# ---- ps2_scan_seq ----
ps2_scan_seq/clocks.png
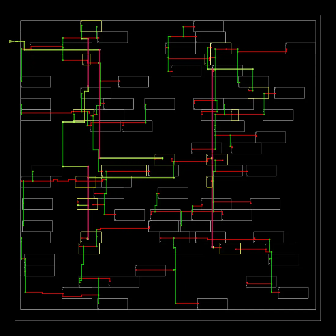
ps2_scan_seq/flops_by_reg.png
Bar = 20 um.
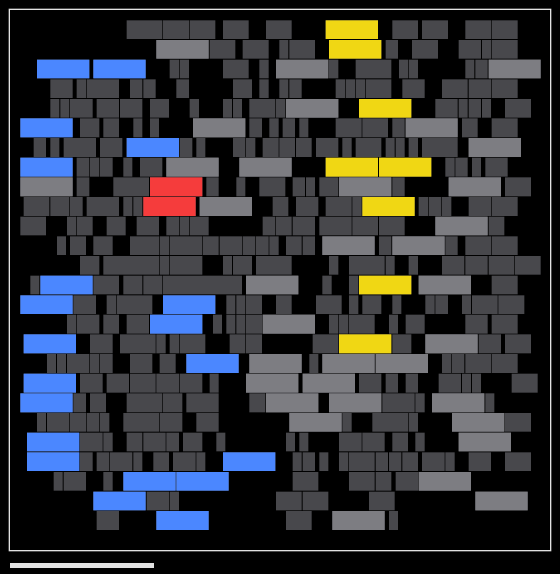
[src/rtl/ps2_seq_pkg.sv]
// Shared types and PS/2 set-2 byte constants for the scancode sequencer.
// Used by ps2_scan_seq and ps2_prefix_timer.
package ps2_seq_pkg;

    typedef enum logic [1:0] {
        IDLE = 2'd0,
        POP  = 2'd1,
        GAP  = 2'd2,
        EMIT = 2'd3
    } state_t;

    localparam logic [7:0] PS2_EXT    = 8'hE0;
    localparam logic [7:0] PS2_BRK    = 8'hF0;
    localparam logic [7:0] PS2_ERR_LO = 8'h00;
    localparam logic [7:0] PS2_ERR_HI = 8'hFF;

    function automatic logic is_err_byte(input logic [7:0] b);
        return (b == PS2_ERR_LO) || (b == PS2_ERR_HI);
    endfunction

endpackage

[src/rtl/ps2_prefix_timer.sv]
// Counts idle cycles while a prefix waits for its data byte; expire pulses
// on the PREFIX_TO-th running cycle. PREFIX_TO = 0 never expires.
module ps2_prefix_timer #(
    parameter int PREFIX_TO = 1000000,
    parameter int TO_W      = 20
) (
    input  logic clk,
    input  logic rst,
    input  logic load,
    input  logic run,
    output logic expire
);
    import ps2_seq_pkg::*;

    localparam logic [TO_W-1:0] LAST = (PREFIX_TO > 0) ? TO_W'(PREFIX_TO - 1) : '0;

    logic [TO_W-1:0] cnt;

    always_ff @(posedge clk) begin
        if (rst || load) begin
            cnt <= '0;
        end else if (run) begin
            if (cnt == LAST) cnt <= '0;
            else             cnt <= cnt + 1'b1;
        end
    end

    assign expire = (PREFIX_TO != 0) && run && (cnt == LAST);

endmodule

[src/rtl/ps2_scan_seq.sv]
// Drains the ps2_keyboard FIFO, folds E0/F0 prefixes into single key events
// and tracks held key / press count / sticky errors. Optional: PS2_TYPEMATIC_FILTER_EN.
module ps2_scan_seq #(
    parameter int CNT_W     = 8,
    parameter int PREFIX_TO = 1000000,
    parameter int TO_W      = 20
) (
    input  logic             clk,
    input  logic             rst,
    input  logic [7:0]       fifo_data,
    input  logic             fifo_ready,
    input  logic             fifo_overflow,
    output logic             fifo_nextdata_n,
    output logic             evt_valid,
    input  logic             evt_ready,
    output logic [7:0]       evt_code,
    output logic             evt_ext,
    output logic             evt_break,
    output logic             held,
    output logic [7:0]       held_code,
    output logic             held_ext,
    output logic [CNT_W-1:0] press_count,
    output logic             err_overflow,
    output logic             err_proto,
    input  logic             err_clr
);
    import ps2_seq_pkg::*;

    state_t     state;
    logic [7:0] byte_r;
    logic       ext_f;
    logic       brk_f;
    logic       tmr_load;
    logic       tmr_run;
    logic       tmr_expire;
    logic       is_repeat;

    // A byte arriving in the same cycle the timer would expire takes priority.
    assign tmr_load = (state == IDLE) && fifo_ready;
    assign tmr_run  = (state == IDLE) && !fifo_ready && (ext_f || brk_f);

`ifdef PS2_TYPEMATIC_FILTER_EN
    assign is_repeat = held && !brk_f && (byte_r == held_code) && (ext_f == held_ext);
`else
    assign is_repeat = 1'b0;
`endif

    ps2_prefix_timer #(
        .PREFIX_TO (PREFIX_TO),
        .TO_W      (TO_W)
    ) u_timer (
        .clk    (clk),
        .rst    (rst),
        .load   (tmr_load),
        .run    (tmr_run),
        .expire (tmr_expire)
    );

    always_ff @(posedge clk) begin
        if (rst) begin
            state           <= IDLE;
            byte_r          <= 8'h00;
            ext_f           <= 1'b0;
            brk_f           <= 1'b0;
            fifo_nextdata_n <= 1'b1;
            evt_valid       <= 1'b0;
            evt_code        <= 8'h00;
            evt_ext         <= 1'b0;
            evt_break       <= 1'b0;
            held            <= 1'b0;
            held_code       <= 8'h00;
            held_ext        <= 1'b0;
            press_count     <= '0;
            err_overflow    <= 1'b0;
            err_proto       <= 1'b0;
        end else begin
            if (fifo_overflow)  err_overflow <= 1'b1;
            else if (err_clr)   err_overflow <= 1'b0;

            // Any err_proto set below is a later assignment and wins over the clear.
            if (err_clr) err_proto <= 1'b0;

            case (state)
                IDLE: begin
                    if (fifo_ready) begin
                        byte_r          <= fifo_data;
                        fifo_nextdata_n <= 1'b0;
                        state           <= POP;
                    end else if (tmr_expire) begin
                        ext_f     <= 1'b0;
                        brk_f     <= 1'b0;
                        err_proto <= 1'b1;
                    end
                end

                POP: begin
                    fifo_nextdata_n <= 1'b1;
                    state           <= GAP;
                end

                GAP: begin
                    fifo_nextdata_n <= 1'b1;
                    state           <= IDLE;
                    if (byte_r == PS2_EXT) begin
                        ext_f <= 1'b1;
                    end else if (byte_r == PS2_BRK) begin
                        brk_f <= 1'b1;
                    end else if (is_err_byte(byte_r)) begin
                        err_proto <= 1'b1;
                        ext_f     <= 1'b0;
                        brk_f     <= 1'b0;
                    end else if (is_repeat) begin
                        ext_f <= 1'b0;
                        brk_f <= 1'b0;
                    end else begin
                        evt_code  <= byte_r;
                        evt_ext   <= ext_f;
                        evt_break <= brk_f;
                        evt_valid <= 1'b1;
                        ext_f     <= 1'b0;
                        brk_f     <= 1'b0;
                        state     <= EMIT;
                    end
                end

                EMIT: begin
                    if (evt_ready) begin
                        evt_valid <= 1'b0;
                        state     <= IDLE;
                        if (!evt_break) begin
                            press_count <= press_count + 1'b1;
                            held        <= 1'b1;
                            held_code   <= evt_code;
                            held_ext    <= evt_ext;
                        end else if (held && (evt_code == held_code) && (evt_ext == held_ext)) begin
                            held <= 1'b0;
                        end
                    end
                end

                default: state <= IDLE;
            endcase
        end
    end

endmodule

[config.mk]
export PLATFORM = sky130hd
export DESIGN_NAME = ps2_scan_seq
export DESIGN_NICKNAME = d
export VERILOG_FILES = /design/src/rtl/ps2_seq_pkg.sv /design/src/rtl/ps2_prefix_timer.sv /design/src/rtl/ps2_scan_seq.sv
export SDC_FILE = /design/constraint.sdc
export NUM_CORES = 1
export LEC_CHECK = 0
export ABC_AREA = 0
export ABC_CLOCK_PERIOD_IN_PS = 2400
export CORE_MARGIN = 1
export CORE_UTILIZATION = 53
export DETAILED_ROUTE_END_ITERATION = 12
export MAX_ROUTING_LAYER = met4
export PLACE_DENSITY = 0.76
export SYNTH_ARGS = -nofsm -noshare
export SYNTH_HDL_FRONTEND = slang
export SYNTH_SLANG_ARGS = --single-unit
[constraint.sdc]
create_clock -name clk -period 2.4 [get_ports clk]
set_clock_uncertainty 0.2 [all_clocks]
set_input_delay 0.48 -clock clk [delete_from_list [all_inputs] [get_ports clk]]
set_output_delay 0.48 -clock clk [all_outputs]
set_load 0.05 [all_outputs]
==> deck_impl_summary.md <==
Physical Implementation Snapshot

Timing
  – Unrepaired setup endpoints after global routing: no
  – Fin crit period: 2.28 ns

Final layout
  – ClkCell Share: 5.56%
  – Comb area share: 40.4%
  – Non-clk bufs: 57
  – Inverters: 6
  – Largest class: logic gates
  – Data buffer area share: 15.1%
  – Number of flip-flops in the largest register: 20

Detailed routing
  – DR pass1 iterations: 5
  – Vias per cell: 5.30

Power
  – Sequential power share: 44.7%
  – Clock power share: 35.3%

Worst hold path
  – Worst hold path type: reg -> reg

Critical path
  – Max incr delay on CP: 0.83 ns

Synth
  – Syn_nets: 340
  – Number of flops mapped to enable cells by yosys: 0
  – Post-synth seq share: a little under half

Clock tree
  – Clock transition at path regs: 0.07 ns

Outcome
  – Run status: finished, final reports clean
About ps2_scan_seq/clocks.png:
CTS Sinks: 64
clk latency of the worst-skew pair: 0.34 ns
clkbuf count: 13
CTS Buf Count: 9
Clock net power: 0.932 mW

About ps2_scan_seq/flops_by_reg.png:
- yellow: `evt_code` (placed flops 8)
- blue: `u_timer.cnt` (placed flops 20)
- red: `state` (placed flops 2)
- not coloured: 34
FF+latch area: 1280 um2
P_seq: 1.18 mW
Core Util, Final: 70.0%

## power by group through the flow
stage / Combinational (mW) / Clock, mW / Sequential [mW]
after floorplan: 0.301 / 0 / 1.26
after global placement: 0.513 / 0 / 1.20
after detailed placement: 0.522 / 0 / 1.20
after CTS: 0.528 / 0.946 / 1.18
after global routing: 0.580 / 0.992 / 1.18
final: 0.527 / 0.932 / 1.18
## routing by layer
metal	vias to the layer above	GRT usage (%)	share of wire (%)
met1	1109	29.9	46
met3	15	4.42	4.2
met5	-	-	0
met2	67	38.2	48
met4	0	12.6	2.2
li1	1201	-	-

# ---- seg7_scan_mux ----
seg7_scan_mux/flops_by_reg.png
Bar = 20 um.
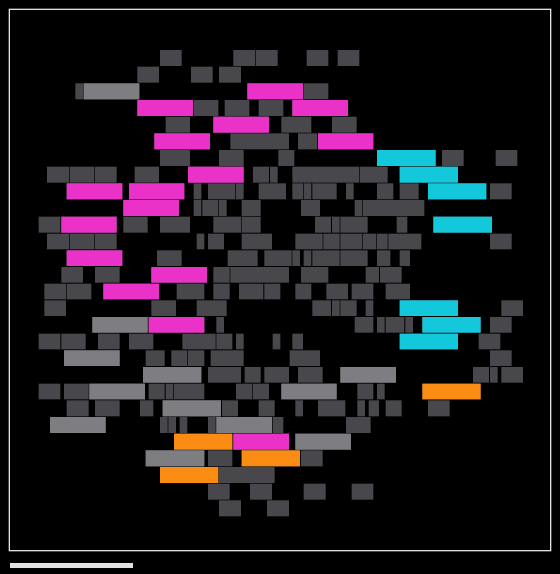
$ cat config.mk
export PLATFORM = sky130hd
export DESIGN_NAME = seg7_scan_mux
export DESIGN_NICKNAME = d
export VERILOG_FILES = /design/src/rtl/seg7_scan_mux.sv
export SDC_FILE = /design/constraint.sdc
export NUM_CORES = 1
export LEC_CHECK = 0
export CAP_MARGIN = 20
export CORE_MARGIN = 4
export CORE_UTILIZATION = 30
export DETAILED_ROUTE_END_ITERATION = 10
export REMOVE_ABC_BUFFERS = 1
export SLEW_MARGIN = 25
export SYNTH_ARGS = -nofsm -noshare
export SYNTH_HDL_FRONTEND = slang
export SYNTH_SLANG_ARGS = --single-unit
export TNS_END_PERCENT = 1
$ cat constraint.sdc
create_clock -name clk -period 2.2 [get_ports clk]
set_input_delay 0.22 -clock clk [delete_from_list [all_inputs] [get_ports clk]]
set_output_delay 0.22 -clock clk [all_outputs]
set_load 0.05 [all_outputs]
$ cat src/rtl/seg7_scan_mux.sv
// ============================================================================
// Module      : seg7_scan_mux
// Description : Time-multiplexed common-anode 7-segment driver with per-frame
//               shadow of digit nibbles. Optional LEADING_ZERO_BLANK_EN macro.
// Revision    : 1.0 - initial release
// ============================================================================
`default_nettype none

module seg7_scan_mux #(
  parameter int NUM_DIGITS  = 4,
  parameter int REFRESH_DIV = 4
) (
  input  logic                          clk,
  input  logic                          rst,
  input  logic                          enable,
  input  logic [4*NUM_DIGITS-1:0]       digits,
  input  logic [NUM_DIGITS-1:0]         dp_mask,
  output logic [NUM_DIGITS-1:0]         an,
  output logic [6:0]                    seg7,
  output logic                          dp,
  output logic [$clog2(NUM_DIGITS)-1:0] digit_sel,
  output logic                          frame_tick
);

  localparam int c_sel_w = $clog2(NUM_DIGITS);
  localparam int c_pre_w = (REFRESH_DIV > 1) ? $clog2(REFRESH_DIV) : 1;

  logic [c_pre_w-1:0]      r_pre;
  logic [c_sel_w-1:0]      r_index;
  logic [4*NUM_DIGITS-1:0] r_shadow_digits;
  logic [NUM_DIGITS-1:0]   r_shadow_dp;

  logic                    w_tc;
  logic                    w_last;
  logic [3:0]              w_nib;
  logic                    w_sel_dp;
  logic                    w_sel_blank;
  logic [NUM_DIGITS-1:0]   w_onehot;
  logic [NUM_DIGITS-1:0]   w_blank;

  function automatic logic [6:0] f_decode(input logic [3:0] nib);
    case (nib)
      4'h0:    f_decode = 7'b0000001;
      4'h1:    f_decode = 7'b1001111;
      4'h2:    f_decode = 7'b0010010;
      4'h3:    f_decode = 7'b0000110;
      4'h4:    f_decode = 7'b1001100;
      4'h5:    f_decode = 7'b0100100;
      4'h6:    f_decode = 7'b0100000;
      4'h7:    f_decode = 7'b0001111;
      4'h8:    f_decode = 7'b0000000;
      4'h9:    f_decode = 7'b0000100;
      4'hA:    f_decode = 7'b0001000;
      4'hB:    f_decode = 7'b1100000;
      4'hC:    f_decode = 7'b0110001;
      4'hD:    f_decode = 7'b1000010;
      4'hE:    f_decode = 7'b0110000;
      default: f_decode = 7'b0111000;
    endcase
  endfunction

  assign w_tc     = (r_pre == c_pre_w'(REFRESH_DIV - 1));
  assign w_last   = (r_index == c_sel_w'(NUM_DIGITS - 1));
  assign w_onehot = {{(NUM_DIGITS-1){1'b0}}, 1'b1} << r_index;

`ifdef LEADING_ZERO_BLANK_EN
  // w_zero_above[i]: shadow nibbles i..NUM_DIGITS-1 are all zero
  logic [NUM_DIGITS-1:1] w_zero_above;
  assign w_blank[0] = 1'b0;
  for (genvar gi = 1; gi < NUM_DIGITS; gi++) begin : g_blank
    if (gi == NUM_DIGITS - 1) begin : g_top
      assign w_zero_above[gi] = (r_shadow_digits[4*gi +: 4] == 4'h0);
    end else begin : g_mid
      assign w_zero_above[gi] = (r_shadow_digits[4*gi +: 4] == 4'h0) && w_zero_above[gi+1];
    end
    assign w_blank[gi] = w_zero_above[gi] && !r_shadow_dp[gi];
  end
`else
  assign w_blank = '0;
`endif

  always_comb begin
    w_nib       = 4'h0;
    w_sel_dp    = 1'b0;
    w_sel_blank = 1'b0;
    for (int i = 0; i < NUM_DIGITS; i++) begin
      if (r_index == c_sel_w'(i)) begin
        w_nib       = r_shadow_digits[4*i +: 4];
        w_sel_dp    = r_shadow_dp[i];
        w_sel_blank = w_blank[i];
      end
    end
  end

  // Outputs are registered from the pre-update index, giving one cycle of latency
  always_ff @(posedge clk or posedge rst) begin
    if (rst) begin
      r_pre           <= '0;
      r_index         <= '0;
      r_shadow_digits <= '0;
      r_shadow_dp     <= '0;
      an              <= '1;
      seg7            <= 7'b1111111;
      dp              <= 1'b1;
      digit_sel       <= '0;
      frame_tick      <= 1'b0;
    end else begin
      frame_tick <= 1'b0;
      digit_sel  <= r_index;
      if (enable) begin
        if (w_tc) begin
          r_pre <= '0;
          if (w_last) begin
            r_index         <= '0;
            r_shadow_digits <= digits;
            r_shadow_dp     <= dp_mask;
            frame_tick      <= 1'b1;
          end else begin
            r_index <= r_index + 1'b1;
          end
        end else begin
          r_pre <= r_pre + 1'b1;
        end
        an   <= w_sel_blank ? '1 : ~w_onehot;
        seg7 <= w_sel_blank ? 7'b1111111 : f_decode(w_nib);
        dp   <= w_sel_blank ? 1'b1 : ~w_sel_dp;
      end else begin
        an   <= '1;
        seg7 <= 7'b1111111;
        dp   <= 1'b1;
      end
    end
  end

endmodule

`default_nettype wire
==> deck_impl_summary.md <==
Physical Implementation Snapshot

Outcome
  – Run status: finished, final reports clean

Timing
  – Fin crit period: 2.16 ns
  – Unrepaired setup endpoints after global routing: yes
  – Rel. slew slack: 66.8%
  – Max Fclk: 463 MHz
  – Post-route worst setup slack: roughly 0.042 ns

Synth
  – Yosys cell types: 42
  – Top comb family, area: multiplexers
  – Aoi share: approximately 11%
  – Cell type with the largest total area: dfrtp_1
  – Synth Flop Type: dfrtp_1
  – Post-synth seq share: 51.5%
  – Ys Warns: 0
  – XOR/XNOR Fraction of Synth Area: 0%

Clock tree
  – Clk latency of the worst-skew pair: about 0.29 ns
  – CTS Buf Count: 5
  – PostCTS Resize Cnt: 3
  – Max Root-Sink Buffers: 2
  – Root buffer cell: clkbuf_8
  – Htree depth: 2

Final layout
  – Proportion of layout cells with a drive suffix above 1: 42.3%
  – Area Growth Syn to Fin: 39.0%
  – Ant. Diodes: 0

Power
  – Net Switching: 1.82 mW
  – Sequential power share: 27.8%
  – Leak: 1.18 nW
  – Clock net power: 0.611 mW

Global route
  – Largest net degree at the start of global routing: 40
  – Vias in the first global route: 1,328
  – Congestion Overflow GR: 0

Critical path
  – CP Launch Type: register
  – CP Capture Type: register
  – Reg2Reg Depth: 7
  – Kind of cell adding the most delay to the critical path: adder cells
  – Worst path bufs/invs: 1

Detailed routing
  – DR pass1 iterations: 4
  – Antenna Violating Nets Remaining: 0
  – Initial DRC Count: 35

Die
  – Core Area: about 6000 um2
  – Io pins: 38
  – Chip area: ~7800 um2
  – Die span in x: 88.1 um
  – Die height: 88.1 um
  – Row count: 28

Placed design
  – Placement Cell Area: 2470 um2
## Picture notes: seg7_scan_mux/flops_by_reg.png
- orange: `an` (placed flops 4)
- cyan: `seg7` (placed flops 7)
- magenta: `r_shadow_digits` (placed flops 16)
Core Util, Final: 44.1%
FF+latch area: 993 um2

per-layer routing:
metal	vias up	routed length (um)	GRT usage [%]	part of all wire, %
li1	643	-	-	-
met1	622	1680	13.0	45
met2	28	1730	15.8	47
met3	6	237	3.95	6.4
met4	0	55	4.40	1.5
met5	-	0	0	0
final cells by class:
class                           count  area (um2)
Clock buffer                        6        82.6
Clock inverter                      2        35.0
Fill cell                         581        3390
Inverter                           10        37.5
Multi-Input combinational cell     94         911
Sequential cell                    39         993
Tap cell                           75        93.8
Timing Repair Buffer               57         520

# ---- mips_muldiv_unit ----
mips_muldiv_unit/placement_by_type.png
Fill, decap, tap and diode cells in grey.
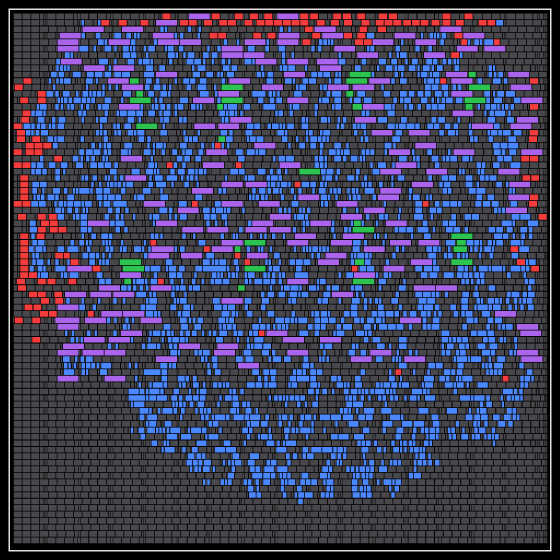
mips_muldiv_unit/flops_by_reg.png
Bar = 50 um.
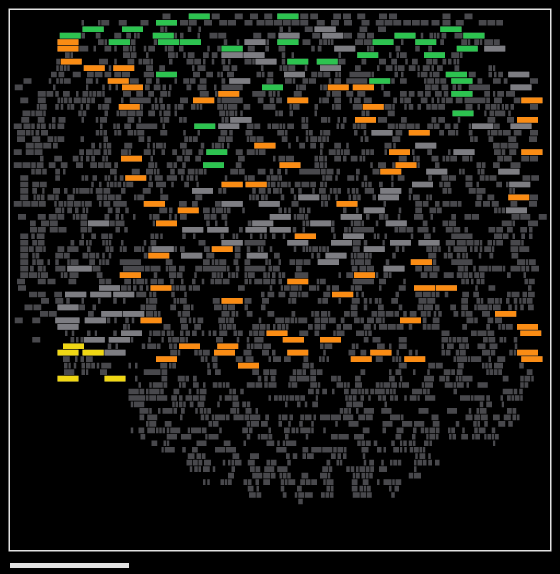
===== src/rtl/mips_muldiv_unit.sv =====
// mips_muldiv_unit: iterative multiply/divide unit with architectural HI/LO.
// MULT/MULTU use a shift-add over a 2*WIDTH working product, and DIV/DIVU
// use restoring division. Both produce one bit per cycle. MTHI/MTLO write
// HI/LO directly. HI/LO change only when a result is committed, so they are
// stable for MFHI/MFLO for the whole of a multiply/divide.
module mips_muldiv_unit #(
    parameter int WIDTH = 32
) (
    input  logic             clk,
    input  logic             rst,
    input  logic             start,
    input  logic [2:0]       op,
    input  logic [WIDTH-1:0] operand_a,
    input  logic [WIDTH-1:0] operand_b,
    output logic             busy,
    output logic             done,
    output logic             div_by_zero,
    output logic [WIDTH-1:0] hi,
    output logic [WIDTH-1:0] lo
);

    localparam int CNT_W = (WIDTH > 1) ? $clog2(WIDTH) : 1;
    localparam logic [CNT_W-1:0] LAST_STEP = CNT_W'(WIDTH - 1);

    localparam logic [2:0] OP_MULT  = 3'b000;
    localparam logic [2:0] OP_MULTU = 3'b001;
    localparam logic [2:0] OP_DIV   = 3'b010;
    localparam logic [2:0] OP_DIVU  = 3'b011;
    localparam logic [2:0] OP_MTHI  = 3'b100;
    localparam logic [2:0] OP_MTLO  = 3'b101;

    typedef enum logic {
        S_IDLE = 1'b0,
        S_RUN  = 1'b1
    } state_t;

    // Absolute value of a two's-complement operand. Unsigned ops pass it
    // through unchanged. The most negative value maps onto itself, which
    // is its correct unsigned magnitude.
    function automatic logic [WIDTH-1:0] magnitude(input logic [WIDTH-1:0] v,
                                                   input logic            is_signed);
        logic signed [WIDTH-1:0] v_s;
        v_s = v;
        if (is_signed && (v_s < 0))
            magnitude = ~v + WIDTH'(1);
        else
            magnitude = v;
    endfunction

    // Conditionally negate a WIDTH-bit result, modulo 2^WIDTH.
    function automatic logic [WIDTH-1:0] cond_neg(input logic [WIDTH-1:0] v,
                                                  input logic            neg);
        cond_neg = neg ? (~v + WIDTH'(1)) : v;
    endfunction

    // Conditionally negate the full 2*WIDTH-bit product.
    function automatic logic [2*WIDTH-1:0] cond_neg2(input logic [2*WIDTH-1:0] v,
                                                     input logic              neg);
        cond_neg2 = neg ? (~v + (2*WIDTH)'(1)) : v;
    endfunction

    state_t              state_q, state_d;
    logic [CNT_W-1:0]    cnt_q, cnt_d;
    logic [2*WIDTH-1:0]  work_q, work_d;    // mult: {partial, multiplier}; div: {remainder, quotient}
    logic [WIDTH-1:0]    opnd_q, opnd_d;    // multiplicand or divisor magnitude
    logic                is_div_q, is_div_d;
    logic                neg_res_q, neg_res_d;  // negate product / quotient
    logic                neg_rem_q, neg_rem_d;  // negate remainder
    logic                busy_q, busy_d;
    logic                done_q, done_d;
    logic                dbz_q, dbz_d;
    logic [WIDTH-1:0]    hi_q, hi_d;
    logic [WIDTH-1:0]    lo_q, lo_d;

    logic [WIDTH:0]      mul_sum;
    logic [2*WIDTH-1:0]  mul_next;
    logic [WIDTH:0]      div_shift;
    logic [WIDTH:0]      div_diff;
    logic [2*WIDTH-1:0]  div_next;

    logic                op_signed;
    logic                op_is_div;
    logic [WIDTH-1:0]    a_mag;
    logic [WIDTH-1:0]    b_mag;

    // One iteration step for each algorithm, computed from the working registers
    always_comb begin
        // Shift-add: add the multiplicand when the multiplier LSB is set, then shift right
        mul_sum  = {1'b0, work_q[2*WIDTH-1:WIDTH]} + (work_q[0] ? {1'b0, opnd_q} : '0);
        mul_next = {mul_sum, work_q[WIDTH-1:1]};
        // Restoring divide: shift in the next dividend bit and try to subtract the divisor.
        // The remainder is always below the divisor, so the shifted value fits in WIDTH+1
        // bits and the top bit of the difference is the borrow.
        div_shift = {work_q[2*WIDTH-1:WIDTH], work_q[WIDTH-1]};
        div_diff  = div_shift - {1'b0, opnd_q};
        if (div_diff[WIDTH])
            div_next = {div_shift[WIDTH-1:0], work_q[WIDTH-2:0], 1'b0};
        else
            div_next = {div_diff[WIDTH-1:0], work_q[WIDTH-2:0], 1'b1};
    end

    // Next-state logic: accept in IDLE, iterate in RUN, commit on the last step
    always_comb begin
        state_d   = state_q;
        cnt_d     = cnt_q;
        work_d    = work_q;
        opnd_d    = opnd_q;
        is_div_d  = is_div_q;
        neg_res_d = neg_res_q;
        neg_rem_d = neg_rem_q;
        busy_d    = busy_q;
        done_d    = 1'b0;
        dbz_d     = 1'b0;
        hi_d      = hi_q;
        lo_d      = lo_q;
        op_signed = (op == OP_MULT) || (op == OP_DIV);
        op_is_div = (op == OP_DIV) || (op == OP_DIVU);
        a_mag     = magnitude(operand_a, op_signed);
        b_mag     = magnitude(operand_b, op_signed);

        case (state_q)
            S_IDLE: begin
                if (start) begin
                    case (op)
                        OP_MULT, OP_MULTU, OP_DIV, OP_DIVU: begin
                            if (op_is_div && (operand_b == '0)) begin
                                // Zero divisor: report it at once and leave HI/LO alone
                                done_d = 1'b1;
                                dbz_d  = 1'b1;
                            end else begin
                                state_d   = S_RUN;
                                busy_d    = 1'b1;
                                cnt_d     = '0;
                                is_div_d  = op_is_div;
                                neg_res_d = op_signed && (operand_a[WIDTH-1] ^ operand_b[WIDTH-1]);
                                neg_rem_d = op_signed && operand_a[WIDTH-1];
                                opnd_d    = op_is_div ? b_mag : a_mag;
                                work_d    = {{WIDTH{1'b0}}, (op_is_div ? a_mag : b_mag)};
                            end
                        end
                        OP_MTHI: begin
                            hi_d   = operand_a;
                            done_d = 1'b1;
                        end
                        OP_MTLO: begin
                            lo_d   = operand_a;
                            done_d = 1'b1;
                        end
                        default: ; // reserved opcodes are ignored
                    endcase
                end
            end
            S_RUN: begin
                work_d = is_div_q ? div_next : mul_next;
                cnt_d  = cnt_q + CNT_W'(1);
                if (cnt_q == LAST_STEP) begin
                    state_d = S_IDLE;
                    busy_d  = 1'b0;
                    done_d  = 1'b1;
                    cnt_d   = '0;
                    if (is_div_q) begin
                        lo_d = cond_neg(div_next[WIDTH-1:0], neg_res_q);
                        hi_d = cond_neg(div_next[2*WIDTH-1:WIDTH], neg_rem_q);
                    end else begin
                        {hi_d, lo_d} = cond_neg2(mul_next, neg_res_q);
                    end
                end
            end
            default: begin
                state_d = S_IDLE;
                busy_d  = 1'b0;
            end
        endcase
    end

    // State and datapath registers; reset aborts any operation in flight
    always_ff @(posedge clk or posedge rst) begin
        if (rst) begin
            state_q   <= S_IDLE;
            cnt_q     <= '0;
            work_q    <= '0;
            opnd_q    <= '0;
            is_div_q  <= 1'b0;
            neg_res_q <= 1'b0;
            neg_rem_q <= 1'b0;
            busy_q    <= 1'b0;
            done_q    <= 1'b0;
            dbz_q     <= 1'b0;
            hi_q      <= '0;
            lo_q      <= '0;
        end else begin
            state_q   <= state_d;
            cnt_q     <= cnt_d;
            work_q    <= work_d;
            opnd_q    <= opnd_d;
            is_div_q  <= is_div_d;
            neg_res_q <= neg_res_d;
            neg_rem_q <= neg_rem_d;
            busy_q    <= busy_d;
            done_q    <= done_d;
            dbz_q     <= dbz_d;
            hi_q      <= hi_d;
            lo_q      <= lo_d;
        end
    end

    assign busy        = busy_q;
    assign done        = done_q;
    assign div_by_zero = dbz_q;
    assign hi          = hi_q;
    assign lo          = lo_q;

endmodule


===== config.mk =====
export PLATFORM = sky130hd
export DESIGN_NAME = mips_muldiv_unit
export DESIGN_NICKNAME = d
export VERILOG_FILES = /design/src/rtl/mips_muldiv_unit.sv
export SDC_FILE = /design/constraint.sdc
export NUM_CORES = 1
export LEC_CHECK = 0
export CAP_MARGIN = 20
export CORE_UTILIZATION = 35
export DETAILED_ROUTE_END_ITERATION = 10
export PLACE_DENSITY = 0.54
export SYNTH_ARGS = -nofsm -noshare
export SYNTH_HDL_FRONTEND = slang
export SYNTH_SLANG_ARGS = --single-unit

===== constraint.sdc =====
create_clock -name clk -period 18.93 [get_ports clk]
set_clock_uncertainty 0.15 [all_clocks]
set_input_delay 4.7325 -clock clk [delete_from_list [all_inputs] [get_ports clk]]
set_output_delay 4.7325 -clock clk [all_outputs]
set_load 0.02 [all_outputs]

==> deck_impl_summary.md <==
Physical Implementation Snapshot

Outcome
  – Run status: finished, final reports clean

Die
  – Die span in x: approximately 230 um
  – Chip area: 51,500 um2

Timing
  – Unrepaired setup endpoints after global routing: no
  – WHS: 0.339 ns

Clock tree
  – Postcts setup bufs: 0
  – Htree depth: 4
  – CTS Sinks: 172

Synth
  – Yosys cell types: 86
  – Cell count in the Yosys report: 2,394
  – Top-area cell share: 24.3%

Critical path
  – Arrival time at the worst endpoint: 9.16 ns

Final layout
  – Filler cell count: around 5,400
  – Proportion of layout cells with a drive suffix above 1: 4.77%

Detailed routing
  – Wire length on met2: 34.3 mm
Notes on mips_muldiv_unit/placement_by_type.png above:
- red: remaining buffers and delay cells (cells 156)
- purple: sequential cells (cells 172)
- blue: combinational and other logic (cells 2,050)
- green: clock drivers and dummy loads (cells 32)
Seq area share: 21.5%
row count: 82
cell area after layout: 20,000 um2
Core Util, Final: 40.0%

Notes on mips_muldiv_unit/flops_by_reg.png above:
- orange: `work_q` (placed flops 64)
- green: `lo` (placed flops 32; where a band across the top)
- yellow: `cnt_q` (placed flops 5)
- not coloured: 71
FF+latch area: 4310 um2
P_seq: 0.817 mW

-- through the flow --
stage                     power [mW]  setup slack [ns]  std cells
after floorplan                 2.95              9.39       2394
after global placement          3.96              9.75       3050
after detailed placement        3.99              9.62       3050
after CTS                       4.36             10.10       3082
after global routing            4.71              9.68       3082
final                           4.41              10.0       3082
-- logic make-up after synthesis --
kind of cell,Yosys count,share of synthesized area [%]
xor+xnor,219,10.8
mux,92,5.32
buf+inv,248,5.42
compound gates,749,27.1
simple gates,841,21.8
fa+ha+maj,73,5.24
flops,172,24.3

# ---- led_frame_ctrl_flat ----
led_frame_ctrl_flat/clocks.png
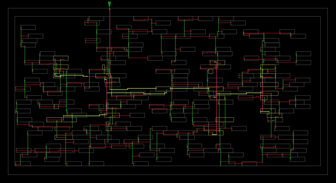
led_frame_ctrl_flat/wires.png
Bar = 50 um. Only two layers are drawn.
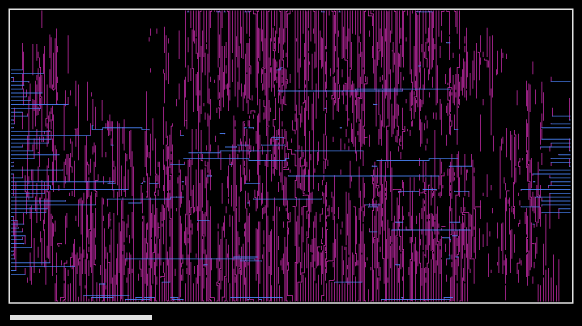
led_frame_ctrl_flat/clk_routes.png
Bar = 50 um.
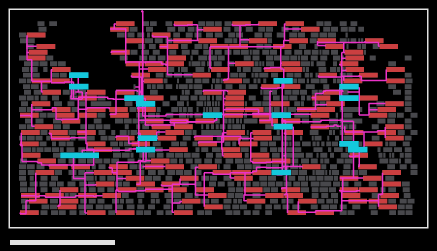
==> src/rtl/led_frame_ctrl_pkg.sv <==
// Shared definitions for the LED frame controller and the LED driver:
// FSM state encodings, the configuration bundle and the panel limits.
package led_pkg;

    localparam int N_ROWS_MAX_DEF     = 64;
    localparam int N_COLS_MAX_DEF     = 256;
    localparam int BITDEPTH_MAX_DEF   = 8;
    localparam int LSB_BLANK_MAX_DEF  = 200;
    localparam int CTRL_REG_WIDTH_DEF = 32;

    typedef enum logic [2:0] {
        ST_OFF  = 3'd0,
        ST_LOAD = 3'd1,
        ST_ERR  = 3'd2,
        ST_RST  = 3'd3,
        ST_RUN  = 3'd4
    } state_t;

    typedef struct packed {
        logic [CTRL_REG_WIDTH_DEF-1:0] n_rows;
        logic [CTRL_REG_WIDTH_DEF-1:0] n_cols;
        logic [CTRL_REG_WIDTH_DEF-1:0] bitdepth;
        logic [CTRL_REG_WIDTH_DEF-1:0] lsb_blank;
        logic [CTRL_REG_WIDTH_DEF-1:0] brightness;
    } led_cfg_t;

endpackage

==> src/rtl/led_frame_ctrl_if.sv <==
// Bundle between software/driver (master) and the frame controller (slave).
interface led_frame_ctrl_if
    import led_pkg::*;
#(
    parameter int CTRL_REG_WIDTH  = CTRL_REG_WIDTH_DEF,
    parameter int FRAME_CNT_WIDTH = 16
);

    logic                       cfg_en;
    logic                       cfg_reload;
    logic [CTRL_REG_WIDTH-1:0]  cfg_n_rows;
    logic [CTRL_REG_WIDTH-1:0]  cfg_n_cols;
    logic [CTRL_REG_WIDTH-1:0]  cfg_bitdepth;
    logic [CTRL_REG_WIDTH-1:0]  cfg_lsb_blank;
    logic [CTRL_REG_WIDTH-1:0]  cfg_brightness;
    logic                       sw_swap_req;
    logic                       drv_frame_done;

    logic                       drv_en;
    logic                       drv_rst;
    logic [CTRL_REG_WIDTH-1:0]  drv_n_rows;
    logic [CTRL_REG_WIDTH-1:0]  drv_n_cols;
    logic [CTRL_REG_WIDTH-1:0]  drv_bitdepth;
    logic [CTRL_REG_WIDTH-1:0]  drv_lsb_blank;
    logic [CTRL_REG_WIDTH-1:0]  drv_brightness;
    logic                       disp_buffer;
    logic                       sw_buffer;
    logic                       swap_pending;
    logic                       swap_ack;
    logic                       sw_overrun;
    logic                       irq_frame;
    logic [FRAME_CNT_WIDTH-1:0] frame_count;
    logic                       cfg_err;

    modport master (
        output cfg_en, cfg_reload, cfg_n_rows, cfg_n_cols, cfg_bitdepth,
               cfg_lsb_blank, cfg_brightness, sw_swap_req, drv_frame_done,
        input  drv_en, drv_rst, drv_n_rows, drv_n_cols, drv_bitdepth,
               drv_lsb_blank, drv_brightness, disp_buffer, sw_buffer,
               swap_pending, swap_ack, sw_overrun, irq_frame, frame_count, cfg_err
    );

    modport slave (
        input  cfg_en, cfg_reload, cfg_n_rows, cfg_n_cols, cfg_bitdepth,
               cfg_lsb_blank, cfg_brightness, sw_swap_req, drv_frame_done,
        output drv_en, drv_rst, drv_n_rows, drv_n_cols, drv_bitdepth,
               drv_lsb_blank, drv_brightness, disp_buffer, sw_buffer,
               swap_pending, swap_ack, sw_overrun, irq_frame, frame_count, cfg_err
    );

endinterface

==> src/rtl/led_cfg_check.sv <==
// Combinational validity check of a configuration against the panel limits.
module led_cfg_check
    import led_pkg::*;
#(
    parameter int N_ROWS_MAX    = N_ROWS_MAX_DEF,
    parameter int N_COLS_MAX    = N_COLS_MAX_DEF,
    parameter int BITDEPTH_MAX  = BITDEPTH_MAX_DEF,
    parameter int LSB_BLANK_MAX = LSB_BLANK_MAX_DEF
) (
    input  led_cfg_t cfg_i,
    output logic     valid_o
);

    localparam int W = CTRL_REG_WIDTH_DEF;
    localparam logic [W-1:0] ROWS_MAX  = W'(N_ROWS_MAX);
    localparam logic [W-1:0] COLS_MAX  = W'(N_COLS_MAX);
    localparam logic [W-1:0] DEPTH_MAX = W'(BITDEPTH_MAX);
    localparam logic [W-1:0] BLANK_MAX = W'(LSB_BLANK_MAX);

    logic rows_ok, cols_ok, depth_ok, blank_ok, bright_ok;

    // Every compare is unsigned at full register width so huge values never alias small ones.
    always_comb begin
        rows_ok   = !cfg_i.n_rows[0] && (cfg_i.n_rows >= W'(2)) && (cfg_i.n_rows <= ROWS_MAX);
        cols_ok   = (cfg_i.n_cols >= W'(1)) && (cfg_i.n_cols <= COLS_MAX);
        depth_ok  = (cfg_i.bitdepth >= W'(1)) && (cfg_i.bitdepth <= DEPTH_MAX);
        blank_ok  = (cfg_i.lsb_blank >= W'(1)) && (cfg_i.lsb_blank <= BLANK_MAX);
        bright_ok = cfg_i.brightness < cfg_i.lsb_blank;
        valid_o   = rows_ok && cols_ok && depth_ok && blank_ok && bright_ok;
    end

endmodule

==> src/rtl/led_frame_ctrl.sv <==
// LED panel driver sequencer and display double-buffer arbiter.
module led_frame_ctrl
    import led_pkg::*;
#(
    parameter int N_ROWS_MAX      = N_ROWS_MAX_DEF,
    parameter int N_COLS_MAX      = N_COLS_MAX_DEF,
    parameter int BITDEPTH_MAX    = BITDEPTH_MAX_DEF,
    parameter int LSB_BLANK_MAX   = LSB_BLANK_MAX_DEF,
    parameter int RST_CYCLES      = 4,
    parameter int FRAME_CNT_WIDTH = 16
) (
    input  logic             clk,
    input  logic             ctrl_rst,
    led_frame_ctrl_if.slave  bus
);

    localparam int RCW = (RST_CYCLES > 1) ? $clog2(RST_CYCLES) : 1;

    state_t                     state_q, state_d;
    logic [RCW-1:0]             rst_cnt_q, rst_cnt_d;
    logic                       reload_q, reload_d;
    logic                       swap_pend_q, swap_pend_d;
    logic                       disp_q, disp_d;
    logic                       sw_buf_q;
    logic [FRAME_CNT_WIDTH-1:0] frame_cnt_q, frame_cnt_d;
    led_cfg_t                   drv_cfg_q;
    logic                       drv_en_q, drv_rst_q, cfg_err_q;
    logic                       swap_ack_q, overrun_q, irq_q;

    led_cfg_t cfg_in;
    logic     cfg_ok;
    logic     run_active, frame_evt, swap_apply, overrun;

    assign cfg_in = '{n_rows:     bus.cfg_n_rows,
                      n_cols:     bus.cfg_n_cols,
                      bitdepth:   bus.cfg_bitdepth,
                      lsb_blank:  bus.cfg_lsb_blank,
                      brightness: bus.cfg_brightness};

    led_cfg_check #(
        .N_ROWS_MAX    (N_ROWS_MAX),
        .N_COLS_MAX    (N_COLS_MAX),
        .BITDEPTH_MAX  (BITDEPTH_MAX),
        .LSB_BLANK_MAX (LSB_BLANK_MAX)
    ) u_cfg_check (
        .cfg_i   (cfg_in),
        .valid_o (cfg_ok)
    );

    // Dropping cfg_en wins over every other transition.
    always_comb begin
        state_d    = state_q;
        rst_cnt_d  = rst_cnt_q;
        reload_d   = reload_q;
        run_active = 1'b0;
        if (!bus.cfg_en && (state_q != ST_OFF)) begin
            state_d  = ST_OFF;
            reload_d = 1'b0;
        end else begin
            case (state_q)
                ST_OFF:  if (bus.cfg_en) state_d = ST_LOAD;
                ST_LOAD: begin
                    if (!cfg_ok) begin
                        state_d = ST_ERR;
                    end else begin
                        state_d   = ST_RST;
                        rst_cnt_d = RCW'(RST_CYCLES - 1);
                    end
                end
                ST_ERR:  state_d = ST_ERR;
                ST_RST: begin
                    if (rst_cnt_q == '0) state_d = ST_RUN;
                    else                 rst_cnt_d = rst_cnt_q - RCW'(1);
                end
                ST_RUN: begin
                    run_active = 1'b1;
                    if (reload_q && bus.drv_frame_done) begin
                        state_d  = ST_LOAD;
                        reload_d = 1'b0;
                    end else if (bus.cfg_reload) begin
                        reload_d = 1'b1;
                    end
                end
                default: state_d = ST_OFF;
            endcase
        end
    end

    // A pending swap is consumed by frame_done; a request only queues when nothing is pending.
    always_comb begin
        frame_evt   = run_active && bus.drv_frame_done;
        swap_apply  = frame_evt && swap_pend_q;
        overrun     = run_active && bus.sw_swap_req && swap_pend_q;
        swap_pend_d = swap_pend_q;
        if (run_active) begin
            swap_pend_d = swap_pend_q ? !bus.drv_frame_done : bus.sw_swap_req;
        end else if (state_d == ST_OFF) begin
            swap_pend_d = 1'b0;
        end
        disp_d      = disp_q ^ swap_apply;
        frame_cnt_d = frame_cnt_q + (frame_evt ? FRAME_CNT_WIDTH'(1) : FRAME_CNT_WIDTH'(0));
    end

    always_ff @(posedge clk or posedge ctrl_rst) begin
        if (ctrl_rst) begin
            state_q     <= ST_OFF;
            rst_cnt_q   <= '0;
            reload_q    <= 1'b0;
            swap_pend_q <= 1'b0;
            disp_q      <= 1'b0;
            sw_buf_q    <= 1'b1;
            frame_cnt_q <= '0;
            drv_cfg_q   <= '0;
            drv_en_q    <= 1'b0;
            drv_rst_q   <= 1'b1;
            cfg_err_q   <= 1'b0;
            swap_ack_q  <= 1'b0;
            overrun_q   <= 1'b0;
            irq_q       <= 1'b0;
        end else begin
            state_q     <= state_d;
            rst_cnt_q   <= rst_cnt_d;
            reload_q    <= reload_d;
            swap_pend_q <= swap_pend_d;
            disp_q      <= disp_d;
            sw_buf_q    <= ~disp_d;
            frame_cnt_q <= frame_cnt_d;
            if (state_q == ST_LOAD) drv_cfg_q <= cfg_in;
            drv_en_q    <= (state_d == ST_RUN);
            drv_rst_q   <= (state_d != ST_RUN);
            cfg_err_q   <= (state_d == ST_ERR);
            swap_ack_q  <= swap_apply;
            overrun_q   <= overrun;
            irq_q       <= frame_evt;
        end
    end

    assign bus.drv_en         = drv_en_q;
    assign bus.drv_rst        = drv_rst_q;
    assign bus.drv_n_rows     = drv_cfg_q.n_rows;
    assign bus.drv_n_cols     = drv_cfg_q.n_cols;
    assign bus.drv_bitdepth   = drv_cfg_q.bitdepth;
    assign bus.drv_lsb_blank  = drv_cfg_q.lsb_blank;
    assign bus.drv_brightness = drv_cfg_q.brightness;
    assign bus.disp_buffer    = disp_q;
    assign bus.sw_buffer      = sw_buf_q;
    assign bus.swap_pending   = swap_pend_q;
    assign bus.swap_ack       = swap_ack_q;
    assign bus.sw_overrun     = overrun_q;
    assign bus.irq_frame      = irq_q;
    assign bus.frame_count    = frame_cnt_q;
    assign bus.cfg_err        = cfg_err_q;

endmodule

==> src/flat_wrapper.sv <==
// flat-port wrapper written by rule: the top's interface ports become plain ports
module led_frame_ctrl_flat import led_pkg::*;
#(
    parameter int N_ROWS_MAX      = N_ROWS_MAX_DEF,
    parameter int N_COLS_MAX      = N_COLS_MAX_DEF,
    parameter int BITDEPTH_MAX    = BITDEPTH_MAX_DEF,
    parameter int LSB_BLANK_MAX   = LSB_BLANK_MAX_DEF,
    parameter int RST_CYCLES      = 4,
    parameter int FRAME_CNT_WIDTH = 16
)
  (clk, ctrl_rst, bus_cfg_en, bus_cfg_reload, bus_cfg_n_rows, bus_cfg_n_cols, bus_cfg_bitdepth, bus_cfg_lsb_blank, bus_cfg_brightness, bus_sw_swap_req, bus_drv_frame_done, bus_drv_en, bus_drv_rst, bus_drv_n_rows, bus_drv_n_cols, bus_drv_bitdepth, bus_drv_lsb_blank, bus_drv_brightness, bus_disp_buffer, bus_sw_buffer, bus_swap_pending, bus_swap_ack, bus_sw_overrun, bus_irq_frame, bus_frame_count, bus_cfg_err);
  led_frame_ctrl_if #(.CTRL_REG_WIDTH(32), .FRAME_CNT_WIDTH(FRAME_CNT_WIDTH)) bus_i ();
  input  logic clk;
  input  logic ctrl_rst;
  input wire logic [$bits(bus_i.cfg_en)-1:0] bus_cfg_en;
  input wire logic [$bits(bus_i.cfg_reload)-1:0] bus_cfg_reload;
  input wire logic [$bits(bus_i.cfg_n_rows)-1:0] bus_cfg_n_rows;
  input wire logic [$bits(bus_i.cfg_n_cols)-1:0] bus_cfg_n_cols;
  input wire logic [$bits(bus_i.cfg_bitdepth)-1:0] bus_cfg_bitdepth;
  input wire logic [$bits(bus_i.cfg_lsb_blank)-1:0] bus_cfg_lsb_blank;
  input wire logic [$bits(bus_i.cfg_brightness)-1:0] bus_cfg_brightness;
  input wire logic [$bits(bus_i.sw_swap_req)-1:0] bus_sw_swap_req;
  input wire logic [$bits(bus_i.drv_frame_done)-1:0] bus_drv_frame_done;
  output wire logic [$bits(bus_i.drv_en)-1:0] bus_drv_en;
  output wire logic [$bits(bus_i.drv_rst)-1:0] bus_drv_rst;
  output wire logic [$bits(bus_i.drv_n_rows)-1:0] bus_drv_n_rows;
  output wire logic [$bits(bus_i.drv_n_cols)-1:0] bus_drv_n_cols;
  output wire logic [$bits(bus_i.drv_bitdepth)-1:0] bus_drv_bitdepth;
  output wire logic [$bits(bus_i.drv_lsb_blank)-1:0] bus_drv_lsb_blank;
  output wire logic [$bits(bus_i.drv_brightness)-1:0] bus_drv_brightness;
  output wire logic [$bits(bus_i.disp_buffer)-1:0] bus_disp_buffer;
  output wire logic [$bits(bus_i.sw_buffer)-1:0] bus_sw_buffer;
  output wire logic [$bits(bus_i.swap_pending)-1:0] bus_swap_pending;
  output wire logic [$bits(bus_i.swap_ack)-1:0] bus_swap_ack;
  output wire logic [$bits(bus_i.sw_overrun)-1:0] bus_sw_overrun;
  output wire logic [$bits(bus_i.irq_frame)-1:0] bus_irq_frame;
  output wire logic [$bits(bus_i.frame_count)-1:0] bus_frame_count;
  output wire logic [$bits(bus_i.cfg_err)-1:0] bus_cfg_err;
  assign bus_i.cfg_en = bus_cfg_en;
  assign bus_i.cfg_reload = bus_cfg_reload;
  assign bus_i.cfg_n_rows = bus_cfg_n_rows;
  assign bus_i.cfg_n_cols = bus_cfg_n_cols;
  assign bus_i.cfg_bitdepth = bus_cfg_bitdepth;
  assign bus_i.cfg_lsb_blank = bus_cfg_lsb_blank;
  assign bus_i.cfg_brightness = bus_cfg_brightness;
  assign bus_i.sw_swap_req = bus_sw_swap_req;
  assign bus_i.drv_frame_done = bus_drv_frame_done;
  assign bus_drv_en = bus_i.drv_en;
  assign bus_drv_rst = bus_i.drv_rst;
  assign bus_drv_n_rows = bus_i.drv_n_rows;
  assign bus_drv_n_cols = bus_i.drv_n_cols;
  assign bus_drv_bitdepth = bus_i.drv_bitdepth;
  assign bus_drv_lsb_blank = bus_i.drv_lsb_blank;
  assign bus_drv_brightness = bus_i.drv_brightness;
  assign bus_disp_buffer = bus_i.disp_buffer;
  assign bus_sw_buffer = bus_i.sw_buffer;
  assign bus_swap_pending = bus_i.swap_pending;
  assign bus_swap_ack = bus_i.swap_ack;
  assign bus_sw_overrun = bus_i.sw_overrun;
  assign bus_irq_frame = bus_i.irq_frame;
  assign bus_frame_count = bus_i.frame_count;
  assign bus_cfg_err = bus_i.cfg_err;
  led_frame_ctrl #(.N_ROWS_MAX(N_ROWS_MAX), .N_COLS_MAX(N_COLS_MAX), .BITDEPTH_MAX(BITDEPTH_MAX), .LSB_BLANK_MAX(LSB_BLANK_MAX), .RST_CYCLES(RST_CYCLES), .FRAME_CNT_WIDTH(FRAME_CNT_WIDTH)) u_core (.clk(clk), .ctrl_rst(ctrl_rst), .bus(bus_i));
endmodule
==> config.mk <==
export PLATFORM = sky130hd
export DESIGN_NAME = led_frame_ctrl_flat
export DESIGN_NICKNAME = d
export VERILOG_FILES = /design/src/rtl/led_frame_ctrl_pkg.sv /design/src/rtl/led_frame_ctrl_if.sv /design/src/rtl/led_cfg_check.sv /design/src/rtl/led_frame_ctrl.sv /design/src/flat_wrapper.sv
export SDC_FILE = /design/constraint.sdc
export NUM_CORES = 1
export LEC_CHECK = 0
export CORE_ASPECT_RATIO = 0.5
export CORE_MARGIN = 4
export CORE_UTILIZATION = 46
export DETAILED_ROUTE_END_ITERATION = 10
export PLACE_DENSITY = 0.86
export SLEW_MARGIN = 30
export SYNTH_ARGS = -nofsm -noshare
export SYNTH_HDL_FRONTEND = slang
export SYNTH_SLANG_ARGS = --single-unit
==> constraint.sdc <==
create_clock -name clk -period 11 [get_ports clk]
set_input_delay 1.65 -clock clk [delete_from_list [all_inputs] [get_ports clk]]
set_output_delay 1.65 -clock clk [all_outputs]
set_load 0.05 [all_outputs]
==> deck_impl_summary.md <==
Physical Implementation Snapshot

Final layout
  – Ant. Diodes: 0
  – Cell area after layout: 12,700 um2
  – Seq area share: 37.6%
  – Comb area share: between 20% and 30%

Clock tree
  – CTS tree: done

Critical path
  – Crit path max fanout: 3
  – Crit Reg-Reg Startpoint: u_core.state_q[1]
  – Slowest-stage cell, CP: clkdlybuf4s50_1

Timing
  – Max Fclk: 254 MHz
  – Post-route worst setup slack: 7.06 ns
  – Fin crit period: about 4 ns

Synth
  – Cell area leaders: dfrtp_1, mux2_2, ha_1

Power
  – Leak: between 5 and 6 nW

Global route
  – M3 GR Usage: 5.32%

Outcome
  – Run status: finished, final reports clean
## Picture notes: led_frame_ctrl_flat/clocks.png
CTS Buf Count: 17
clock skew: 0.0116 ns
clk latency of the worst-skew pair: 0.43 ns
CTS Sinks: 191

## Picture notes: led_frame_ctrl_flat/wires.png
- magenta: metal 2 (wire length 13,600 um)
- blue: metal 3 (wire length 1,330 um)
wire per inst: 21.5 um
Overall Global Routing Usage: 25.3%

## Picture notes: led_frame_ctrl_flat/clk_routes.png
- red: flip-flops (count 191)
- magenta: clock wires (length 2,200 um)
- cyan: clock drivers (count 17)
- routed clock nets: 18
Clock net power: 0.670 mW
clock power share: 16.0%

## worst max-delay path, delay by kind of cell
kind / cells / cell delay, ns
buffers and inverters: 2 / 0.75
AND/OR/NAND/NOR: 2 / 0.37
adder cells (fa/ha/maj): 1 / 0.31
AND-OR/OR-AND: 5 / 1.21
## cell families (layout without fill, tap and decap cells)
family	count (synthesis)	after routing	share of synthesized area (%)
flip-flops	191	191	57.6
multiplexers	160	160	21.7
AND/OR/NAND/NOR	113	113	7.55
buffers and inverters	58	423	2.89
AND-OR/OR-AND	39	39	3.48
adder cells (fa/ha/maj)	34	34	5.12
XOR/XNOR	16	16	1.69

# ---- out_buffer ----
out_buffer/clk_routes.png
Bar = 20 um.
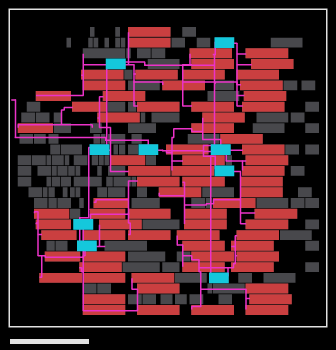
out_buffer/placement_by_type.png
Fill, decap, tap and diode cells in grey.
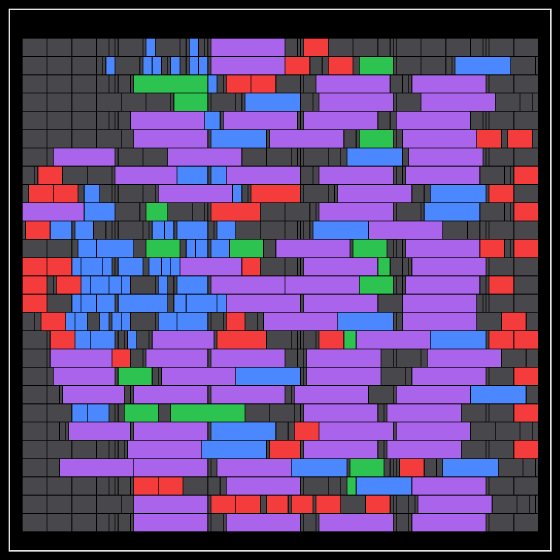
out_buffer/clocks.png
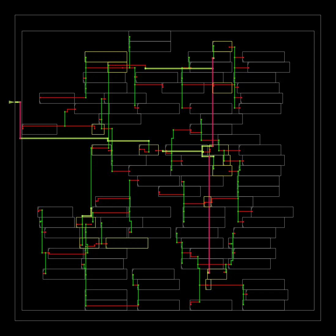
==> config.mk <==
export PLATFORM = sky130hd
export DESIGN_NAME = out_buffer
export DESIGN_NICKNAME = d
export VERILOG_FILES = /design/src/rtl/out_buffer.sv
export SDC_FILE = /design/constraint.sdc
export NUM_CORES = 1
export LEC_CHECK = 0
export CORE_MARGIN = 1.5
export CORE_UTILIZATION = 50
export CTS_BUF_LIST = sky130_fd_sc_hd__clkbuf_8
export DETAILED_ROUTE_END_ITERATION = 16
export GPL_ROUTABILITY_DRIVEN = 0
export HOLD_SLACK_MARGIN = 0.08
export PLACE_DENSITY = 0.8
export SETUP_SLACK_MARGIN = 0.05
export SKIP_LAST_GASP = 1
export SLEW_MARGIN = 20
export SYNTH_ARGS = -nofsm -noshare
export SYNTH_HDL_FRONTEND = slang
export SYNTH_SLANG_ARGS = --single-unit
==> constraint.sdc <==
create_clock -name clock -period 2.54 [get_ports clock]
set_input_delay 0.381 -clock clock [delete_from_list [all_inputs] [get_ports clock]]
set_output_delay 0.381 -clock clock [all_outputs]
set_load 0.03 [all_outputs]
==> src/rtl/out_buffer.sv <==
// -----------------------------------------------------------------------------
// out_buffer
// Small circular buffer between the x3 outputs register and an external
// valid/ready consumer. It asks the pipeline to stall before it fills. Once
// full, it drops words that it cannot accept and records the drop in the
// sticky overflow flag.
//
// Optional feature: define OUT_BUFFER_DROP_CNT_EN to build a saturating 8-bit
// dropped-word counter on drop_cnt. Without it, drop_cnt is tied to zero.
// -----------------------------------------------------------------------------
module out_buffer #(
    parameter int DATA_W = 16,
    parameter int DEPTH  = 4,
    parameter int SKID   = 2
) (
    input  logic                       clock,
    input  logic                       reset_n,
    input  logic                       dataoutv_in,
    input  logic [DATA_W-1:0]          dataout_in,
    input  logic                       stalled_in,
    output logic                       out_valid,
    output logic [DATA_W-1:0]          out_data,
    input  logic                       out_ready,
    output logic                       stall_req,
    output logic [$clog2(DEPTH+1)-1:0] count,
    output logic                       overflow,
    output logic [7:0]                 drop_cnt
);

    localparam int PTR_W = (DEPTH > 1) ? $clog2(DEPTH) : 1;
    localparam int CNT_W = $clog2(DEPTH + 1);

    localparam logic [PTR_W-1:0] PTR_LAST  = PTR_W'(DEPTH - 1);
    localparam logic [PTR_W-1:0] PTR_ZERO  = {PTR_W{1'b0}};
    localparam logic [PTR_W-1:0] PTR_ONE   = PTR_W'(32'd1);
    localparam logic [CNT_W-1:0] CNT_FULL  = CNT_W'(DEPTH);
    localparam logic [CNT_W-1:0] CNT_ONE   = CNT_W'(32'd1);
    localparam logic [CNT_W-1:0] CNT_ZERO  = {CNT_W{1'b0}};
    localparam logic [CNT_W-1:0] CNT_STALL = CNT_W'(DEPTH - SKID);

    logic [DATA_W-1:0] mem_r [DEPTH];
    logic [PTR_W-1:0]  wr_ptr_r;
    logic [PTR_W-1:0]  rd_ptr_r;
    logic [CNT_W-1:0]  count_r;
    logic              out_valid_r;
    logic              stall_req_r;
    logic              overflow_r;

    logic              push_s;
    logic              pop_s;
    logic              full_s;
    logic              wr_en_s;
    logic              drop_s;
    logic [CNT_W-1:0]  count_nxt_s;
    logic [PTR_W-1:0]  wr_ptr_nxt_s;
    logic [PTR_W-1:0]  rd_ptr_nxt_s;

    // Decode the push and pop requests, and decide between accept and drop.
    always_comb begin
        push_s  = dataoutv_in & ~stalled_in;
        pop_s   = out_valid_r & out_ready;
        full_s  = (count_r == CNT_FULL);
        // On a full buffer, a pop in the same cycle frees the slot for the push.
        wr_en_s = push_s & (~full_s | pop_s);
        drop_s  = push_s & full_s & ~pop_s;
    end

    // Compute the next occupancy and the next pointer positions, wrapping explicitly.
    always_comb begin
        count_nxt_s  = count_r;
        wr_ptr_nxt_s = wr_ptr_r;
        rd_ptr_nxt_s = rd_ptr_r;
        case ({wr_en_s, pop_s})
            2'b10:   count_nxt_s = count_r + CNT_ONE;
            2'b01:   count_nxt_s = count_r - CNT_ONE;
            default: count_nxt_s = count_r;
        endcase
        if (wr_en_s) begin
            wr_ptr_nxt_s = (wr_ptr_r == PTR_LAST) ? PTR_ZERO : (wr_ptr_r + PTR_ONE);
        end else begin
            wr_ptr_nxt_s = wr_ptr_r;
        end
        if (pop_s) begin
            rd_ptr_nxt_s = (rd_ptr_r == PTR_LAST) ? PTR_ZERO : (rd_ptr_r + PTR_ONE);
        end else begin
            rd_ptr_nxt_s = rd_ptr_r;
        end
    end

    // Control state. out_valid and stall_req are registered from the next count.
    always_ff @(posedge clock or negedge reset_n) begin
        if (!reset_n) begin
            wr_ptr_r    <= PTR_ZERO;
            rd_ptr_r    <= PTR_ZERO;
            count_r     <= CNT_ZERO;
            out_valid_r <= 1'b0;
            stall_req_r <= 1'b0;
            overflow_r  <= 1'b0;
        end else begin
            wr_ptr_r    <= wr_ptr_nxt_s;
            rd_ptr_r    <= rd_ptr_nxt_s;
            count_r     <= count_nxt_s;
            out_valid_r <= (count_nxt_s != CNT_ZERO);
            stall_req_r <= (count_nxt_s >= CNT_STALL);
            overflow_r  <= overflow_r | drop_s;
        end
    end

    // Storage array. Contents are not reset because occupancy qualifies every read.
    always_ff @(posedge clock) begin
        if (wr_en_s) begin
            mem_r[wr_ptr_r] <= dataout_in;
        end
    end

`ifdef OUT_BUFFER_DROP_CNT_EN
    logic [7:0] drop_cnt_r;

    // Count dropped words, saturating at 255. Only reset clears the count.
    always_ff @(posedge clock or negedge reset_n) begin
        if (!reset_n) begin
            drop_cnt_r <= 8'd0;
        end else if (drop_s && (drop_cnt_r != 8'hFF)) begin
            drop_cnt_r <= drop_cnt_r + 8'd1;
        end else begin
            drop_cnt_r <= drop_cnt_r;
        end
    end

    assign drop_cnt = drop_cnt_r;
`else
    assign drop_cnt = 8'd0;
`endif

    assign out_valid = out_valid_r;
    assign out_data  = mem_r[rd_ptr_r];
    assign stall_req = stall_req_r;
    assign count     = count_r;
    assign overflow  = overflow_r;

endmodule

==> deck_impl_summary.md <==
Physical Implementation Snapshot

Die
  – Io pins: 51
  – Row count: 27
  – # Taps: about 72

Synth
  – Number of cells produced by synthesis: 153
  – Yosys simple share: 4.64%

Critical path
  – Worst r2r dst: out_valid
  – Crit Reg-Reg Startpoint: out_valid
  – Worst setup path class: reg -> out
  – CP Cell Sequence: buf_12 -> mux4_2 -> clkdlybuf4s50_1

Power
  – Sequential power share: 38.3%
  – VDD IR max: 642 uV

Detailed routing
  – Routed wl met3: between 150 and 200 um
  – Initial DRC Count: 77

Global route
  – M3 GR Usage: 3.18%

Final layout
  – Proportion of layout cells with a drive suffix above 1: 20.8%

Outcome
  – Run status: finished, final reports clean
## Picture notes: out_buffer/clk_routes.png
- red: flip-flops (count 74)
- cyan: clock drivers (count 9)
- magenta: clock wires (length 708 um)
- routed clock nets: 10
Clock net power: 0.964 mW
clock power share: 22.8%
clock skew: 0.00576 ns
clk latency of the worst-skew pair: 0.33 ns

## Picture notes: out_buffer/placement_by_type.png
- red: remaining buffers and delay cells (cells 48)
- blue: combinational and other logic (cells 74)
- green: clock drivers and dummy loads (cells 16)
- purple: sequential cells (cells 74)
Seq area share: 58.2%
cell area after layout: 3730 um2

## Picture notes: out_buffer/clocks.png
CTS Buf Count: 9
clkbuf count: 10
FF+latch count: 74

==> metrics by stage <==
stage	instances	util (%)	hold WS, ns	power, mW
floorplan	160	-	0.0854	2.73
global placement	268	62.2	0.452	3.24
detailed placement	268	62.2	0.451	3.32
CTS	284	66.1	0.364	4.27
global route	284	66.1	0.392	4.42
finish	284	66.1	0.362	4.22
==> registers in the layout, indices dropped and copies added, names as in the netlist <==
name       count
wr_ptr_r       2
overflow       1
out_valid      1
count          3
stall_req      1
mem_r         64
rd_ptr_r       2
==> critical path, delay by kind of cell, from the launching register on <==
family   cells  cell delay (ns)
flops        1             0.39
buf+inv      2             0.78
mux          1             0.53

# ---- spi_aes_frame_master ----
[src/rtl/spi_aes_pkg.sv]
// rtl/spi_aes_pkg.sv - shared states, key width and key-length decode for the SPI AES frame master
package spi_aes_pkg;

  typedef enum logic [2:0] {
    IDLE,
    SETUP,
    SEND_DATA,
    SEND_KEY,
    WAIT,
    RECV,
    DONE
  } state_t;

  localparam int KEY_W = 256;

  // 00 -> Nk 4, 01 -> Nk 6, 10/11 -> Nk 8; returns 32*Nk
  function automatic logic [8:0] nk_bits(input logic [1:0] key_len);
    case (key_len)
      2'b00:   return 9'd128;
      2'b01:   return 9'd192;
      default: return 9'd256;
    endcase
  endfunction

endpackage

[src/rtl/spi_sclk_gen.sv]
// rtl/spi_sclk_gen.sv - SCLK divider with one-cycle rise/fall strobes, held low while disabled
module spi_sclk_gen #(
  parameter int CLK_DIV = 2
) (
  input  logic clk,
  input  logic rst,
  input  logic en,
  output logic sclk,
  output logic rise_tick,
  output logic fall_tick
);

  localparam int DIV_W = (CLK_DIV > 1) ? $clog2(CLK_DIV) : 1;

  logic [DIV_W-1:0] div_cnt;
  logic             half_end;

  // Strobes fire in the cycle whose closing edge moves sclk
  assign half_end  = en && (div_cnt == DIV_W'(CLK_DIV - 1));
  assign rise_tick = half_end && !sclk;
  assign fall_tick = half_end && sclk;

  always_ff @(posedge clk or posedge rst) begin
    if (rst) begin
      div_cnt <= '0;
      sclk    <= 1'b0;
    end else if (!en) begin
      div_cnt <= '0;
      sclk    <= 1'b0;
    end else if (half_end) begin
      div_cnt <= '0;
      sclk    <= ~sclk;
    end else begin
      div_cnt <= div_cnt + 1'b1;
    end
  end

endmodule

[src/rtl/spi_aes_frame_master.sv]
// rtl/spi_aes_frame_master.sv - SPI master sending one AES block+key to a selected slave and reading back the result
// Optional SPI_LOOPBACK_EN adds a loopback input that feeds one-period-delayed mosi into the receive path.
module spi_aes_frame_master
  import spi_aes_pkg::*;
#(
  parameter int DATA_W     = 128,
  parameter int N_SLAVES   = 2,
  parameter int CLK_DIV    = 2,
  parameter int TURNAROUND = 4,
  parameter int SEL_W      = (N_SLAVES > 1) ? $clog2(N_SLAVES) : 1
) (
  input  logic                clk,
  input  logic                rst,
  input  logic                start,
  input  logic [SEL_W-1:0]    slave_sel,
  input  logic [1:0]          key_len,
  input  logic [DATA_W-1:0]   data_in,
  input  logic [KEY_W-1:0]    key_in,
`ifdef SPI_LOOPBACK_EN
  input  logic                loopback,
`endif
  output logic                busy,
  output logic                done,
  output logic                err,
  output logic [DATA_W-1:0]   result,
  output logic                sclk,
  output logic                mosi,
  input  logic [N_SLAVES-1:0] miso,
  output logic [N_SLAVES-1:0] cs_n
);

  localparam int MAX_A   = (DATA_W > KEY_W) ? DATA_W : KEY_W;
  localparam int MAX_B   = (TURNAROUND > CLK_DIV) ? TURNAROUND : CLK_DIV;
  localparam int CNT_MAX = (MAX_A > MAX_B) ? MAX_A : MAX_B;
  localparam int CNT_W   = $clog2(CNT_MAX + 1);
  localparam int TX_W    = DATA_W + KEY_W;

  state_t              state;
  logic [CNT_W-1:0]    cnt;
  logic [SEL_W-1:0]    sel_q;
  logic [1:0]          key_len_q;
  logic [TX_W-1:0]     tx_sr;
  logic [DATA_W-1:0]   rx_sr;
  logic                err_job;
  logic [N_SLAVES-1:0] sel_mask;
  logic                sclk_en;
  logic                rise_tick;
  logic                fall_tick;
  logic                rx_bit;

  always_comb begin
    sel_mask = '0;
    for (int i = 0; i < N_SLAVES; i++) begin
      if (i == int'(slave_sel)) sel_mask[i] = 1'b1;
    end
  end

  // Generator keeps running in DONE only to finish the final high half-period
  assign sclk_en = (state inside {SETUP, SEND_DATA, SEND_KEY, WAIT, RECV}) ||
                   (state == DONE && sclk);

  spi_sclk_gen #(.CLK_DIV(CLK_DIV)) u_sclk_gen (
    .clk       (clk),
    .rst       (rst),
    .en        (sclk_en),
    .sclk      (sclk),
    .rise_tick (rise_tick),
    .fall_tick (fall_tick)
  );

`ifdef SPI_LOOPBACK_EN
  logic lb_q;
  logic mosi_d;
  assign rx_bit = lb_q ? mosi_d : miso[sel_q];
`else
  assign rx_bit = miso[sel_q];
`endif

  always_ff @(posedge clk or posedge rst) begin
    if (rst) begin
      state     <= IDLE;
      cnt       <= '0;
      sel_q     <= '0;
      key_len_q <= '0;
      tx_sr     <= '0;
      rx_sr     <= '0;
      err_job   <= 1'b0;
      mosi      <= 1'b0;
      cs_n      <= '1;
      busy      <= 1'b0;
      done      <= 1'b0;
      err       <= 1'b0;
      result    <= '0;
`ifdef SPI_LOOPBACK_EN
      lb_q      <= 1'b0;
      mosi_d    <= 1'b0;
`endif
    end else begin
      done <= 1'b0;
      err  <= 1'b0;
`ifdef SPI_LOOPBACK_EN
      if (rise_tick) mosi_d <= mosi;
`endif
      case (state)
        IDLE: begin
          if (start) begin
            busy      <= 1'b1;
            cnt       <= '0;
            sel_q     <= slave_sel;
            key_len_q <= key_len;
            tx_sr     <= {data_in, key_in};
`ifdef SPI_LOOPBACK_EN
            lb_q      <= loopback;
`endif
            if (int'(slave_sel) >= N_SLAVES) begin
              err_job <= 1'b1;
              state   <= DONE;
            end else begin
              err_job <= 1'b0;
              state   <= SETUP;
              mosi    <= data_in[DATA_W-1];
`ifdef SPI_LOOPBACK_EN
              cs_n    <= loopback ? '1 : ~sel_mask;
`else
              cs_n    <= ~sel_mask;
`endif
            end
          end
        end
        // The rise closing SETUP already samples data bit 0
        SETUP: begin
          if (rise_tick) begin
            state <= SEND_DATA;
            cnt   <= CNT_W'(1);
          end
        end
        SEND_DATA: begin
          if (rise_tick) begin
            if (cnt == CNT_W'(DATA_W - 1)) begin
              state <= SEND_KEY;
              cnt   <= '0;
            end else begin
              cnt <= cnt + 1'b1;
            end
          end
        end
        SEND_KEY: begin
          if (rise_tick) begin
            if (cnt == CNT_W'(nk_bits(key_len_q) - 9'd1)) begin
              state <= WAIT;
              cnt   <= '0;
            end else begin
              cnt <= cnt + 1'b1;
            end
          end
        end
        WAIT: begin
          if (rise_tick) begin
            if (cnt == CNT_W'(TURNAROUND - 1)) begin
              state <= RECV;
              cnt   <= '0;
            end else begin
              cnt <= cnt + 1'b1;
            end
          end
        end
        RECV: begin
          if (rise_tick) begin
            rx_sr <= {rx_sr[DATA_W-2:0], rx_bit};
            if (cnt == CNT_W'(DATA_W - 1)) begin
              state <= DONE;
              cnt   <= '0;
            end else begin
              cnt <= cnt + 1'b1;
            end
          end
        end
        DONE: begin
          // Wait out the last high half-period, then one low half-period before releasing cs_n
          if (sclk) begin
            cnt <= '0;
          end else if (err_job || cnt == CNT_W'(CLK_DIV - 1)) begin
            state <= IDLE;
            busy  <= 1'b0;
            done  <= 1'b1;
            err   <= err_job;
            cs_n  <= '1;
            mosi  <= 1'b0;
            if (!err_job) result <= rx_sr;
          end else begin
            cnt <= cnt + 1'b1;
          end
        end
        default: state <= IDLE;
      endcase
      if (fall_tick) begin
        if (state == SEND_DATA || state == SEND_KEY) begin
          mosi  <= tx_sr[TX_W-2];
          tx_sr <= tx_sr << 1;
        end else begin
          mosi <= 1'b0;
        end
      end
    end
  end

endmodule
[config.mk]
export PLATFORM = sky130hd
export DESIGN_NAME = spi_aes_frame_master
export DESIGN_NICKNAME = d
export VERILOG_FILES = /design/src/rtl/spi_aes_pkg.sv /design/src/rtl/spi_sclk_gen.sv /design/src/rtl/spi_aes_frame_master.sv
export SDC_FILE = /design/constraint.sdc
export NUM_CORES = 2
export LEC_CHECK = 0
export ABC_AREA = 0
export ABC_CLOCK_PERIOD_IN_PS = 28700
export CORE_MARGIN = 2
export CORE_UTILIZATION = 51
export CTS_CLUSTER_DIAMETER = 200
export DETAILED_ROUTE_END_ITERATION = 12
export PLACE_DENSITY = 0.82
export RECOVER_POWER = 25
export SYNTH_ARGS = -nofsm -noshare
export SYNTH_HDL_FRONTEND = slang
export SYNTH_SLANG_ARGS = --single-unit
[constraint.sdc]
create_clock -name clk -period 28.7 [get_ports clk]
set_input_delay 5.74 -clock clk [delete_from_list [all_inputs] [get_ports clk]]
set_output_delay 5.74 -clock clk [all_outputs]
set_load 0.05 [all_outputs]
spi_aes_frame_master/wires.png
Bar = 50 um. Only two layers are drawn.
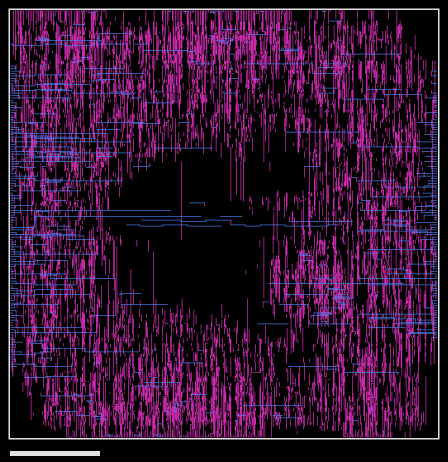
- blue: metal 3 (wire length 4,820 um)
- magenta: metal 2 (wire length 35.0 mm)
Overall Global Routing Usage: 25.6%
wire per inst: 17.2 um
Vias: 23,044

==> deck_impl_summary.md <==
Physical Implementation Snapshot

Outcome
  – Run status: finished, violations left
  – Failing checks: max-capacitance violations, max-slew violations

Clock tree
  – Clock transition at path regs: approximately 0.06 ns

Worst hold path
  – Worst hold start: result[93]
  – Worst hold endpoint: result[93]

Final layout
  – Comb area share: 29.3%
  – Number of flip-flops in the largest register: 383
  – Core Util, Final: between 60% and 70%
  – Ant. Diodes: 13

Timing
  – Max Transition Viols Final: 401
  – Fin crit period: 11.80 ns
  – Rel. slew slack: -297%

Placed design
  – Total placed cells including tap cells: approximately 4,100

Detailed routing
  – Antenna Violating Nets Remaining: 0

Power
  – Main power group: sequential cells
  – Net Switching: 0.997 mW
  – Final Power: 3.11 mW
  – P_seq: 1.40 mW

Run
  – # Max-Cap Violations: 5
spi_aes_frame_master/clocks.png
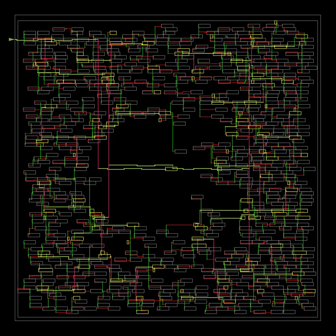
Clock net power: 0.936 mW
clock skew: 0.0223 ns
clkbuf count: 94
CTS Sinks: 661

==> layer usage <==
metal  GRT usage (%)  wire (um)  up-vias
met3            5.68       4820      177
met2            41.0      35000      699
met5               0         94        -
li1                -          -    10917
met1            34.3      30200    11235
met4            9.94       2600       16
==> worst register-to-register path, stage by stage, from the launching register on <==
cell	delay, ns
dfrtp_1	0.83
nand3_1	0.32
nor2_4	0.14
clkbuf_1	2.47
clkbuf_1	2.54
mux2_2	0.55

# ---- tod_counter ----
tod_counter/placement_by_type.png
Fill, decap, tap and diode cells in grey.
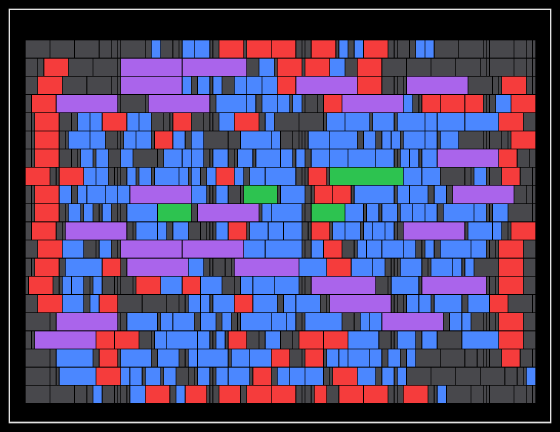
`src/rtl/tod_counter.sv`:
```
// Time-of-day counter: binary 24-hour state, prescaled tick, set-mode field editing, range-checked preset load,
// 12/24-hour display with PM flag and a day-carry pulse. Define TOD_BCD_OUT_EN for packed-BCD time outputs.
module tod_counter #(
    parameter int TICK_DIV = 4
) (
    input  logic       clk,
    input  logic       rst_n,
    input  logic       set_time_en,
    input  logic       set_time_shift,
    input  logic       set_time_add,
    input  logic       set_time_sub,
    input  logic       load_en,
    input  logic [7:0] load_hour,
    input  logic [7:0] load_minute,
    input  logic [7:0] load_second,
    input  logic       mode_12h,
    output logic [1:0] blink1,
    output logic [7:0] out_hour,
    output logic [7:0] out_minute,
    output logic [7:0] out_second,
    output logic       out_pm,
    output logic       cout_day,
    output logic       load_err
);

    localparam int PW = (TICK_DIV > 1) ? $clog2(TICK_DIV) : 1;
    localparam logic [PW-1:0] PRE_MAX = PW'(TICK_DIV - 1);

    typedef enum logic [1:0] {
        SEL_NONE = 2'd0,
        SEL_HOUR = 2'd1,
        SEL_MIN  = 2'd2,
        SEL_SEC  = 2'd3
    } sel_t;

    logic [4:0]    hour_q, hour_d;
    logic [5:0]    min_q, min_d;
    logic [5:0]    sec_q, sec_d;
    logic [PW-1:0] pre_q, pre_d;
    sel_t          sel_q, sel_d, edit_sel;
    logic          set_q;
    logic          cday_q, cday_d;
    logic          err_q, err_d;

    logic set_rise, load_ok, edit_go, tick;
    logic [4:0] disp_hour;

    assign set_rise = set_time_en & ~set_q;
    // an edit arriving with the set-mode entry edge targets the hour field
    assign edit_sel = set_rise ? SEL_HOUR : sel_q;
    assign load_ok  = (load_hour < 8'd24) && (load_minute < 8'd60) && (load_second < 8'd60);
    assign edit_go  = set_time_add ^ set_time_sub;
    assign tick     = (pre_q == PRE_MAX);

    always_comb begin
        sel_d = sel_q;
        if (set_rise)
            sel_d = SEL_HOUR;
        else if (set_time_en && set_time_shift) begin
            case (sel_q)
                SEL_HOUR: sel_d = SEL_MIN;
                SEL_MIN:  sel_d = SEL_SEC;
                default:  sel_d = SEL_HOUR;
            endcase
        end
    end

    always_comb begin
        hour_d = hour_q;
        min_d  = min_q;
        sec_d  = sec_q;
        pre_d  = pre_q;
        cday_d = 1'b0;
        err_d  = 1'b0;
        if (load_en) begin
            // a rejected load freezes the whole time state for that cycle
            if (load_ok) begin
                hour_d = load_hour[4:0];
                min_d  = load_minute[5:0];
                sec_d  = load_second[5:0];
                pre_d  = '0;
            end else begin
                err_d = 1'b1;
            end
        end else if (set_time_en) begin
            pre_d = '0;
            if (edit_go) begin
                case (edit_sel)
                    SEL_HOUR: begin
                        if (set_time_add) hour_d = (hour_q == 5'd23) ? 5'd0 : hour_q + 5'd1;
                        else              hour_d = (hour_q == 5'd0) ? 5'd23 : hour_q - 5'd1;
                    end
                    SEL_MIN: begin
                        if (set_time_add) min_d = (min_q == 6'd59) ? 6'd0 : min_q + 6'd1;
                        else              min_d = (min_q == 6'd0) ? 6'd59 : min_q - 6'd1;
                    end
                    default: sec_d = 6'd0;
                endcase
            end
        end else if (tick) begin
            pre_d = '0;
            if (sec_q != 6'd59) begin
                sec_d = sec_q + 6'd1;
            end else begin
                sec_d = 6'd0;
                if (min_q != 6'd59) begin
                    min_d = min_q + 6'd1;
                end else begin
                    min_d = 6'd0;
                    if (hour_q != 5'd23) begin
                        hour_d = hour_q + 5'd1;
                    end else begin
                        hour_d = 5'd0;
                        cday_d = 1'b1;
                    end
                end
            end
        end else begin
            pre_d = pre_q + 1'b1;
        end
    end

    always_ff @(posedge clk or negedge rst_n) begin
        if (!rst_n) begin
            hour_q <= '0;
            min_q  <= '0;
            sec_q  <= '0;
            pre_q  <= '0;
            sel_q  <= SEL_HOUR;
            set_q  <= 1'b0;
            cday_q <= 1'b0;
            err_q  <= 1'b0;
        end else begin
            hour_q <= hour_d;
            min_q  <= min_d;
            sec_q  <= sec_d;
            pre_q  <= pre_d;
            sel_q  <= sel_d;
            set_q  <= set_time_en;
            cday_q <= cday_d;
            err_q  <= err_d;
        end
    end

    function automatic logic [7:0] to_out(input logic [5:0] v);
`ifdef TOD_BCD_OUT_EN
        return {4'(v / 6'd10), 4'(v % 6'd10)};
`else
        return {2'b00, v};
`endif
    endfunction

    always_comb begin
        disp_hour = hour_q;
        if (mode_12h) begin
            if (hour_q == 5'd0)       disp_hour = 5'd12;
            else if (hour_q > 5'd12)  disp_hour = hour_q - 5'd12;
        end
    end

    assign blink1     = set_q ? sel_q : SEL_NONE;
    assign out_hour   = to_out({1'b0, disp_hour});
    assign out_minute = to_out(min_q);
    assign out_second = to_out(sec_q);
    assign out_pm     = (hour_q >= 5'd12);
    assign cout_day   = cday_q;
    assign load_err   = err_q;

endmodule

```
`config.mk`:
```
export PLATFORM = sky130hd
export DESIGN_NAME = tod_counter
export DESIGN_NICKNAME = d
export VERILOG_FILES = /design/src/rtl/tod_counter.sv
export SDC_FILE = /design/constraint.sdc
export NUM_CORES = 1
export LEC_CHECK = 0
export CORE_ASPECT_RATIO = 0.75
export CORE_MARGIN = 2
export CORE_UTILIZATION = 48
export DETAILED_ROUTE_END_ITERATION = 8
export PLACE_DENSITY = 0.81
export SETUP_SLACK_MARGIN = 0.15
export SKIP_LAST_GASP = 1
export SYNTH_ARGS = -nofsm -noshare
export SYNTH_HDL_FRONTEND = slang
export SYNTH_SLANG_ARGS = --single-unit
```
`constraint.sdc`:
```
create_clock -name clk -period 2.7 [get_ports clk]
set_clock_uncertainty 0.1 [all_clocks]
set_input_delay 0.54 -clock clk [delete_from_list [all_inputs] [get_ports clk]]
set_output_delay 0.54 -clock clk [all_outputs]
set_load 0.02 [all_outputs]
```
==> deck_impl_summary.md <==
Physical Implementation Snapshot

Power
  – Sw Ratio: 41.4%
  – Net Switching: 0.877 mW
  – Clock power share: 15.1%
  – Main power group: combinational cells

Run
  – OpenROAD warning count: 35

Synth
  – Number of cells produced by synthesis: 259
  – Cell type with the largest total area: dfrtp_1
  – Post-synth seq share: about 28%

Detailed routing
  – Initial DRC Count: between 150 and 200

Worst hold path
  – Worst hold start: set_q
  – Hold Path Depth: 1

Critical path
  – Worst r2r dst: hour_q[2]
  – CP Cell Sequence: ha_1 -> nand2b_1 -> a2111oi_1 -> a21o_1 -> clkbuf_2
  – Reg2Reg Depth: 6
  – Critical Path Start: hour_q[2]

Final layout
  – Ant. Diodes: 0
  – Non-clk bufs: 80
  – Area Growth Syn to Fin: 37.9%

Outcome
  – Run status: finished, final reports clean

Die
  – # Taps: 55

Clock tree
  – CTS Sinks: 24

Global route
  – Met2 usage: around two fifths
About tod_counter/placement_by_type.png:
- purple: sequential cells (cells 24)
- green: clock drivers and dummy loads (cells 4)
- red: remaining buffers and delay cells (cells 80)
- blue: combinational and other logic (cells 220)
cell area after layout: 2930 um2
row count: 20
Core Util, Final: 70.5%
Seq area share: 20.7%

[registers in the layout (all words and copies together) (netlist names)]
signal	count
cout_day	1
hour_q	5
pre_q	2
sec_q	6
set_q	1
sel_q	2
load_err	1
min_q	6
[per-stage QoR]
step	std cells	setup WS, ns	hold WS, ns	instance area (um2)
floorplan	265	0.151	0.144	2150
global placement	378	-0.116	0.364	2830
detailed placement	378	-0.158	0.366	2830
CTS	382	0.118	0.379	2900
global route	383	0.137	0.422	2930
finish	383	0.211	0.379	2930

# ---- flash_led_ctrl_flat ----
flash_led_ctrl_flat/placement_by_type.png
Fill, decap, tap and diode cells in grey.
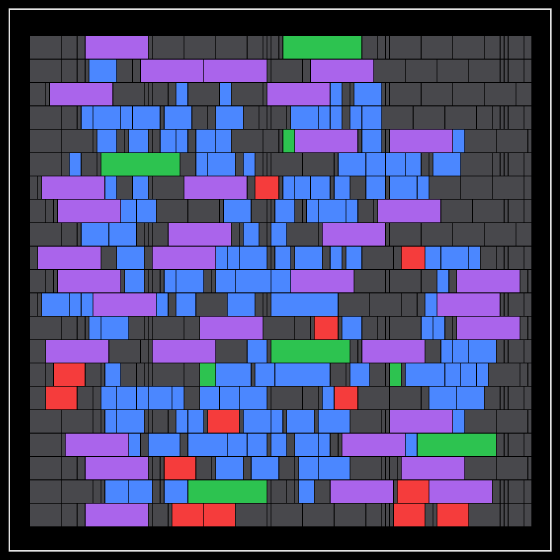
flash_led_ctrl_flat/clk_routes.png
Bar = 20 um.
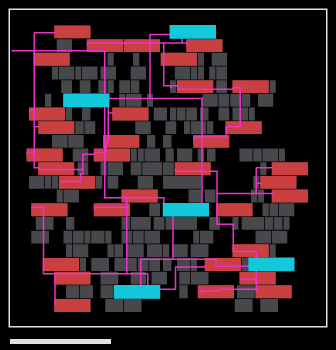
flash_led_ctrl_flat/flops_by_reg.png
Bar = 20 um.
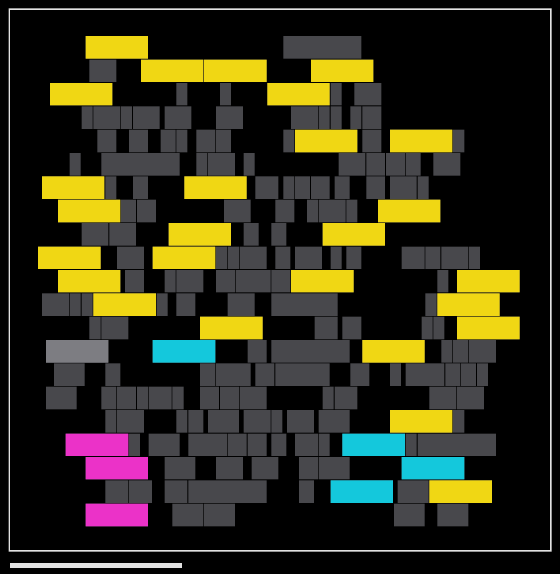
### src/rtl/flash_led_pkg.sv
// flash_led_pkg
//   Shared definitions for the LED pattern sequencer: the phase encoding,
//   the logical (on = 1) pattern for each of the eight frame steps, and the
//   default number of clock cycles per step.
package flash_led_pkg;

    // RUN: steps 0-3 (running light), BLINK: steps 4-7 (all on / all off).
    // The encoding equals step[2], so phase and step can never disagree.
    typedef enum logic {
        RUN   = 1'b0,
        BLINK = 1'b1
    } phase_t;

    // Logical pattern per step, bit 0 = LED0, 1 = lit.
    localparam logic [3:0] LED_PATTERN [0:7] = '{
        4'b0001, 4'b0010, 4'b0100, 4'b1000,
        4'b1111, 4'b0000, 4'b1111, 4'b0000
    };

    // 0.5 s per step at 100 MHz.
    localparam int STEP_CNT_DEFAULT = 50_000_000;

endpackage

### src/rtl/flash_led_ctrl_if.sv
// flash_led_ctrl_if
//   Output bundle of the LED sequencer.
//   led   : registered physical LED drive (polarity already applied)
//   phase : current phase state (RUN/BLINK), for observation
//   step  : current step index 0..7, for observation
//   master modport drives everything; slave modport observes it.
//   There is no handshake: the outputs are plain registered levels that are
//   valid on every cycle after the first reset edge.
interface flash_led_ctrl_if;
    import flash_led_pkg::*;

    logic [3:0] led;
    phase_t     phase;
    logic [2:0] step;

    modport master (output led, output phase, output step);
    modport slave  (input  led, input  phase, input  step);

endinterface

### src/rtl/flash_led_tick.sv
// flash_led_tick
//   Prescaler: counts 0 .. STEP_CNT-1 and raises tick on the last count.
//   sclk    : system clock, rising edge
//   s_rst_n : synchronous active-low reset (cnt -> 0)
//   tick    : one-cycle step strobe; constant 1 when STEP_CNT == 1
module flash_led_tick #(
    parameter int STEP_CNT = flash_led_pkg::STEP_CNT_DEFAULT
) (
    input  logic sclk,
    input  logic s_rst_n,
    output logic tick
);

    if (STEP_CNT < 1) begin : g_bad_step_cnt
        $error("flash_led_tick: STEP_CNT must be at least 1");
    end

    localparam int CW = (STEP_CNT > 1) ? $clog2(STEP_CNT) : 1;
    localparam logic [CW-1:0] LAST = CW'(STEP_CNT - 1);

    logic [CW-1:0] cnt;

    // The constant term keeps tick at 1 for single-cycle steps even before
    // the counter has ever been reset.
    assign tick = (STEP_CNT == 1) || (cnt == LAST);

    always_ff @(posedge sclk) begin
        if (!s_rst_n) begin
            cnt <= '0;
        end else if (tick) begin
            cnt <= '0;
        end else begin
            cnt <= cnt + CW'(1);
        end
    end

endmodule

### src/rtl/flash_led_ctrl.sv
// flash_led_ctrl
//   Free-running 4-LED sequencer: an 8-step frame of a one-hot running light
//   (steps 0-3) followed by two all-LED blinks (steps 4-7), one step every
//   STEP_CNT clock cycles, repeating forever.
//   sclk    : system clock, rising edge
//   s_rst_n : synchronous active-low reset (step 0, LED0 lit)
//   led_if  : master side of flash_led_ctrl_if (led, phase, step)
module flash_led_ctrl
    import flash_led_pkg::*;
#(
    parameter int STEP_CNT        = STEP_CNT_DEFAULT,
    parameter bit LED_ACTIVE_HIGH = 1'b1
) (
    input  logic                     sclk,
    input  logic                     s_rst_n,
    flash_led_ctrl_if.master         led_if
);

    // XOR mask turning a logical pattern into the physical pin level.
    localparam logic [3:0] POL_MASK = LED_ACTIVE_HIGH ? 4'b0000 : 4'b1111;

    logic       tick;
    logic [2:0] step_q, step_d;
    phase_t     phase_q, phase_d;
    logic [3:0] led_q, led_d;

    flash_led_tick #(
        .STEP_CNT (STEP_CNT)
    ) u_tick (
        .sclk    (sclk),
        .s_rst_n (s_rst_n),
        .tick    (tick)
    );

    always_ff @(posedge sclk) begin
        if (!s_rst_n) begin
            step_q  <= 3'd0;
            phase_q <= RUN;
            led_q   <= LED_PATTERN[0] ^ POL_MASK;
        end else begin
            step_q  <= step_d;
            phase_q <= phase_d;
            led_q   <= led_d;
        end
    end

    // Step/phase advance on tick; led is loaded with the pattern of the
    // step being entered so it changes on the same edge as the step.
    always_comb begin
        step_d  = step_q;
        phase_d = phase_q;
        if (tick) begin
            step_d = step_q + 3'd1;
            case (phase_q)
                RUN:     if (step_q == 3'd3) phase_d = BLINK;
                BLINK:   if (step_q == 3'd7) phase_d = RUN;
                default: phase_d = RUN;
            endcase
        end
        led_d = LED_PATTERN[step_d] ^ POL_MASK;
    end

    assign led_if.led   = led_q;
    assign led_if.phase = phase_q;
    assign led_if.step  = step_q;

endmodule

### src/flat_wrapper.sv
// flat-port wrapper written by rule: the top's interface ports become plain ports
module flash_led_ctrl_flat import flash_led_pkg::*;
#(
    parameter int STEP_CNT        = STEP_CNT_DEFAULT,
    parameter bit LED_ACTIVE_HIGH = 1'b1
)
  (sclk, s_rst_n, led_if_led, led_if_phase, led_if_step);
  flash_led_ctrl_if led_if_i ();
  input  logic sclk;
  input  logic s_rst_n;
  output wire logic [$bits(led_if_i.led)-1:0] led_if_led;
  output wire logic [$bits(led_if_i.phase)-1:0] led_if_phase;
  output wire logic [$bits(led_if_i.step)-1:0] led_if_step;
  assign led_if_led = led_if_i.led;
  assign led_if_phase = led_if_i.phase;
  assign led_if_step = led_if_i.step;
  flash_led_ctrl #(.STEP_CNT(STEP_CNT), .LED_ACTIVE_HIGH(LED_ACTIVE_HIGH)) u_core (.sclk(sclk), .s_rst_n(s_rst_n), .led_if(led_if_i));
endmodule
### config.mk
export PLATFORM = sky130hd
export DESIGN_NAME = flash_led_ctrl_flat
export DESIGN_NICKNAME = d
export VERILOG_FILES = /design/src/rtl/flash_led_pkg.sv /design/src/rtl/flash_led_ctrl_if.sv /design/src/rtl/flash_led_tick.sv /design/src/rtl/flash_led_ctrl.sv /design/src/flat_wrapper.sv
export SDC_FILE = /design/constraint.sdc
export NUM_CORES = 1
export LEC_CHECK = 0
export CAP_MARGIN = 20
export CORE_MARGIN = 2
export CORE_UTILIZATION = 45
export CTS_BUF_LIST = sky130_fd_sc_hd__clkbuf_16
export DETAILED_ROUTE_END_ITERATION = 16
export PLACE_DENSITY = 0.59
export SLEW_MARGIN = 15
export SYNTH_ARGS = -nofsm -noshare
export SYNTH_HDL_FRONTEND = slang
export SYNTH_SLANG_ARGS = --single-unit
### constraint.sdc
create_clock -name sclk -period 3 [get_ports sclk]
set_clock_uncertainty 0.2 [all_clocks]
set_input_delay 0.6 -clock sclk [delete_from_list [all_inputs] [get_ports sclk]]
set_output_delay 0.6 -clock sclk [all_outputs]
set_load 0.02 [all_outputs]
==> deck_impl_summary.md <==
Physical Implementation Snapshot

Placed design
  – GPL Wtd Cong: 0.759
  – Post-DP HPWL: just under 2 mm

Outcome
  – Run status: finished, final reports clean

Final layout
  – Comb area share: 45.5%
  – Dominant logic cell type in the layout: dfxtp_1
  – Data buffer area share: approximately 6.5%
  – Proportion of layout cells with a drive suffix above 1: 8.99%
  – Inverters: 3

Synth
  – FFs w/ async S/R, synth: 0%
  – Top comb family, area: simple AND/OR/NAND/NOR gates
  – Yosys simple share: 31.3%
  – Yosys cell types: 39
  – Yosys stat area: around 1600 um2
  – Post-Syn Area per Cell: 8.95 um2
  – Mux frac, synth: 1.37%

Power
  – Leak: 0.703 nW
  – Net Switching: 0.194 mW

Detailed routing
  – Antenna Violating Nets Remaining: 0
  – Routed wl met3: ~130 um
  – DR pass1 iterations: 4
  – Vias: 1,233

Timing
  – Crit share post-route: between 80% and 90%
  – Setup_tns: 0 ns
  – Rel. slew slack: 65.6%

Critical path
  – CP Launch Type: register
  – Slowest-stage cell, CP: or4_4
  – R2r setup slk: approximately 0.56 ns
  – CP Capture Type: register
  – Critical Path Start: u_core.u_tick.cnt[11]
  – CP required: 3.00 ns

Clock tree
  – PostCTS Resize Cnt: 0
  – Htree depth: 2

Die
  – # Taps: approximately 46

Global route
  – Largest net degree at the start of global routing: 26
  – Vias in the first global route: 1,114
  – First-pass GRT wire length: 5.07 mm
  – GRT Max-Usage Layer: met2
  – M3 GR Usage: 6.49%
About flash_led_ctrl_flat/placement_by_type.png:
- purple: sequential cells (cells 34)
- green: clock drivers and dummy loads (cells 8)
- blue: combinational and other logic (cells 134)
- red: remaining buffers and delay cells (cells 13)
Seq area share: 36.8%
Core Area: 3340 um2
Core Util, Final: 55.4%
cell area after layout: 1850 um2
row count: 21

About flash_led_ctrl_flat/clk_routes.png:
- red: flip-flops (count 34)
- magenta: clock wires (length 488 um)
- cyan: clock drivers (count 5)
- routed clock nets: 6
- flops lie: all over the die
clk latency of the worst-skew pair: 0.28 ns
Clock net power: 0.480 mW
clock power share: 50.3%

About flash_led_ctrl_flat/flops_by_reg.png:
- magenta: `u_core.led_if.step` (placed flops 3)
- cyan: `u_core.led_if.led` (placed flops 4)
- yellow: `u_core.u_tick.cnt` (placed flops 26)
- not coloured: 1
P_seq: 0.459 mW
FF+latch area: 681 um2

Yosys cell counts, types with 3 or more instances:
cell type | instances | share of area (%)
nand2_1 | 9 | 2.2
nand4_1 | 7 | 2.8
xor2_1 | 19 | 11
xnor2_1 | 7 | 3.9
nor3_1 | 3 | 0.96
nor2_1 | 31 | 7.5
inv_1 | 3 | 0.72
nand3_1 | 15 | 4.8
clkbuf_1 | 4 | 0.96
dfxtp_1 | 34 | 44
and3_1 | 8 | 3.2

# ---- args_sync_filt ----
args_sync_filt/placement_by_type.png
Fill, decap, tap and diode cells in grey.
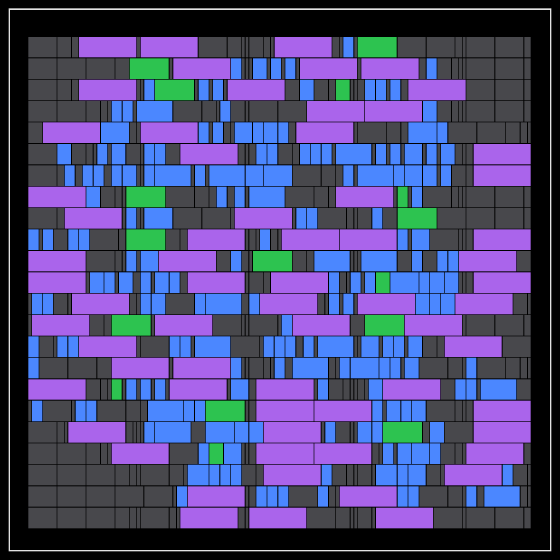
args_sync_filt/clk_routes.png
Bar = 20 um.
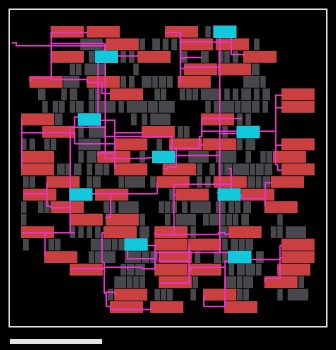
`src/rtl/args_sync_filt.sv`:
```
// Multi-channel N-stage synchronizer with per-channel stability filter and
// registered rise/fall/change pulses for slow asynchronous inputs.
module args_sync_filt #(
    parameter int unsigned  W    = 8,
    parameter int unsigned  N    = 2,
    parameter logic [W-1:0] INIT = '0,
    parameter int unsigned  FILT = 4
) (
    input  logic         c,
    input  logic         r,
    input  logic [W-1:0] i,
    output logic [W-1:0] o,
    output logic [W-1:0] rise,
    output logic [W-1:0] fall,
    output logic         chg
);

    localparam int unsigned CW = $clog2(FILT + 1);

    (* ASYNC_REG = "TRUE", shreg_extract = "no" *) logic [W-1:0] sync_q [N];

    logic [W-1:0]  sy_c;
    logic [W-1:0]  upd_c;
    logic [W-1:0]  o_q, o_d;
    logic [W-1:0]  rise_q, rise_d;
    logic [W-1:0]  fall_q, fall_d;
    logic          chg_q, chg_d;
    logic [CW-1:0] cnt_q [W];
    logic [CW-1:0] cnt_d [W];

    // Plain flop chain, nothing between stages.
    always_ff @(posedge c) begin
        if (r) begin
            for (int j = 0; j < N; j++) sync_q[j] <= INIT;
        end else begin
            sync_q[0] <= i;
            for (int j = 1; j < N; j++) sync_q[j] <= sync_q[j-1];
        end
    end

    assign sy_c = sync_q[N-1];

    // Output follows sy only after FILT consecutive mismatching cycles.
    always_comb begin
        o_d   = o_q;
        upd_c = '0;
        for (int k = 0; k < W; k++) begin
            cnt_d[k] = cnt_q[k];
            if (sy_c[k] == o_q[k]) begin
                cnt_d[k] = '0;
            end else if (cnt_q[k] == CW'(FILT - 1)) begin
                upd_c[k] = 1'b1;
                o_d[k]   = sy_c[k];
                cnt_d[k] = '0;
            end else begin
                cnt_d[k] = cnt_q[k] + CW'(1);
            end
        end
        rise_d = upd_c & sy_c;
        fall_d = upd_c & ~sy_c;
        chg_d  = |upd_c;
    end

    always_ff @(posedge c) begin
        if (r) begin
            o_q    <= INIT;
            rise_q <= '0;
            fall_q <= '0;
            chg_q  <= 1'b0;
            for (int k = 0; k < W; k++) cnt_q[k] <= '0;
        end else begin
            o_q    <= o_d;
            rise_q <= rise_d;
            fall_q <= fall_d;
            chg_q  <= chg_d;
            for (int k = 0; k < W; k++) cnt_q[k] <= cnt_d[k];
        end
    end

    assign o    = o_q;
    assign rise = rise_q;
    assign fall = fall_q;
    assign chg  = chg_q;

endmodule

```
`config.mk`:
```
export PLATFORM = sky130hd
export DESIGN_NAME = args_sync_filt
export DESIGN_NICKNAME = d
export VERILOG_FILES = /design/src/rtl/args_sync_filt.sv
export SDC_FILE = /design/constraint.sdc
export NUM_CORES = 1
export LEC_CHECK = 0
export ABC_AREA = 1
export CAP_MARGIN = 15
export CORE_MARGIN = 2
export CORE_UTILIZATION = 55
export CTS_CLUSTER_SIZE = 40
export DETAILED_ROUTE_END_ITERATION = 16
export DONT_BUFFER_PORTS = 1
export PLACE_DENSITY = 0.76
export SLEW_MARGIN = 10
export SYNTH_ARGS = -nofsm -noshare
export SYNTH_HDL_FRONTEND = slang
export SYNTH_SLANG_ARGS = --single-unit
```
`constraint.sdc`:
```
create_clock -name c -period 2.8 [get_ports c]
set_input_delay 0.42 -clock c [delete_from_list [all_inputs] [get_ports c]]
set_output_delay 0.42 -clock c [all_outputs]
set_load 0.05 [all_outputs]
```
==> deck_impl_summary.md <==
Physical Implementation Snapshot

Outcome
  – Run status: finished, final reports clean

Power
  – Sw Ratio: around 21%
  – Internal power: 1.32 mW
  – Leak: 1.06 nW

Timing
  – Max Transition Viols Final: 0
  – Final Setup Violations: 0
  – Fin crit period: 1.43 ns
  – Hold Vio Cnt, Final: 0

Detailed routing
  – Vias: 1,506

Final layout
  – Proportion of layout cells with a drive suffix above 1: 12.3%
  – FF+latch area: 1300 um2
  – ClkCell Share: 6.96%
  – Filler cell count: 350
  – MI comb area: 753 um2
  – Core Util, Final: 62.4%
  – FF+latch count: ~65
  – Data buffer area share: 0%

Synth
  – Syn_nets: 284
  – Yosys cell types: 16
  – Synth Flop Type: dfxtp_1
  – Top-area cell share: 56.6%
  – Post-synth regs: about 65
  – Cell count in the Yosys report: about 260
  – Syn Std Cell Area: about 2300 um2
  – Cell area leaders: dfxtp_1, ha_1, nor2_1
  – Cell type with the largest total area: dfxtp_1

Placed design
  – Total placed cells including tap cells: 303
  – GPL Wtd Cong: 0.733

Global route
  – Congestion Overflow GR: 0
  – Overall Global Routing Usage: between 10% and 20%
  – Initial antenna violation count: 0

Critical path
  – Reg2Reg Depth: 5
  – CP Capture Type: output port
  – CP Launch Type: register
  – Crit Reg-Reg Startpoint: o[7]
  – Worst setup path endpoint: o[7]
  – Critical Path Start: o[7]

Die
  – Chip area: 4710 um2
  – # Taps: 50

Clock tree
  – CTS tree: done
  – CTS Sinks: between 60 and 70
  – Hold Buf Count CTS: 0
Notes on args_sync_filt/placement_by_type.png above:
- purple: sequential cells (cells 65)
- blue: combinational and other logic (cells 188)
- green: clock drivers and dummy loads (cells 16)
cell area after layout: 2500 um2
Seq area share: 52.1%
row count: 23

Notes on args_sync_filt/clk_routes.png above:
- cyan: clock drivers (count 9)
- magenta: clock wires (length 707 um)
- red: flip-flops (count 65)
- flops lie: all over the die
clock skew: 0.00439 ns
clock power share: 41.1%
Clock net power: 0.682 mW

-- state kept, by name, summed over array words and instances (netlist names) --
signal / cells
chg: 1
sync_q: 16
rise: 8
fall: 8
o: 8
cnt_q: 24
-- cell families after synthesis --
logic type               after synthesis  synth area share, %
buffers and inverters                 60                 10.6
AND/OR/NAND/NOR                      106                 21.4
adder cells (fa/ha/maj)               16                 8.71
flip-flops                            65                 56.6
AND-OR/OR-AND                         11                 2.61
-- metal layers --
metal	vias to the layer above	track usage, %	part of all wire [%]
met4	0	10.5	2.9
met2	37	26.4	45
met5	-	0	0
met3	11	7.47	5.4
met1	653	18.4	47
li1	805	-	-

# ---- fir_out_quantizer_flat ----
[src/rtl/fir_out_quantizer_if.sv]
// Bundle of the quantizer's input strobe, output handshake, occupancy and flag signals.
// Latency: none (wires only).
// Backpressure: the output side uses valid/ready; the input side is strobe-only.
interface fir_out_quantizer_if #(
  parameter int InWidth  = 38,
  parameter int OutWidth = 16,
  parameter int Depth    = 8
);
  logic                     inValid;
  logic [InWidth-1:0]       din;
  logic                     outValid;
  logic                     outReady;
  logic [OutWidth-1:0]      dout;
  logic [$clog2(Depth):0]   count;
  logic                     clrFlags;
  logic                     satFlag;
  logic                     dropFlag;

  // Upstream/consumer side: drives samples and the ready, observes results.
  modport master (
    output inValid, din, outReady, clrFlags,
    input  outValid, dout, count, satFlag, dropFlag
  );

  // Quantizer side.
  modport slave (
    input  inValid, din, outReady, clrFlags,
    output outValid, dout, count, satFlag, dropFlag
  );
endinterface

[src/rtl/fir_out_quantizer.sv]
// Scales (>>> Shift), optionally rounds, saturates FIR results and buffers them in a FWFT FIFO.
// Latency: 3 edges from inValid to the head of an empty FIFO; one sample per cycle.
// Backpressure: none toward the FIR; a full FIFO drops the sample and sets dropFlag. Build option: FIR_ROUND_EN.
module fir_out_quantizer #(
  parameter int InWidth  = 38,
  parameter int OutWidth = 16,
  parameter int Shift    = 15,
  parameter int Depth    = 8
) (
  input logic              clk,
  input logic              rst,
  fir_out_quantizer_if.slave bus
);

  localparam int QW = InWidth + 1 - Shift;            // width of the shifted value
  localparam int CW = (QW > OutWidth) ? QW : OutWidth; // common width for the clip compare
  localparam int AW = $clog2(Depth);

  localparam logic signed [CW-1:0] SAT_MAX = {{(CW-OutWidth+1){1'b0}}, {(OutWidth-1){1'b1}}};
  localparam logic signed [CW-1:0] SAT_MIN = {{(CW-OutWidth+1){1'b1}}, {(OutWidth-1){1'b0}}};
  localparam logic [OutWidth-1:0]  OUT_MAX = {1'b0, {(OutWidth-1){1'b1}}};
  localparam logic [OutWidth-1:0]  OUT_MIN = {1'b1, {(OutWidth-1){1'b0}}};
  localparam logic [AW:0]          FULL    = (AW+1)'(Depth);

  // ---------------- S1: optional rounding bias and arithmetic shift ----------------
  logic signed [InWidth:0] din_ext;
  logic signed [InWidth:0] r_val;
  logic                    s1_vld;
  logic signed [QW-1:0]    s1_q;

  // One extra bit of headroom so the rounding add can never wrap.
  assign din_ext = {bus.din[InWidth-1], bus.din};

`ifdef FIR_ROUND_EN
  localparam logic [InWidth:0] BIAS = (InWidth+1)'(1) << (Shift-1);
  assign r_val = din_ext + $signed(BIAS);
`else
  assign r_val = din_ext;
`endif

  // Capture the shifted value; dropping the low Shift bits of r is r >>> Shift.
  always_ff @(posedge clk) begin
    if (rst) s1_vld <= 1'b0;
    else     s1_vld <= bus.inValid;
    if (bus.inValid) s1_q <= r_val[InWidth:Shift];
  end

  // ---------------- S2: saturate to OutWidth ----------------
  logic signed [CW-1:0]  q_ext;
  logic                  sat_hi;
  logic                  sat_lo;
  logic [OutWidth-1:0]   sat_val;
  logic                  s2_vld;
  logic                  s2_sat;
  logic [OutWidth-1:0]   s2_dat;

  assign q_ext   = CW'(s1_q);
  assign sat_hi  = q_ext > SAT_MAX;
  assign sat_lo  = q_ext < SAT_MIN;
  assign sat_val = sat_hi ? OUT_MAX : (sat_lo ? OUT_MIN : q_ext[OutWidth-1:0]);

  // Register the clipped sample with its clip indication; bubbles carry through s2_vld.
  always_ff @(posedge clk) begin
    if (rst) s2_vld <= 1'b0;
    else     s2_vld <= s1_vld;
    if (s1_vld) begin
      s2_dat <= sat_val;
      s2_sat <= sat_hi | sat_lo;
    end
  end

  // ---------------- FIFO (first-word-fall-through) ----------------
  logic [OutWidth-1:0] mem [Depth];
  logic [AW-1:0]       wr_ptr;
  logic [AW-1:0]       rd_ptr;
  logic [AW:0]         cnt;
  logic                pop;
  logic                push;
  logic                sat_evt;
  logic                drop_evt;
  logic                sat_flag;
  logic                drop_flag;

  // A full FIFO still accepts a write when the head leaves in the same cycle.
  assign pop      = (cnt != '0) && bus.outReady;
  assign push     = s2_vld && ((cnt != FULL) || pop);
  assign sat_evt  = s2_vld && s2_sat;
  assign drop_evt = s2_vld && !push;

  // Storage is left unreset; only valid entries are ever exposed on dout.
  always_ff @(posedge clk) begin
    if (push) mem[wr_ptr] <= s2_dat;
  end

  // Pointers wrap naturally at the power-of-two depth; simultaneous push/pop holds cnt.
  always_ff @(posedge clk) begin
    if (rst) begin
      wr_ptr <= '0;
      rd_ptr <= '0;
      cnt    <= '0;
    end else begin
      if (push) wr_ptr <= wr_ptr + 1'b1;
      if (pop)  rd_ptr <= rd_ptr + 1'b1;
      if (push && !pop)      cnt <= cnt + 1'b1;
      else if (!push && pop) cnt <= cnt - 1'b1;
    end
  end

  // Sticky flags: a set event in the same cycle beats the clear.
  always_ff @(posedge clk) begin
    if (rst) begin
      sat_flag  <= 1'b0;
      drop_flag <= 1'b0;
    end else begin
      if (sat_evt)           sat_flag  <= 1'b1;
      else if (bus.clrFlags) sat_flag  <= 1'b0;
      if (drop_evt)          drop_flag <= 1'b1;
      else if (bus.clrFlags) drop_flag <= 1'b0;
    end
  end

  assign bus.outValid = (cnt != '0);
  assign bus.dout     = (cnt != '0) ? mem[rd_ptr] : '0;
  assign bus.count    = cnt;
  assign bus.satFlag  = sat_flag;
  assign bus.dropFlag = drop_flag;

endmodule

[src/flat_wrapper.sv]
// flat-port wrapper written by rule: the top's interface ports become plain ports
module fir_out_quantizer_flat 
#(
  parameter int InWidth  = 38,
  parameter int OutWidth = 16,
  parameter int Shift    = 15,
  parameter int Depth    = 8
)
  (clk, rst, bus_inValid, bus_din, bus_outReady, bus_clrFlags, bus_outValid, bus_dout, bus_count, bus_satFlag, bus_dropFlag);
  fir_out_quantizer_if #(.InWidth(InWidth), .OutWidth(OutWidth), .Depth(Depth)) bus_i ();
  input logic clk;
  input logic rst;
  input wire logic [$bits(bus_i.inValid)-1:0] bus_inValid;
  input wire logic [$bits(bus_i.din)-1:0] bus_din;
  input wire logic [$bits(bus_i.outReady)-1:0] bus_outReady;
  input wire logic [$bits(bus_i.clrFlags)-1:0] bus_clrFlags;
  output wire logic [$bits(bus_i.outValid)-1:0] bus_outValid;
  output wire logic [$bits(bus_i.dout)-1:0] bus_dout;
  output wire logic [$bits(bus_i.count)-1:0] bus_count;
  output wire logic [$bits(bus_i.satFlag)-1:0] bus_satFlag;
  output wire logic [$bits(bus_i.dropFlag)-1:0] bus_dropFlag;
  assign bus_i.inValid = bus_inValid;
  assign bus_i.din = bus_din;
  assign bus_i.outReady = bus_outReady;
  assign bus_i.clrFlags = bus_clrFlags;
  assign bus_outValid = bus_i.outValid;
  assign bus_dout = bus_i.dout;
  assign bus_count = bus_i.count;
  assign bus_satFlag = bus_i.satFlag;
  assign bus_dropFlag = bus_i.dropFlag;
  fir_out_quantizer #(.InWidth(InWidth), .OutWidth(OutWidth), .Shift(Shift), .Depth(Depth)) u_core (.clk(clk), .rst(rst), .bus(bus_i));
endmodule
[config.mk]
export PLATFORM = sky130hd
export DESIGN_NAME = fir_out_quantizer_flat
export DESIGN_NICKNAME = d
export VERILOG_FILES = /design/src/rtl/fir_out_quantizer_if.sv /design/src/rtl/fir_out_quantizer.sv /design/src/flat_wrapper.sv
export SDC_FILE = /design/constraint.sdc
export NUM_CORES = 1
export LEC_CHECK = 0
export CAP_MARGIN = 20
export CORE_ASPECT_RATIO = 2
export CORE_MARGIN = 10
export CORE_UTILIZATION = 50
export DETAILED_ROUTE_END_ITERATION = 10
export PLACE_DENSITY = 0.69
export SETUP_SLACK_MARGIN = 0.5
export SLEW_MARGIN = 0
export SYNTH_ARGS = -nofsm -noshare
export SYNTH_HDL_FRONTEND = slang
export SYNTH_SLANG_ARGS = --single-unit
[constraint.sdc]
create_clock -name clk -period 3.3 [get_ports clk]
set_input_delay 0.495 -clock clk [delete_from_list [all_inputs] [get_ports clk]]
set_output_delay 0.495 -clock clk [all_outputs]
set_load 0.1 [all_outputs]
==> deck_impl_summary.md <==
Physical Implementation Snapshot

Final layout
  – Top Layout Cells: edfxtp_1, nor2_1, mux4_2, clkdlybuf4s50_1, a21oi_1
  – Comb gates: 182
  – ClkCell Share: 6.72%

Synth
  – FFs w/ async S/R, synth: 0%
  – Count leader, synth: edfxtp_1
  – Aoi share: 2.11%

Placed design
  – Placement Cell Area: about 8000 um2
  – Pre-CTS setup slack: 0.258 ns

Clock tree
  – CTS tree: done
  – Clock transition at path regs: 0.06 ns
  – Htree depth: 4
  – Max Root-Sink Buffers: 2

Global route
  – Initial antenna violation count: 0

Power
  – Main power group: sequential cells
  – Leak: 2.81 nW
  – Combinational cell fraction of total power: 36.5%

Outcome
  – Run status: finished, final reports clean

Critical path
  – Max incr delay on CP: 0.44 ns
  – Arrival time at the worst endpoint: 2.94 ns
  – Worst r2r dst: u_core.bus.count[3]

Die
  – Row count: 61
  – Starting density of the core: around half

Detailed routing
  – Wire length on met2: 7.41 mm
  – DR pass1 iterations: 4

Timing
  – Fin crit period: 2.63 ns
  – Rel. slew slack: 34.3%
==> registers in the layout, summed over array words and instances (netlist names), named ones only <==
register             cells
u_core.bus.count         4
u_core.bus.dropFlag      1
u_core.bus.satFlag       1
u_core.mem             128
u_core.q_ext            23
u_core.rd_ptr            3
u_core.s1_vld            1
u_core.s2_dat           16
u_core.s2_sat            1
u_core.s2_vld            1
u_core.wr_ptr            3
==> metal layers <==
layer  GRT usage [%]  vias to the layer above
li1                -                     1630
met1            13.2                     1761
met2            25.9                       91
met3            3.59                       14
met4            4.41                        0
met5               0                        -
fir_out_quantizer_flat/flops_by_reg.png
Bar = 20 um.
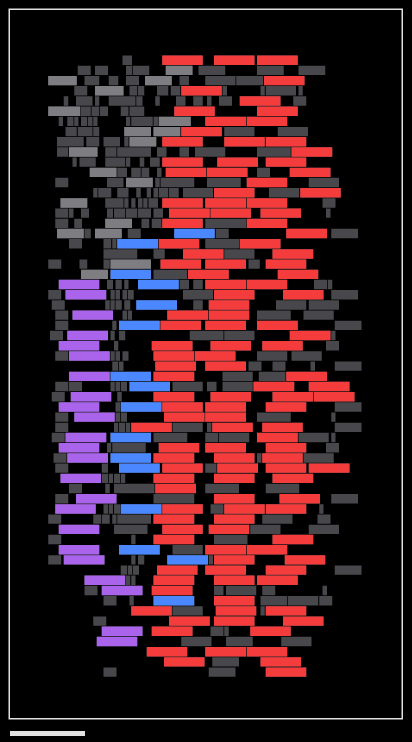
- blue: `u_core.s2_dat` (placed flops 16)
- purple: `u_core.q_ext` (placed flops 23)
- red: `u_core.mem` (placed flops 128)
Core Util, Final: 62.0%
FF+latch area: 5400 um2

fir_out_quantizer_flat/clk_routes.png
Bar = 20 um.
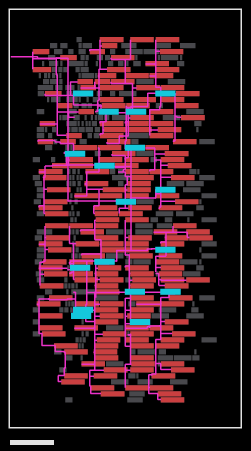
- red: flip-flops (count 185)
- magenta: clock wires (length 1,690 um)
- cyan: clock drivers (count 17)
- routed clock nets: 18
clock power share: 26.3%
clk latency of the worst-skew pair: 0.42 ns
Clock net power: 1.96 mW
clock skew: 0.00934 ns


# ---- mem_access_sequencer ----
mem_access_sequencer/clocks.png
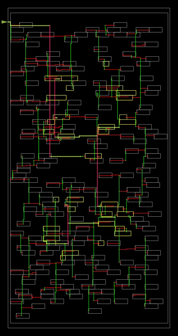
File: config.mk
export PLATFORM = sky130hd
export DESIGN_NAME = mem_access_sequencer
export DESIGN_NICKNAME = d
export VERILOG_FILES = /design/src/rtl/mem_access_sequencer_pkg.sv /design/src/rtl/mem_access_sequencer_load_data_aligner.sv /design/src/rtl/mem_access_sequencer.sv
export SDC_FILE = /design/constraint.sdc
export NUM_CORES = 1
export LEC_CHECK = 0
export CORE_ASPECT_RATIO = 2
export CORE_UTILIZATION = 49
export DETAILED_ROUTE_END_ITERATION = 16
export MAX_ROUTING_LAYER = met4
export PLACE_DENSITY = 0.89
export SETUP_SLACK_MARGIN = 0.05
export SYNTH_ARGS = -nofsm -noshare
export SYNTH_HDL_FRONTEND = slang
export SYNTH_SLANG_ARGS = --single-unit
export TNS_END_PERCENT = 10
File: constraint.sdc
create_clock -name Clk -period 4.9 [get_ports Clk]
set_input_delay 0.735 -clock Clk [delete_from_list [all_inputs] [get_ports Clk]]
set_output_delay 0.735 -clock Clk [all_outputs]
set_load 0.02 [all_outputs]
File: src/rtl/mem_access_sequencer_pkg.sv
// Shared encodings for the memory access sequencer: access sizes, FSM
// states, and the RAM_OpCode field layout.
package mem_access_sequencer_pkg;

  localparam logic [1:0] SZ_BYTE   = 2'b00;
  localparam logic [1:0] SZ_HALF   = 2'b01;
  localparam logic [1:0] SZ_WORD   = 2'b10;
  localparam logic [1:0] SZ_DOUBLE = 2'b11;

  typedef enum logic [2:0] {
    ST_IDLE,
    ST_SETUP,
    ST_ACCESS,
    ST_LATCH,
    ST_NEXT,
    ST_DONE
  } state_t;

  // RAM_OpCode = {2'b00, rw, signed, size}. A doubleword goes to RAM as two
  // word accesses, so its size field is reported as a word.
  function automatic logic [5:0] ram_opcode(input logic rw, input logic sgn,
                                            input logic [1:0] size);
    logic [1:0] sz;
    sz = (size == SZ_DOUBLE) ? SZ_WORD : size;
    return {2'b00, rw, sgn, sz};
  endfunction

  // Natural alignment check on the low address bits.
  function automatic logic is_misaligned(input logic [1:0] size, input logic [2:0] a);
    case (size)
      SZ_HALF:   return a[0];
      SZ_WORD:   return |a[1:0];
      SZ_DOUBLE: return |a;
      default:   return 1'b0;
    endcase
  endfunction

endpackage

File: src/rtl/mem_access_sequencer_load_data_aligner.sv
// Combinational load data extraction: byte/half taken from the low lanes of
// the RAM word and sign- or zero-extended; word/double passed through.
module load_data_aligner
  import mem_access_sequencer_pkg::*;
(
  input  logic [31:0] raw,
  input  logic [1:0]  size,
  input  logic        sgn,
  output logic [31:0] data
);

  // Select lane width and fill the upper bits from the sign bit if requested.
  always_comb begin
    case (size)
      SZ_BYTE: data = {{24{sgn & raw[7]}}, raw[7:0]};
      SZ_HALF: data = {{16{sgn & raw[15]}}, raw[15:0]};
      default: data = raw;
    endcase
  end

endmodule

File: src/rtl/mem_access_sequencer.sv
// Multi-cycle load/store sequencer between the control unit and the RAM
// port. One request at a time; doublewords are split into two word phases.
module mem_access_sequencer
  import mem_access_sequencer_pkg::*;
#(
  parameter int TIMEOUT_CYCLES = 16,
  parameter int SETUP_CYCLES   = 1
) (
  input  logic        Clk,
  input  logic        Clr,
  input  logic        req_valid,
  output logic        req_ready,
  input  logic        req_rw,
  input  logic [1:0]  req_size,
  input  logic        req_signed,
  input  logic [31:0] req_addr,
  input  logic [63:0] req_wdata,
  input  logic        MFC,
  input  logic [31:0] ram_rdata,
  output logic [31:0] mar_out,
  output logic [31:0] mdr_out,
  output logic        RAM_enable,
  output logic [5:0]  RAM_OpCode,
  output logic        rsp_valid,
  output logic [63:0] rsp_rdata,
  output logic        rsp_misaligned,
  output logic        rsp_timeout
);

  localparam int SW = (SETUP_CYCLES > 1) ? $clog2(SETUP_CYCLES + 1) : 1;
  localparam int TW = $clog2(TIMEOUT_CYCLES + 1);
  localparam logic [SW-1:0] SETUP_LAST = SW'(SETUP_CYCLES - 1);
  localparam logic [TW-1:0] TMO_LAST   = TW'(TIMEOUT_CYCLES - 1);

  state_t        state, state_n;
  logic          rw_q, sgn_q, phase_q;
  logic [1:0]    size_q;
  logic [31:0]   wlo_q;
  logic [SW-1:0] setup_cnt;
  logic [TW-1:0] tmo_cnt;
  logic [63:0]   rdata_q;
  logic          mis_q, tmo_q;
  logic [31:0]   aligned;

  load_data_aligner u_align (
    .raw  (ram_rdata),
    .size (size_q),
    .sgn  (sgn_q),
    .data (aligned)
  );

  assign req_ready      = (state == ST_IDLE);
  assign RAM_enable     = (state == ST_ACCESS);
  assign rsp_valid      = (state == ST_DONE);
  assign RAM_OpCode     = ram_opcode(rw_q, sgn_q, size_q);
  assign rsp_rdata      = rdata_q;
  assign rsp_misaligned = mis_q;
  assign rsp_timeout    = tmo_q;

  // State register.
  always_ff @(posedge Clk) begin
    if (!Clr) state <= ST_IDLE;
    else      state <= state_n;
  end

  // Next-state: misaligned requests skip the RAM entirely; MFC beats timeout.
  always_comb begin
    state_n = state;
    case (state)
      ST_IDLE:   if (req_valid)
                   state_n = is_misaligned(req_size, req_addr[2:0]) ? ST_DONE : ST_SETUP;
      ST_SETUP:  if (setup_cnt == SETUP_LAST) state_n = ST_ACCESS;
      ST_ACCESS: if (MFC)                      state_n = ST_LATCH;
                 else if (tmo_cnt == TMO_LAST) state_n = ST_DONE;
      ST_LATCH:  state_n = (size_q == SZ_DOUBLE && !phase_q) ? ST_NEXT : ST_DONE;
      ST_NEXT:   state_n = ST_SETUP;
      ST_DONE:   state_n = ST_IDLE;
      default:   state_n = ST_IDLE;
    endcase
  end

  // Request latches, MAR/MDR, counters and response registers.
  always_ff @(posedge Clk) begin
    if (!Clr) begin
      rw_q      <= 1'b0;
      sgn_q     <= 1'b0;
      size_q    <= SZ_BYTE;
      phase_q   <= 1'b0;
      wlo_q     <= '0;
      mar_out   <= '0;
      mdr_out   <= '0;
      setup_cnt <= '0;
      tmo_cnt   <= '0;
      rdata_q   <= '0;
      mis_q     <= 1'b0;
      tmo_q     <= 1'b0;
    end else begin
      case (state)
        ST_IDLE: if (req_valid) begin
          rw_q      <= req_rw;
          sgn_q     <= req_signed;
          size_q    <= req_size;
          phase_q   <= 1'b0;
          wlo_q     <= req_wdata[31:0];
          mar_out   <= req_addr;
          // Phase 0 of a doubleword stores the even register (upper half).
          mdr_out   <= (req_size == SZ_DOUBLE) ? req_wdata[63:32] : req_wdata[31:0];
          setup_cnt <= '0;
          tmo_cnt   <= '0;
          rdata_q   <= '0;
          mis_q     <= is_misaligned(req_size, req_addr[2:0]);
          tmo_q     <= 1'b0;
        end
        ST_SETUP:
          setup_cnt <= (setup_cnt == SETUP_LAST) ? '0 : setup_cnt + 1'b1;
        ST_ACCESS: begin
          tmo_cnt <= tmo_cnt + 1'b1;
          if (!MFC && tmo_cnt == TMO_LAST) begin
            tmo_q   <= 1'b1;
            rdata_q <= '0;  // drop any phase-0 data on an aborted doubleword
          end
        end
        ST_LATCH: if (!rw_q) begin
          if (size_q == SZ_DOUBLE && !phase_q) rdata_q[63:32] <= aligned;
          else                                 rdata_q[31:0]  <= aligned;
        end
        ST_NEXT: begin
          mar_out   <= mar_out + 32'd4;
          mdr_out   <= wlo_q;
          phase_q   <= 1'b1;
          tmo_cnt   <= '0;
          setup_cnt <= '0;
        end
        default: ;
      endcase
    end
  end

endmodule

==> deck_impl_summary.md <==
Physical Implementation Snapshot

Critical path
  – CP Capture Type: output port
  – CP Cell Sequence: inv_1 -> nor3_1 -> clkdlybuf4s50_1
  – Reg2Reg Depth: 5
  – Crit path max fanout: 20
  – Max incr delay on CP: 0.77 ns
  – Worst setup path class: reg -> out

Final layout
  – # nets final: 1,298
  – Cell area after layout: roughly 11,000 um2
  – Area Growth Syn to Fin: 44.2%
  – Ant. Diodes: 0
  – Proportion of layout cells with a drive suffix above 1: 8.36%
  – Post-route insts no fill: approximately 1,400

Global route
  – Vias in the first global route: around 7,700
  – First-pass GRT wire length: about 37 mm

Detailed routing
  – Wire length on met2: 12.5 mm
  – Final wirelength: 23.4 mm
  – Vias: approximately 7,800
  – DR pass1 iterations: 7

Power
  – P_seq: 1.70 mW
  – Clock power share: 33.7%

Synth
  – Yosys cell types: ~58
  – XOR/XNOR Fraction of Synth Area: 0.907%
  – Count leader, synth: nand2_1
  – Post-Syn Area per Cell: 8.24 um2
  – Aoi share: between 10% and 20%

Die
  – Chip area: 16,300 um2
  – Starting density of the core: 50.2%

Timing
  – Crit share post-route: 69.4%
  – Final Setup Violations: 0
  – Hold Vio Cnt, Final: 0

Outcome
  – Run status: finished, final reports clean

Placed design
  – GPL Wtd Cong: 0.901
Notes on mem_access_sequencer/clocks.png above:
clkbuf count: 18
FF+latch count: 175
CTS Buf Count: 17
clk latency of the worst-skew pair: 0.42 ns
clock skew: 0.0116 ns

## cell type report
cell class,count,area (um2)
clock buffers,18,439
inverters,22,82.6
multi-input cells,661,3860
well taps,198,248
repair buffers,282,2810
fillers,1176,4240
clock inverters,14,196
flip-flops and latches,175,3500
## path summary, 6_finish.rpt
path / startpoint / endpoint / slack, ns
max reg2reg: state[1] / rsp_rdata[57] / 2.15
min: rsp_rdata[20] / rsp_rdata[20] / 0.46
min reg2reg: rsp_rdata[20] / rsp_rdata[20] / 0.46
max: state[1] / RAM_enable / 1.50

# ---- wrap_counter ----
wrap_counter/clocks.png
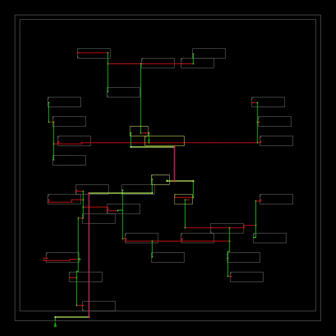
--- src/rtl/wrap_counter.sv ---
// Modulo up-counter cycling MIN..MAX with parallel load and count enable.
// Acts as a timebase; tc flags the cycle that will wrap back to MIN.
module wrap_counter #(
    parameter int unsigned      WIDTH = 28,
    parameter logic [WIDTH-1:0] MIN   = WIDTH'(0),
    parameter logic [WIDTH-1:0] MAX   = WIDTH'(99_999_999)
) (
    input  logic             clk,
    input  logic             rstn,
    input  logic             pe,
    input  logic             ce,
    input  logic [WIDTH-1:0] d,
    output logic [WIDTH-1:0] q,
    output logic             tc
);

    logic [WIDTH-1:0] q_q;
    logic [WIDTH-1:0] q_d;

    // >= rather than == so an out-of-range load above MAX still wraps
    always_comb begin
        q_d = q_q;
        if (pe) begin
            q_d = d;
        end else if (ce) begin
            if (q_q >= MAX) begin
                q_d = MIN;
            end else begin
                q_d = q_q + WIDTH'(1);
            end
        end
    end

    always_ff @(posedge clk or negedge rstn) begin
        if (!rstn) begin
            q_q <= MIN;
        end else begin
            q_q <= q_d;
        end
    end

    assign q  = q_q;
    assign tc = (q_q == MAX) && ce && !pe;

endmodule

--- config.mk ---
export PLATFORM = sky130hd
export DESIGN_NAME = wrap_counter
export DESIGN_NICKNAME = d
export VERILOG_FILES = /design/src/rtl/wrap_counter.sv
export SDC_FILE = /design/constraint.sdc
export NUM_CORES = 1
export LEC_CHECK = 0
export ABC_AREA = 1
export ABC_CLOCK_PERIOD_IN_PS = 2500
export CAP_MARGIN = 30
export CELL_PAD_IN_SITES_DETAIL_PLACEMENT = 1
export CELL_PAD_IN_SITES_GLOBAL_PLACEMENT = 1
export CORE_UTILIZATION = 30
export CTS_CLUSTER_SIZE = 24
export DETAILED_ROUTE_END_ITERATION = 10
export GPL_TIMING_DRIVEN = 0
export PLACE_DENSITY = 0.76
export SLEW_MARGIN = 20
export SYNTH_ARGS = -nofsm -noshare
export SYNTH_HDL_FRONTEND = slang
export SYNTH_SLANG_ARGS = --single-unit
--- constraint.sdc ---
create_clock -name clk -period 2.5 [get_ports clk]
set_input_delay 0.375 -clock clk [delete_from_list [all_inputs] [get_ports clk]]
set_output_delay 0.375 -clock clk [all_outputs]
set_load 0.02 [all_outputs]
==> deck_impl_summary.md <==
Physical Implementation Snapshot

Synth
  – Post-synth seq share: 33.5%
  – Cell count in the Yosys report: 293
  – Fa+ha+maj area frac: 0.597%
  – Yosys cell types: 30

Detailed routing
  – Vias per cell: 5.06
  – Max Used Layer: met4
  – Wire per inst: about 15 um

Clock tree
  – Root buffer cell: clkbuf_8

Run
  – OpenROAD warning count: 26

Final layout
  – Clkbuf count: 3
  – Seq area share: 24.5%
  – Ant. Diodes: 0

Global route
  – First-pass GRT wire length: 10.7 mm
  – M3 GR Usage: 2.21%

Placed design
  – Placement Cell Area: 2790 um2

Outcome
  – Run status: finished, final reports clean

Critical path
  – Slowest-stage cell, CP: dfrtp_1
Notes on wrap_counter/clocks.png above:
clk latency of the worst-skew pair: 0.29 ns
FF+latch count: 28
CTS Sinks: 28

[per-stage QoR]
step           cells  setup slack [ns]  util (%)  hold WS, ns  total power [mW]
6_report         437             0.145      42.3       0.0910              1.39
5_1_grt          437            0.0424      42.3        0.148              1.45
4_1_cts          437            0.0258      42.3        0.125              1.40
3_5_place_dp     433           -0.0666      41.3        0.448              1.02
3_3_place_gp     433           -0.0785      41.4        0.527              1.01
2_1_floorplan    293             0.315         -       0.0794             0.804
[report_power, final]
part	total [mW]	internal, mW	switching (mW)
registers	0.582	0.498	0.0840
logic	0.428	0.200	0.228
clock network	0.378	0.215	0.163


==> notes/layouts.md <==
Pictures saved along the way, in no particular order.

Routed clock nets over the placement.
image #1
Bar = 20 um.
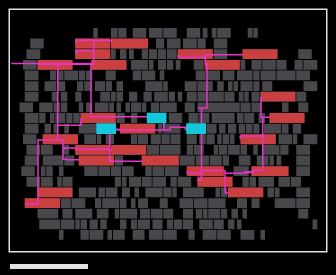
image #2
Bar = 20 um.
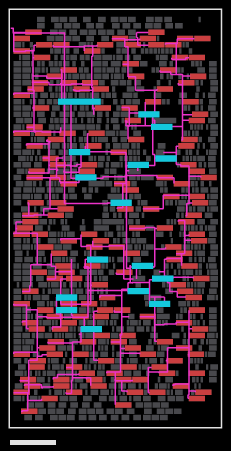
image #3
Bar = 50 um.
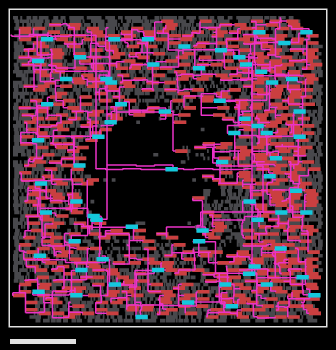
image #4
Bar = 20 um.
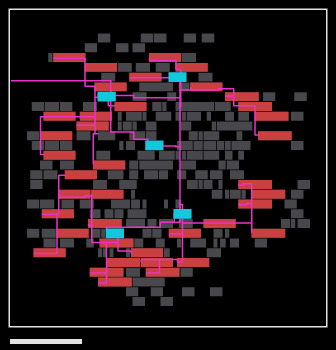
image #5
Bar = 20 um.
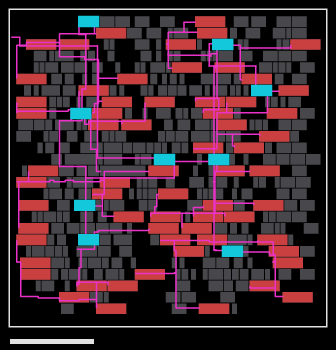
image #6
Bar = 50 um.
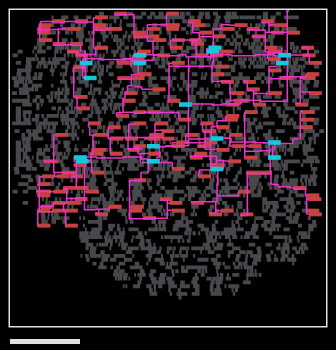
spi_aes_frame_master: image #3
mem_access_sequencer: image #2
tod_counter: image #1
ps2_scan_seq: image #5
seg7_scan_mux: image #4
mips_muldiv_unit: image #6
- fewest sequential cells: image #1
- most sequential cells: image #3

Key to image #2:
- red: flip-flops (count 175)
- cyan: clock drivers (count 17)
- magenta: clock wires (length 2,030 um)
- routed clock nets: 18


==> gallery <==
Metal layers overlaid.
Bar = 20 um. Only two layers are drawn.
Plate I
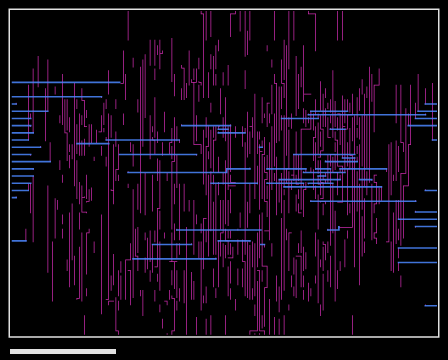
Plate II
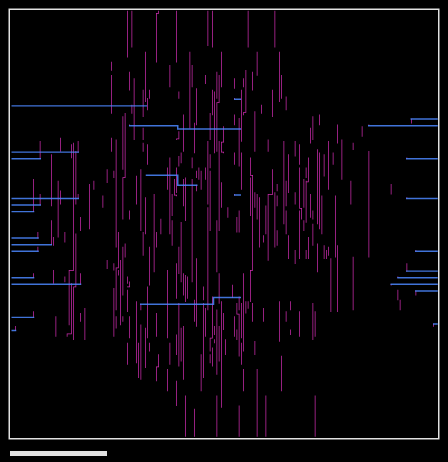
Plate III
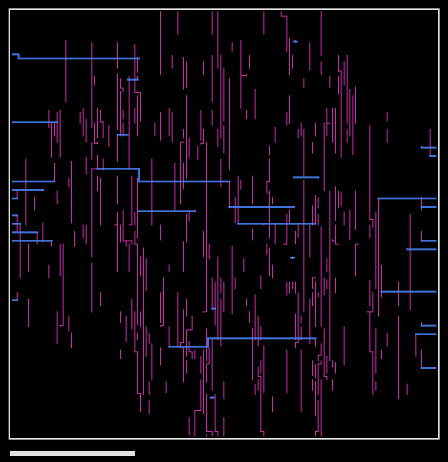
Plate IV
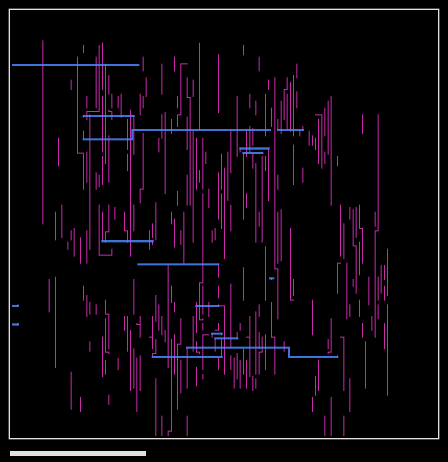
Plate V
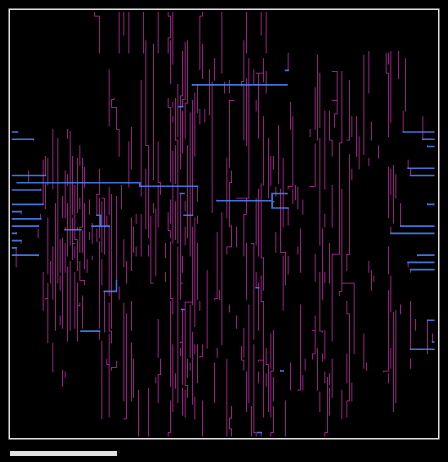
Plate VI
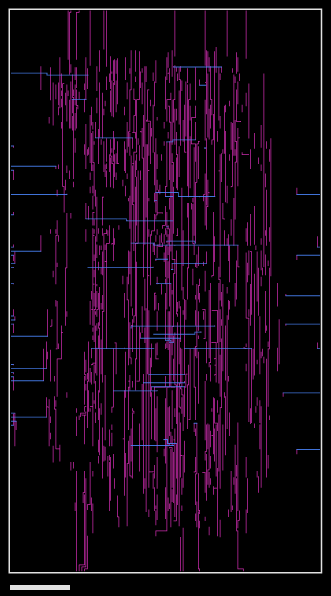
- args_sync_filt = Plate III
- seg7_scan_mux = Plate II
- tod_counter = Plate I
- fir_out_quantizer_flat = Plate VI
- out_buffer = Plate V
- flash_led_ctrl_flat = Plate IV
The one with the smallest die is Plate IV.
The one with the most wire is Plate VI.

Power is estimated from default activity; no workload was simulated.
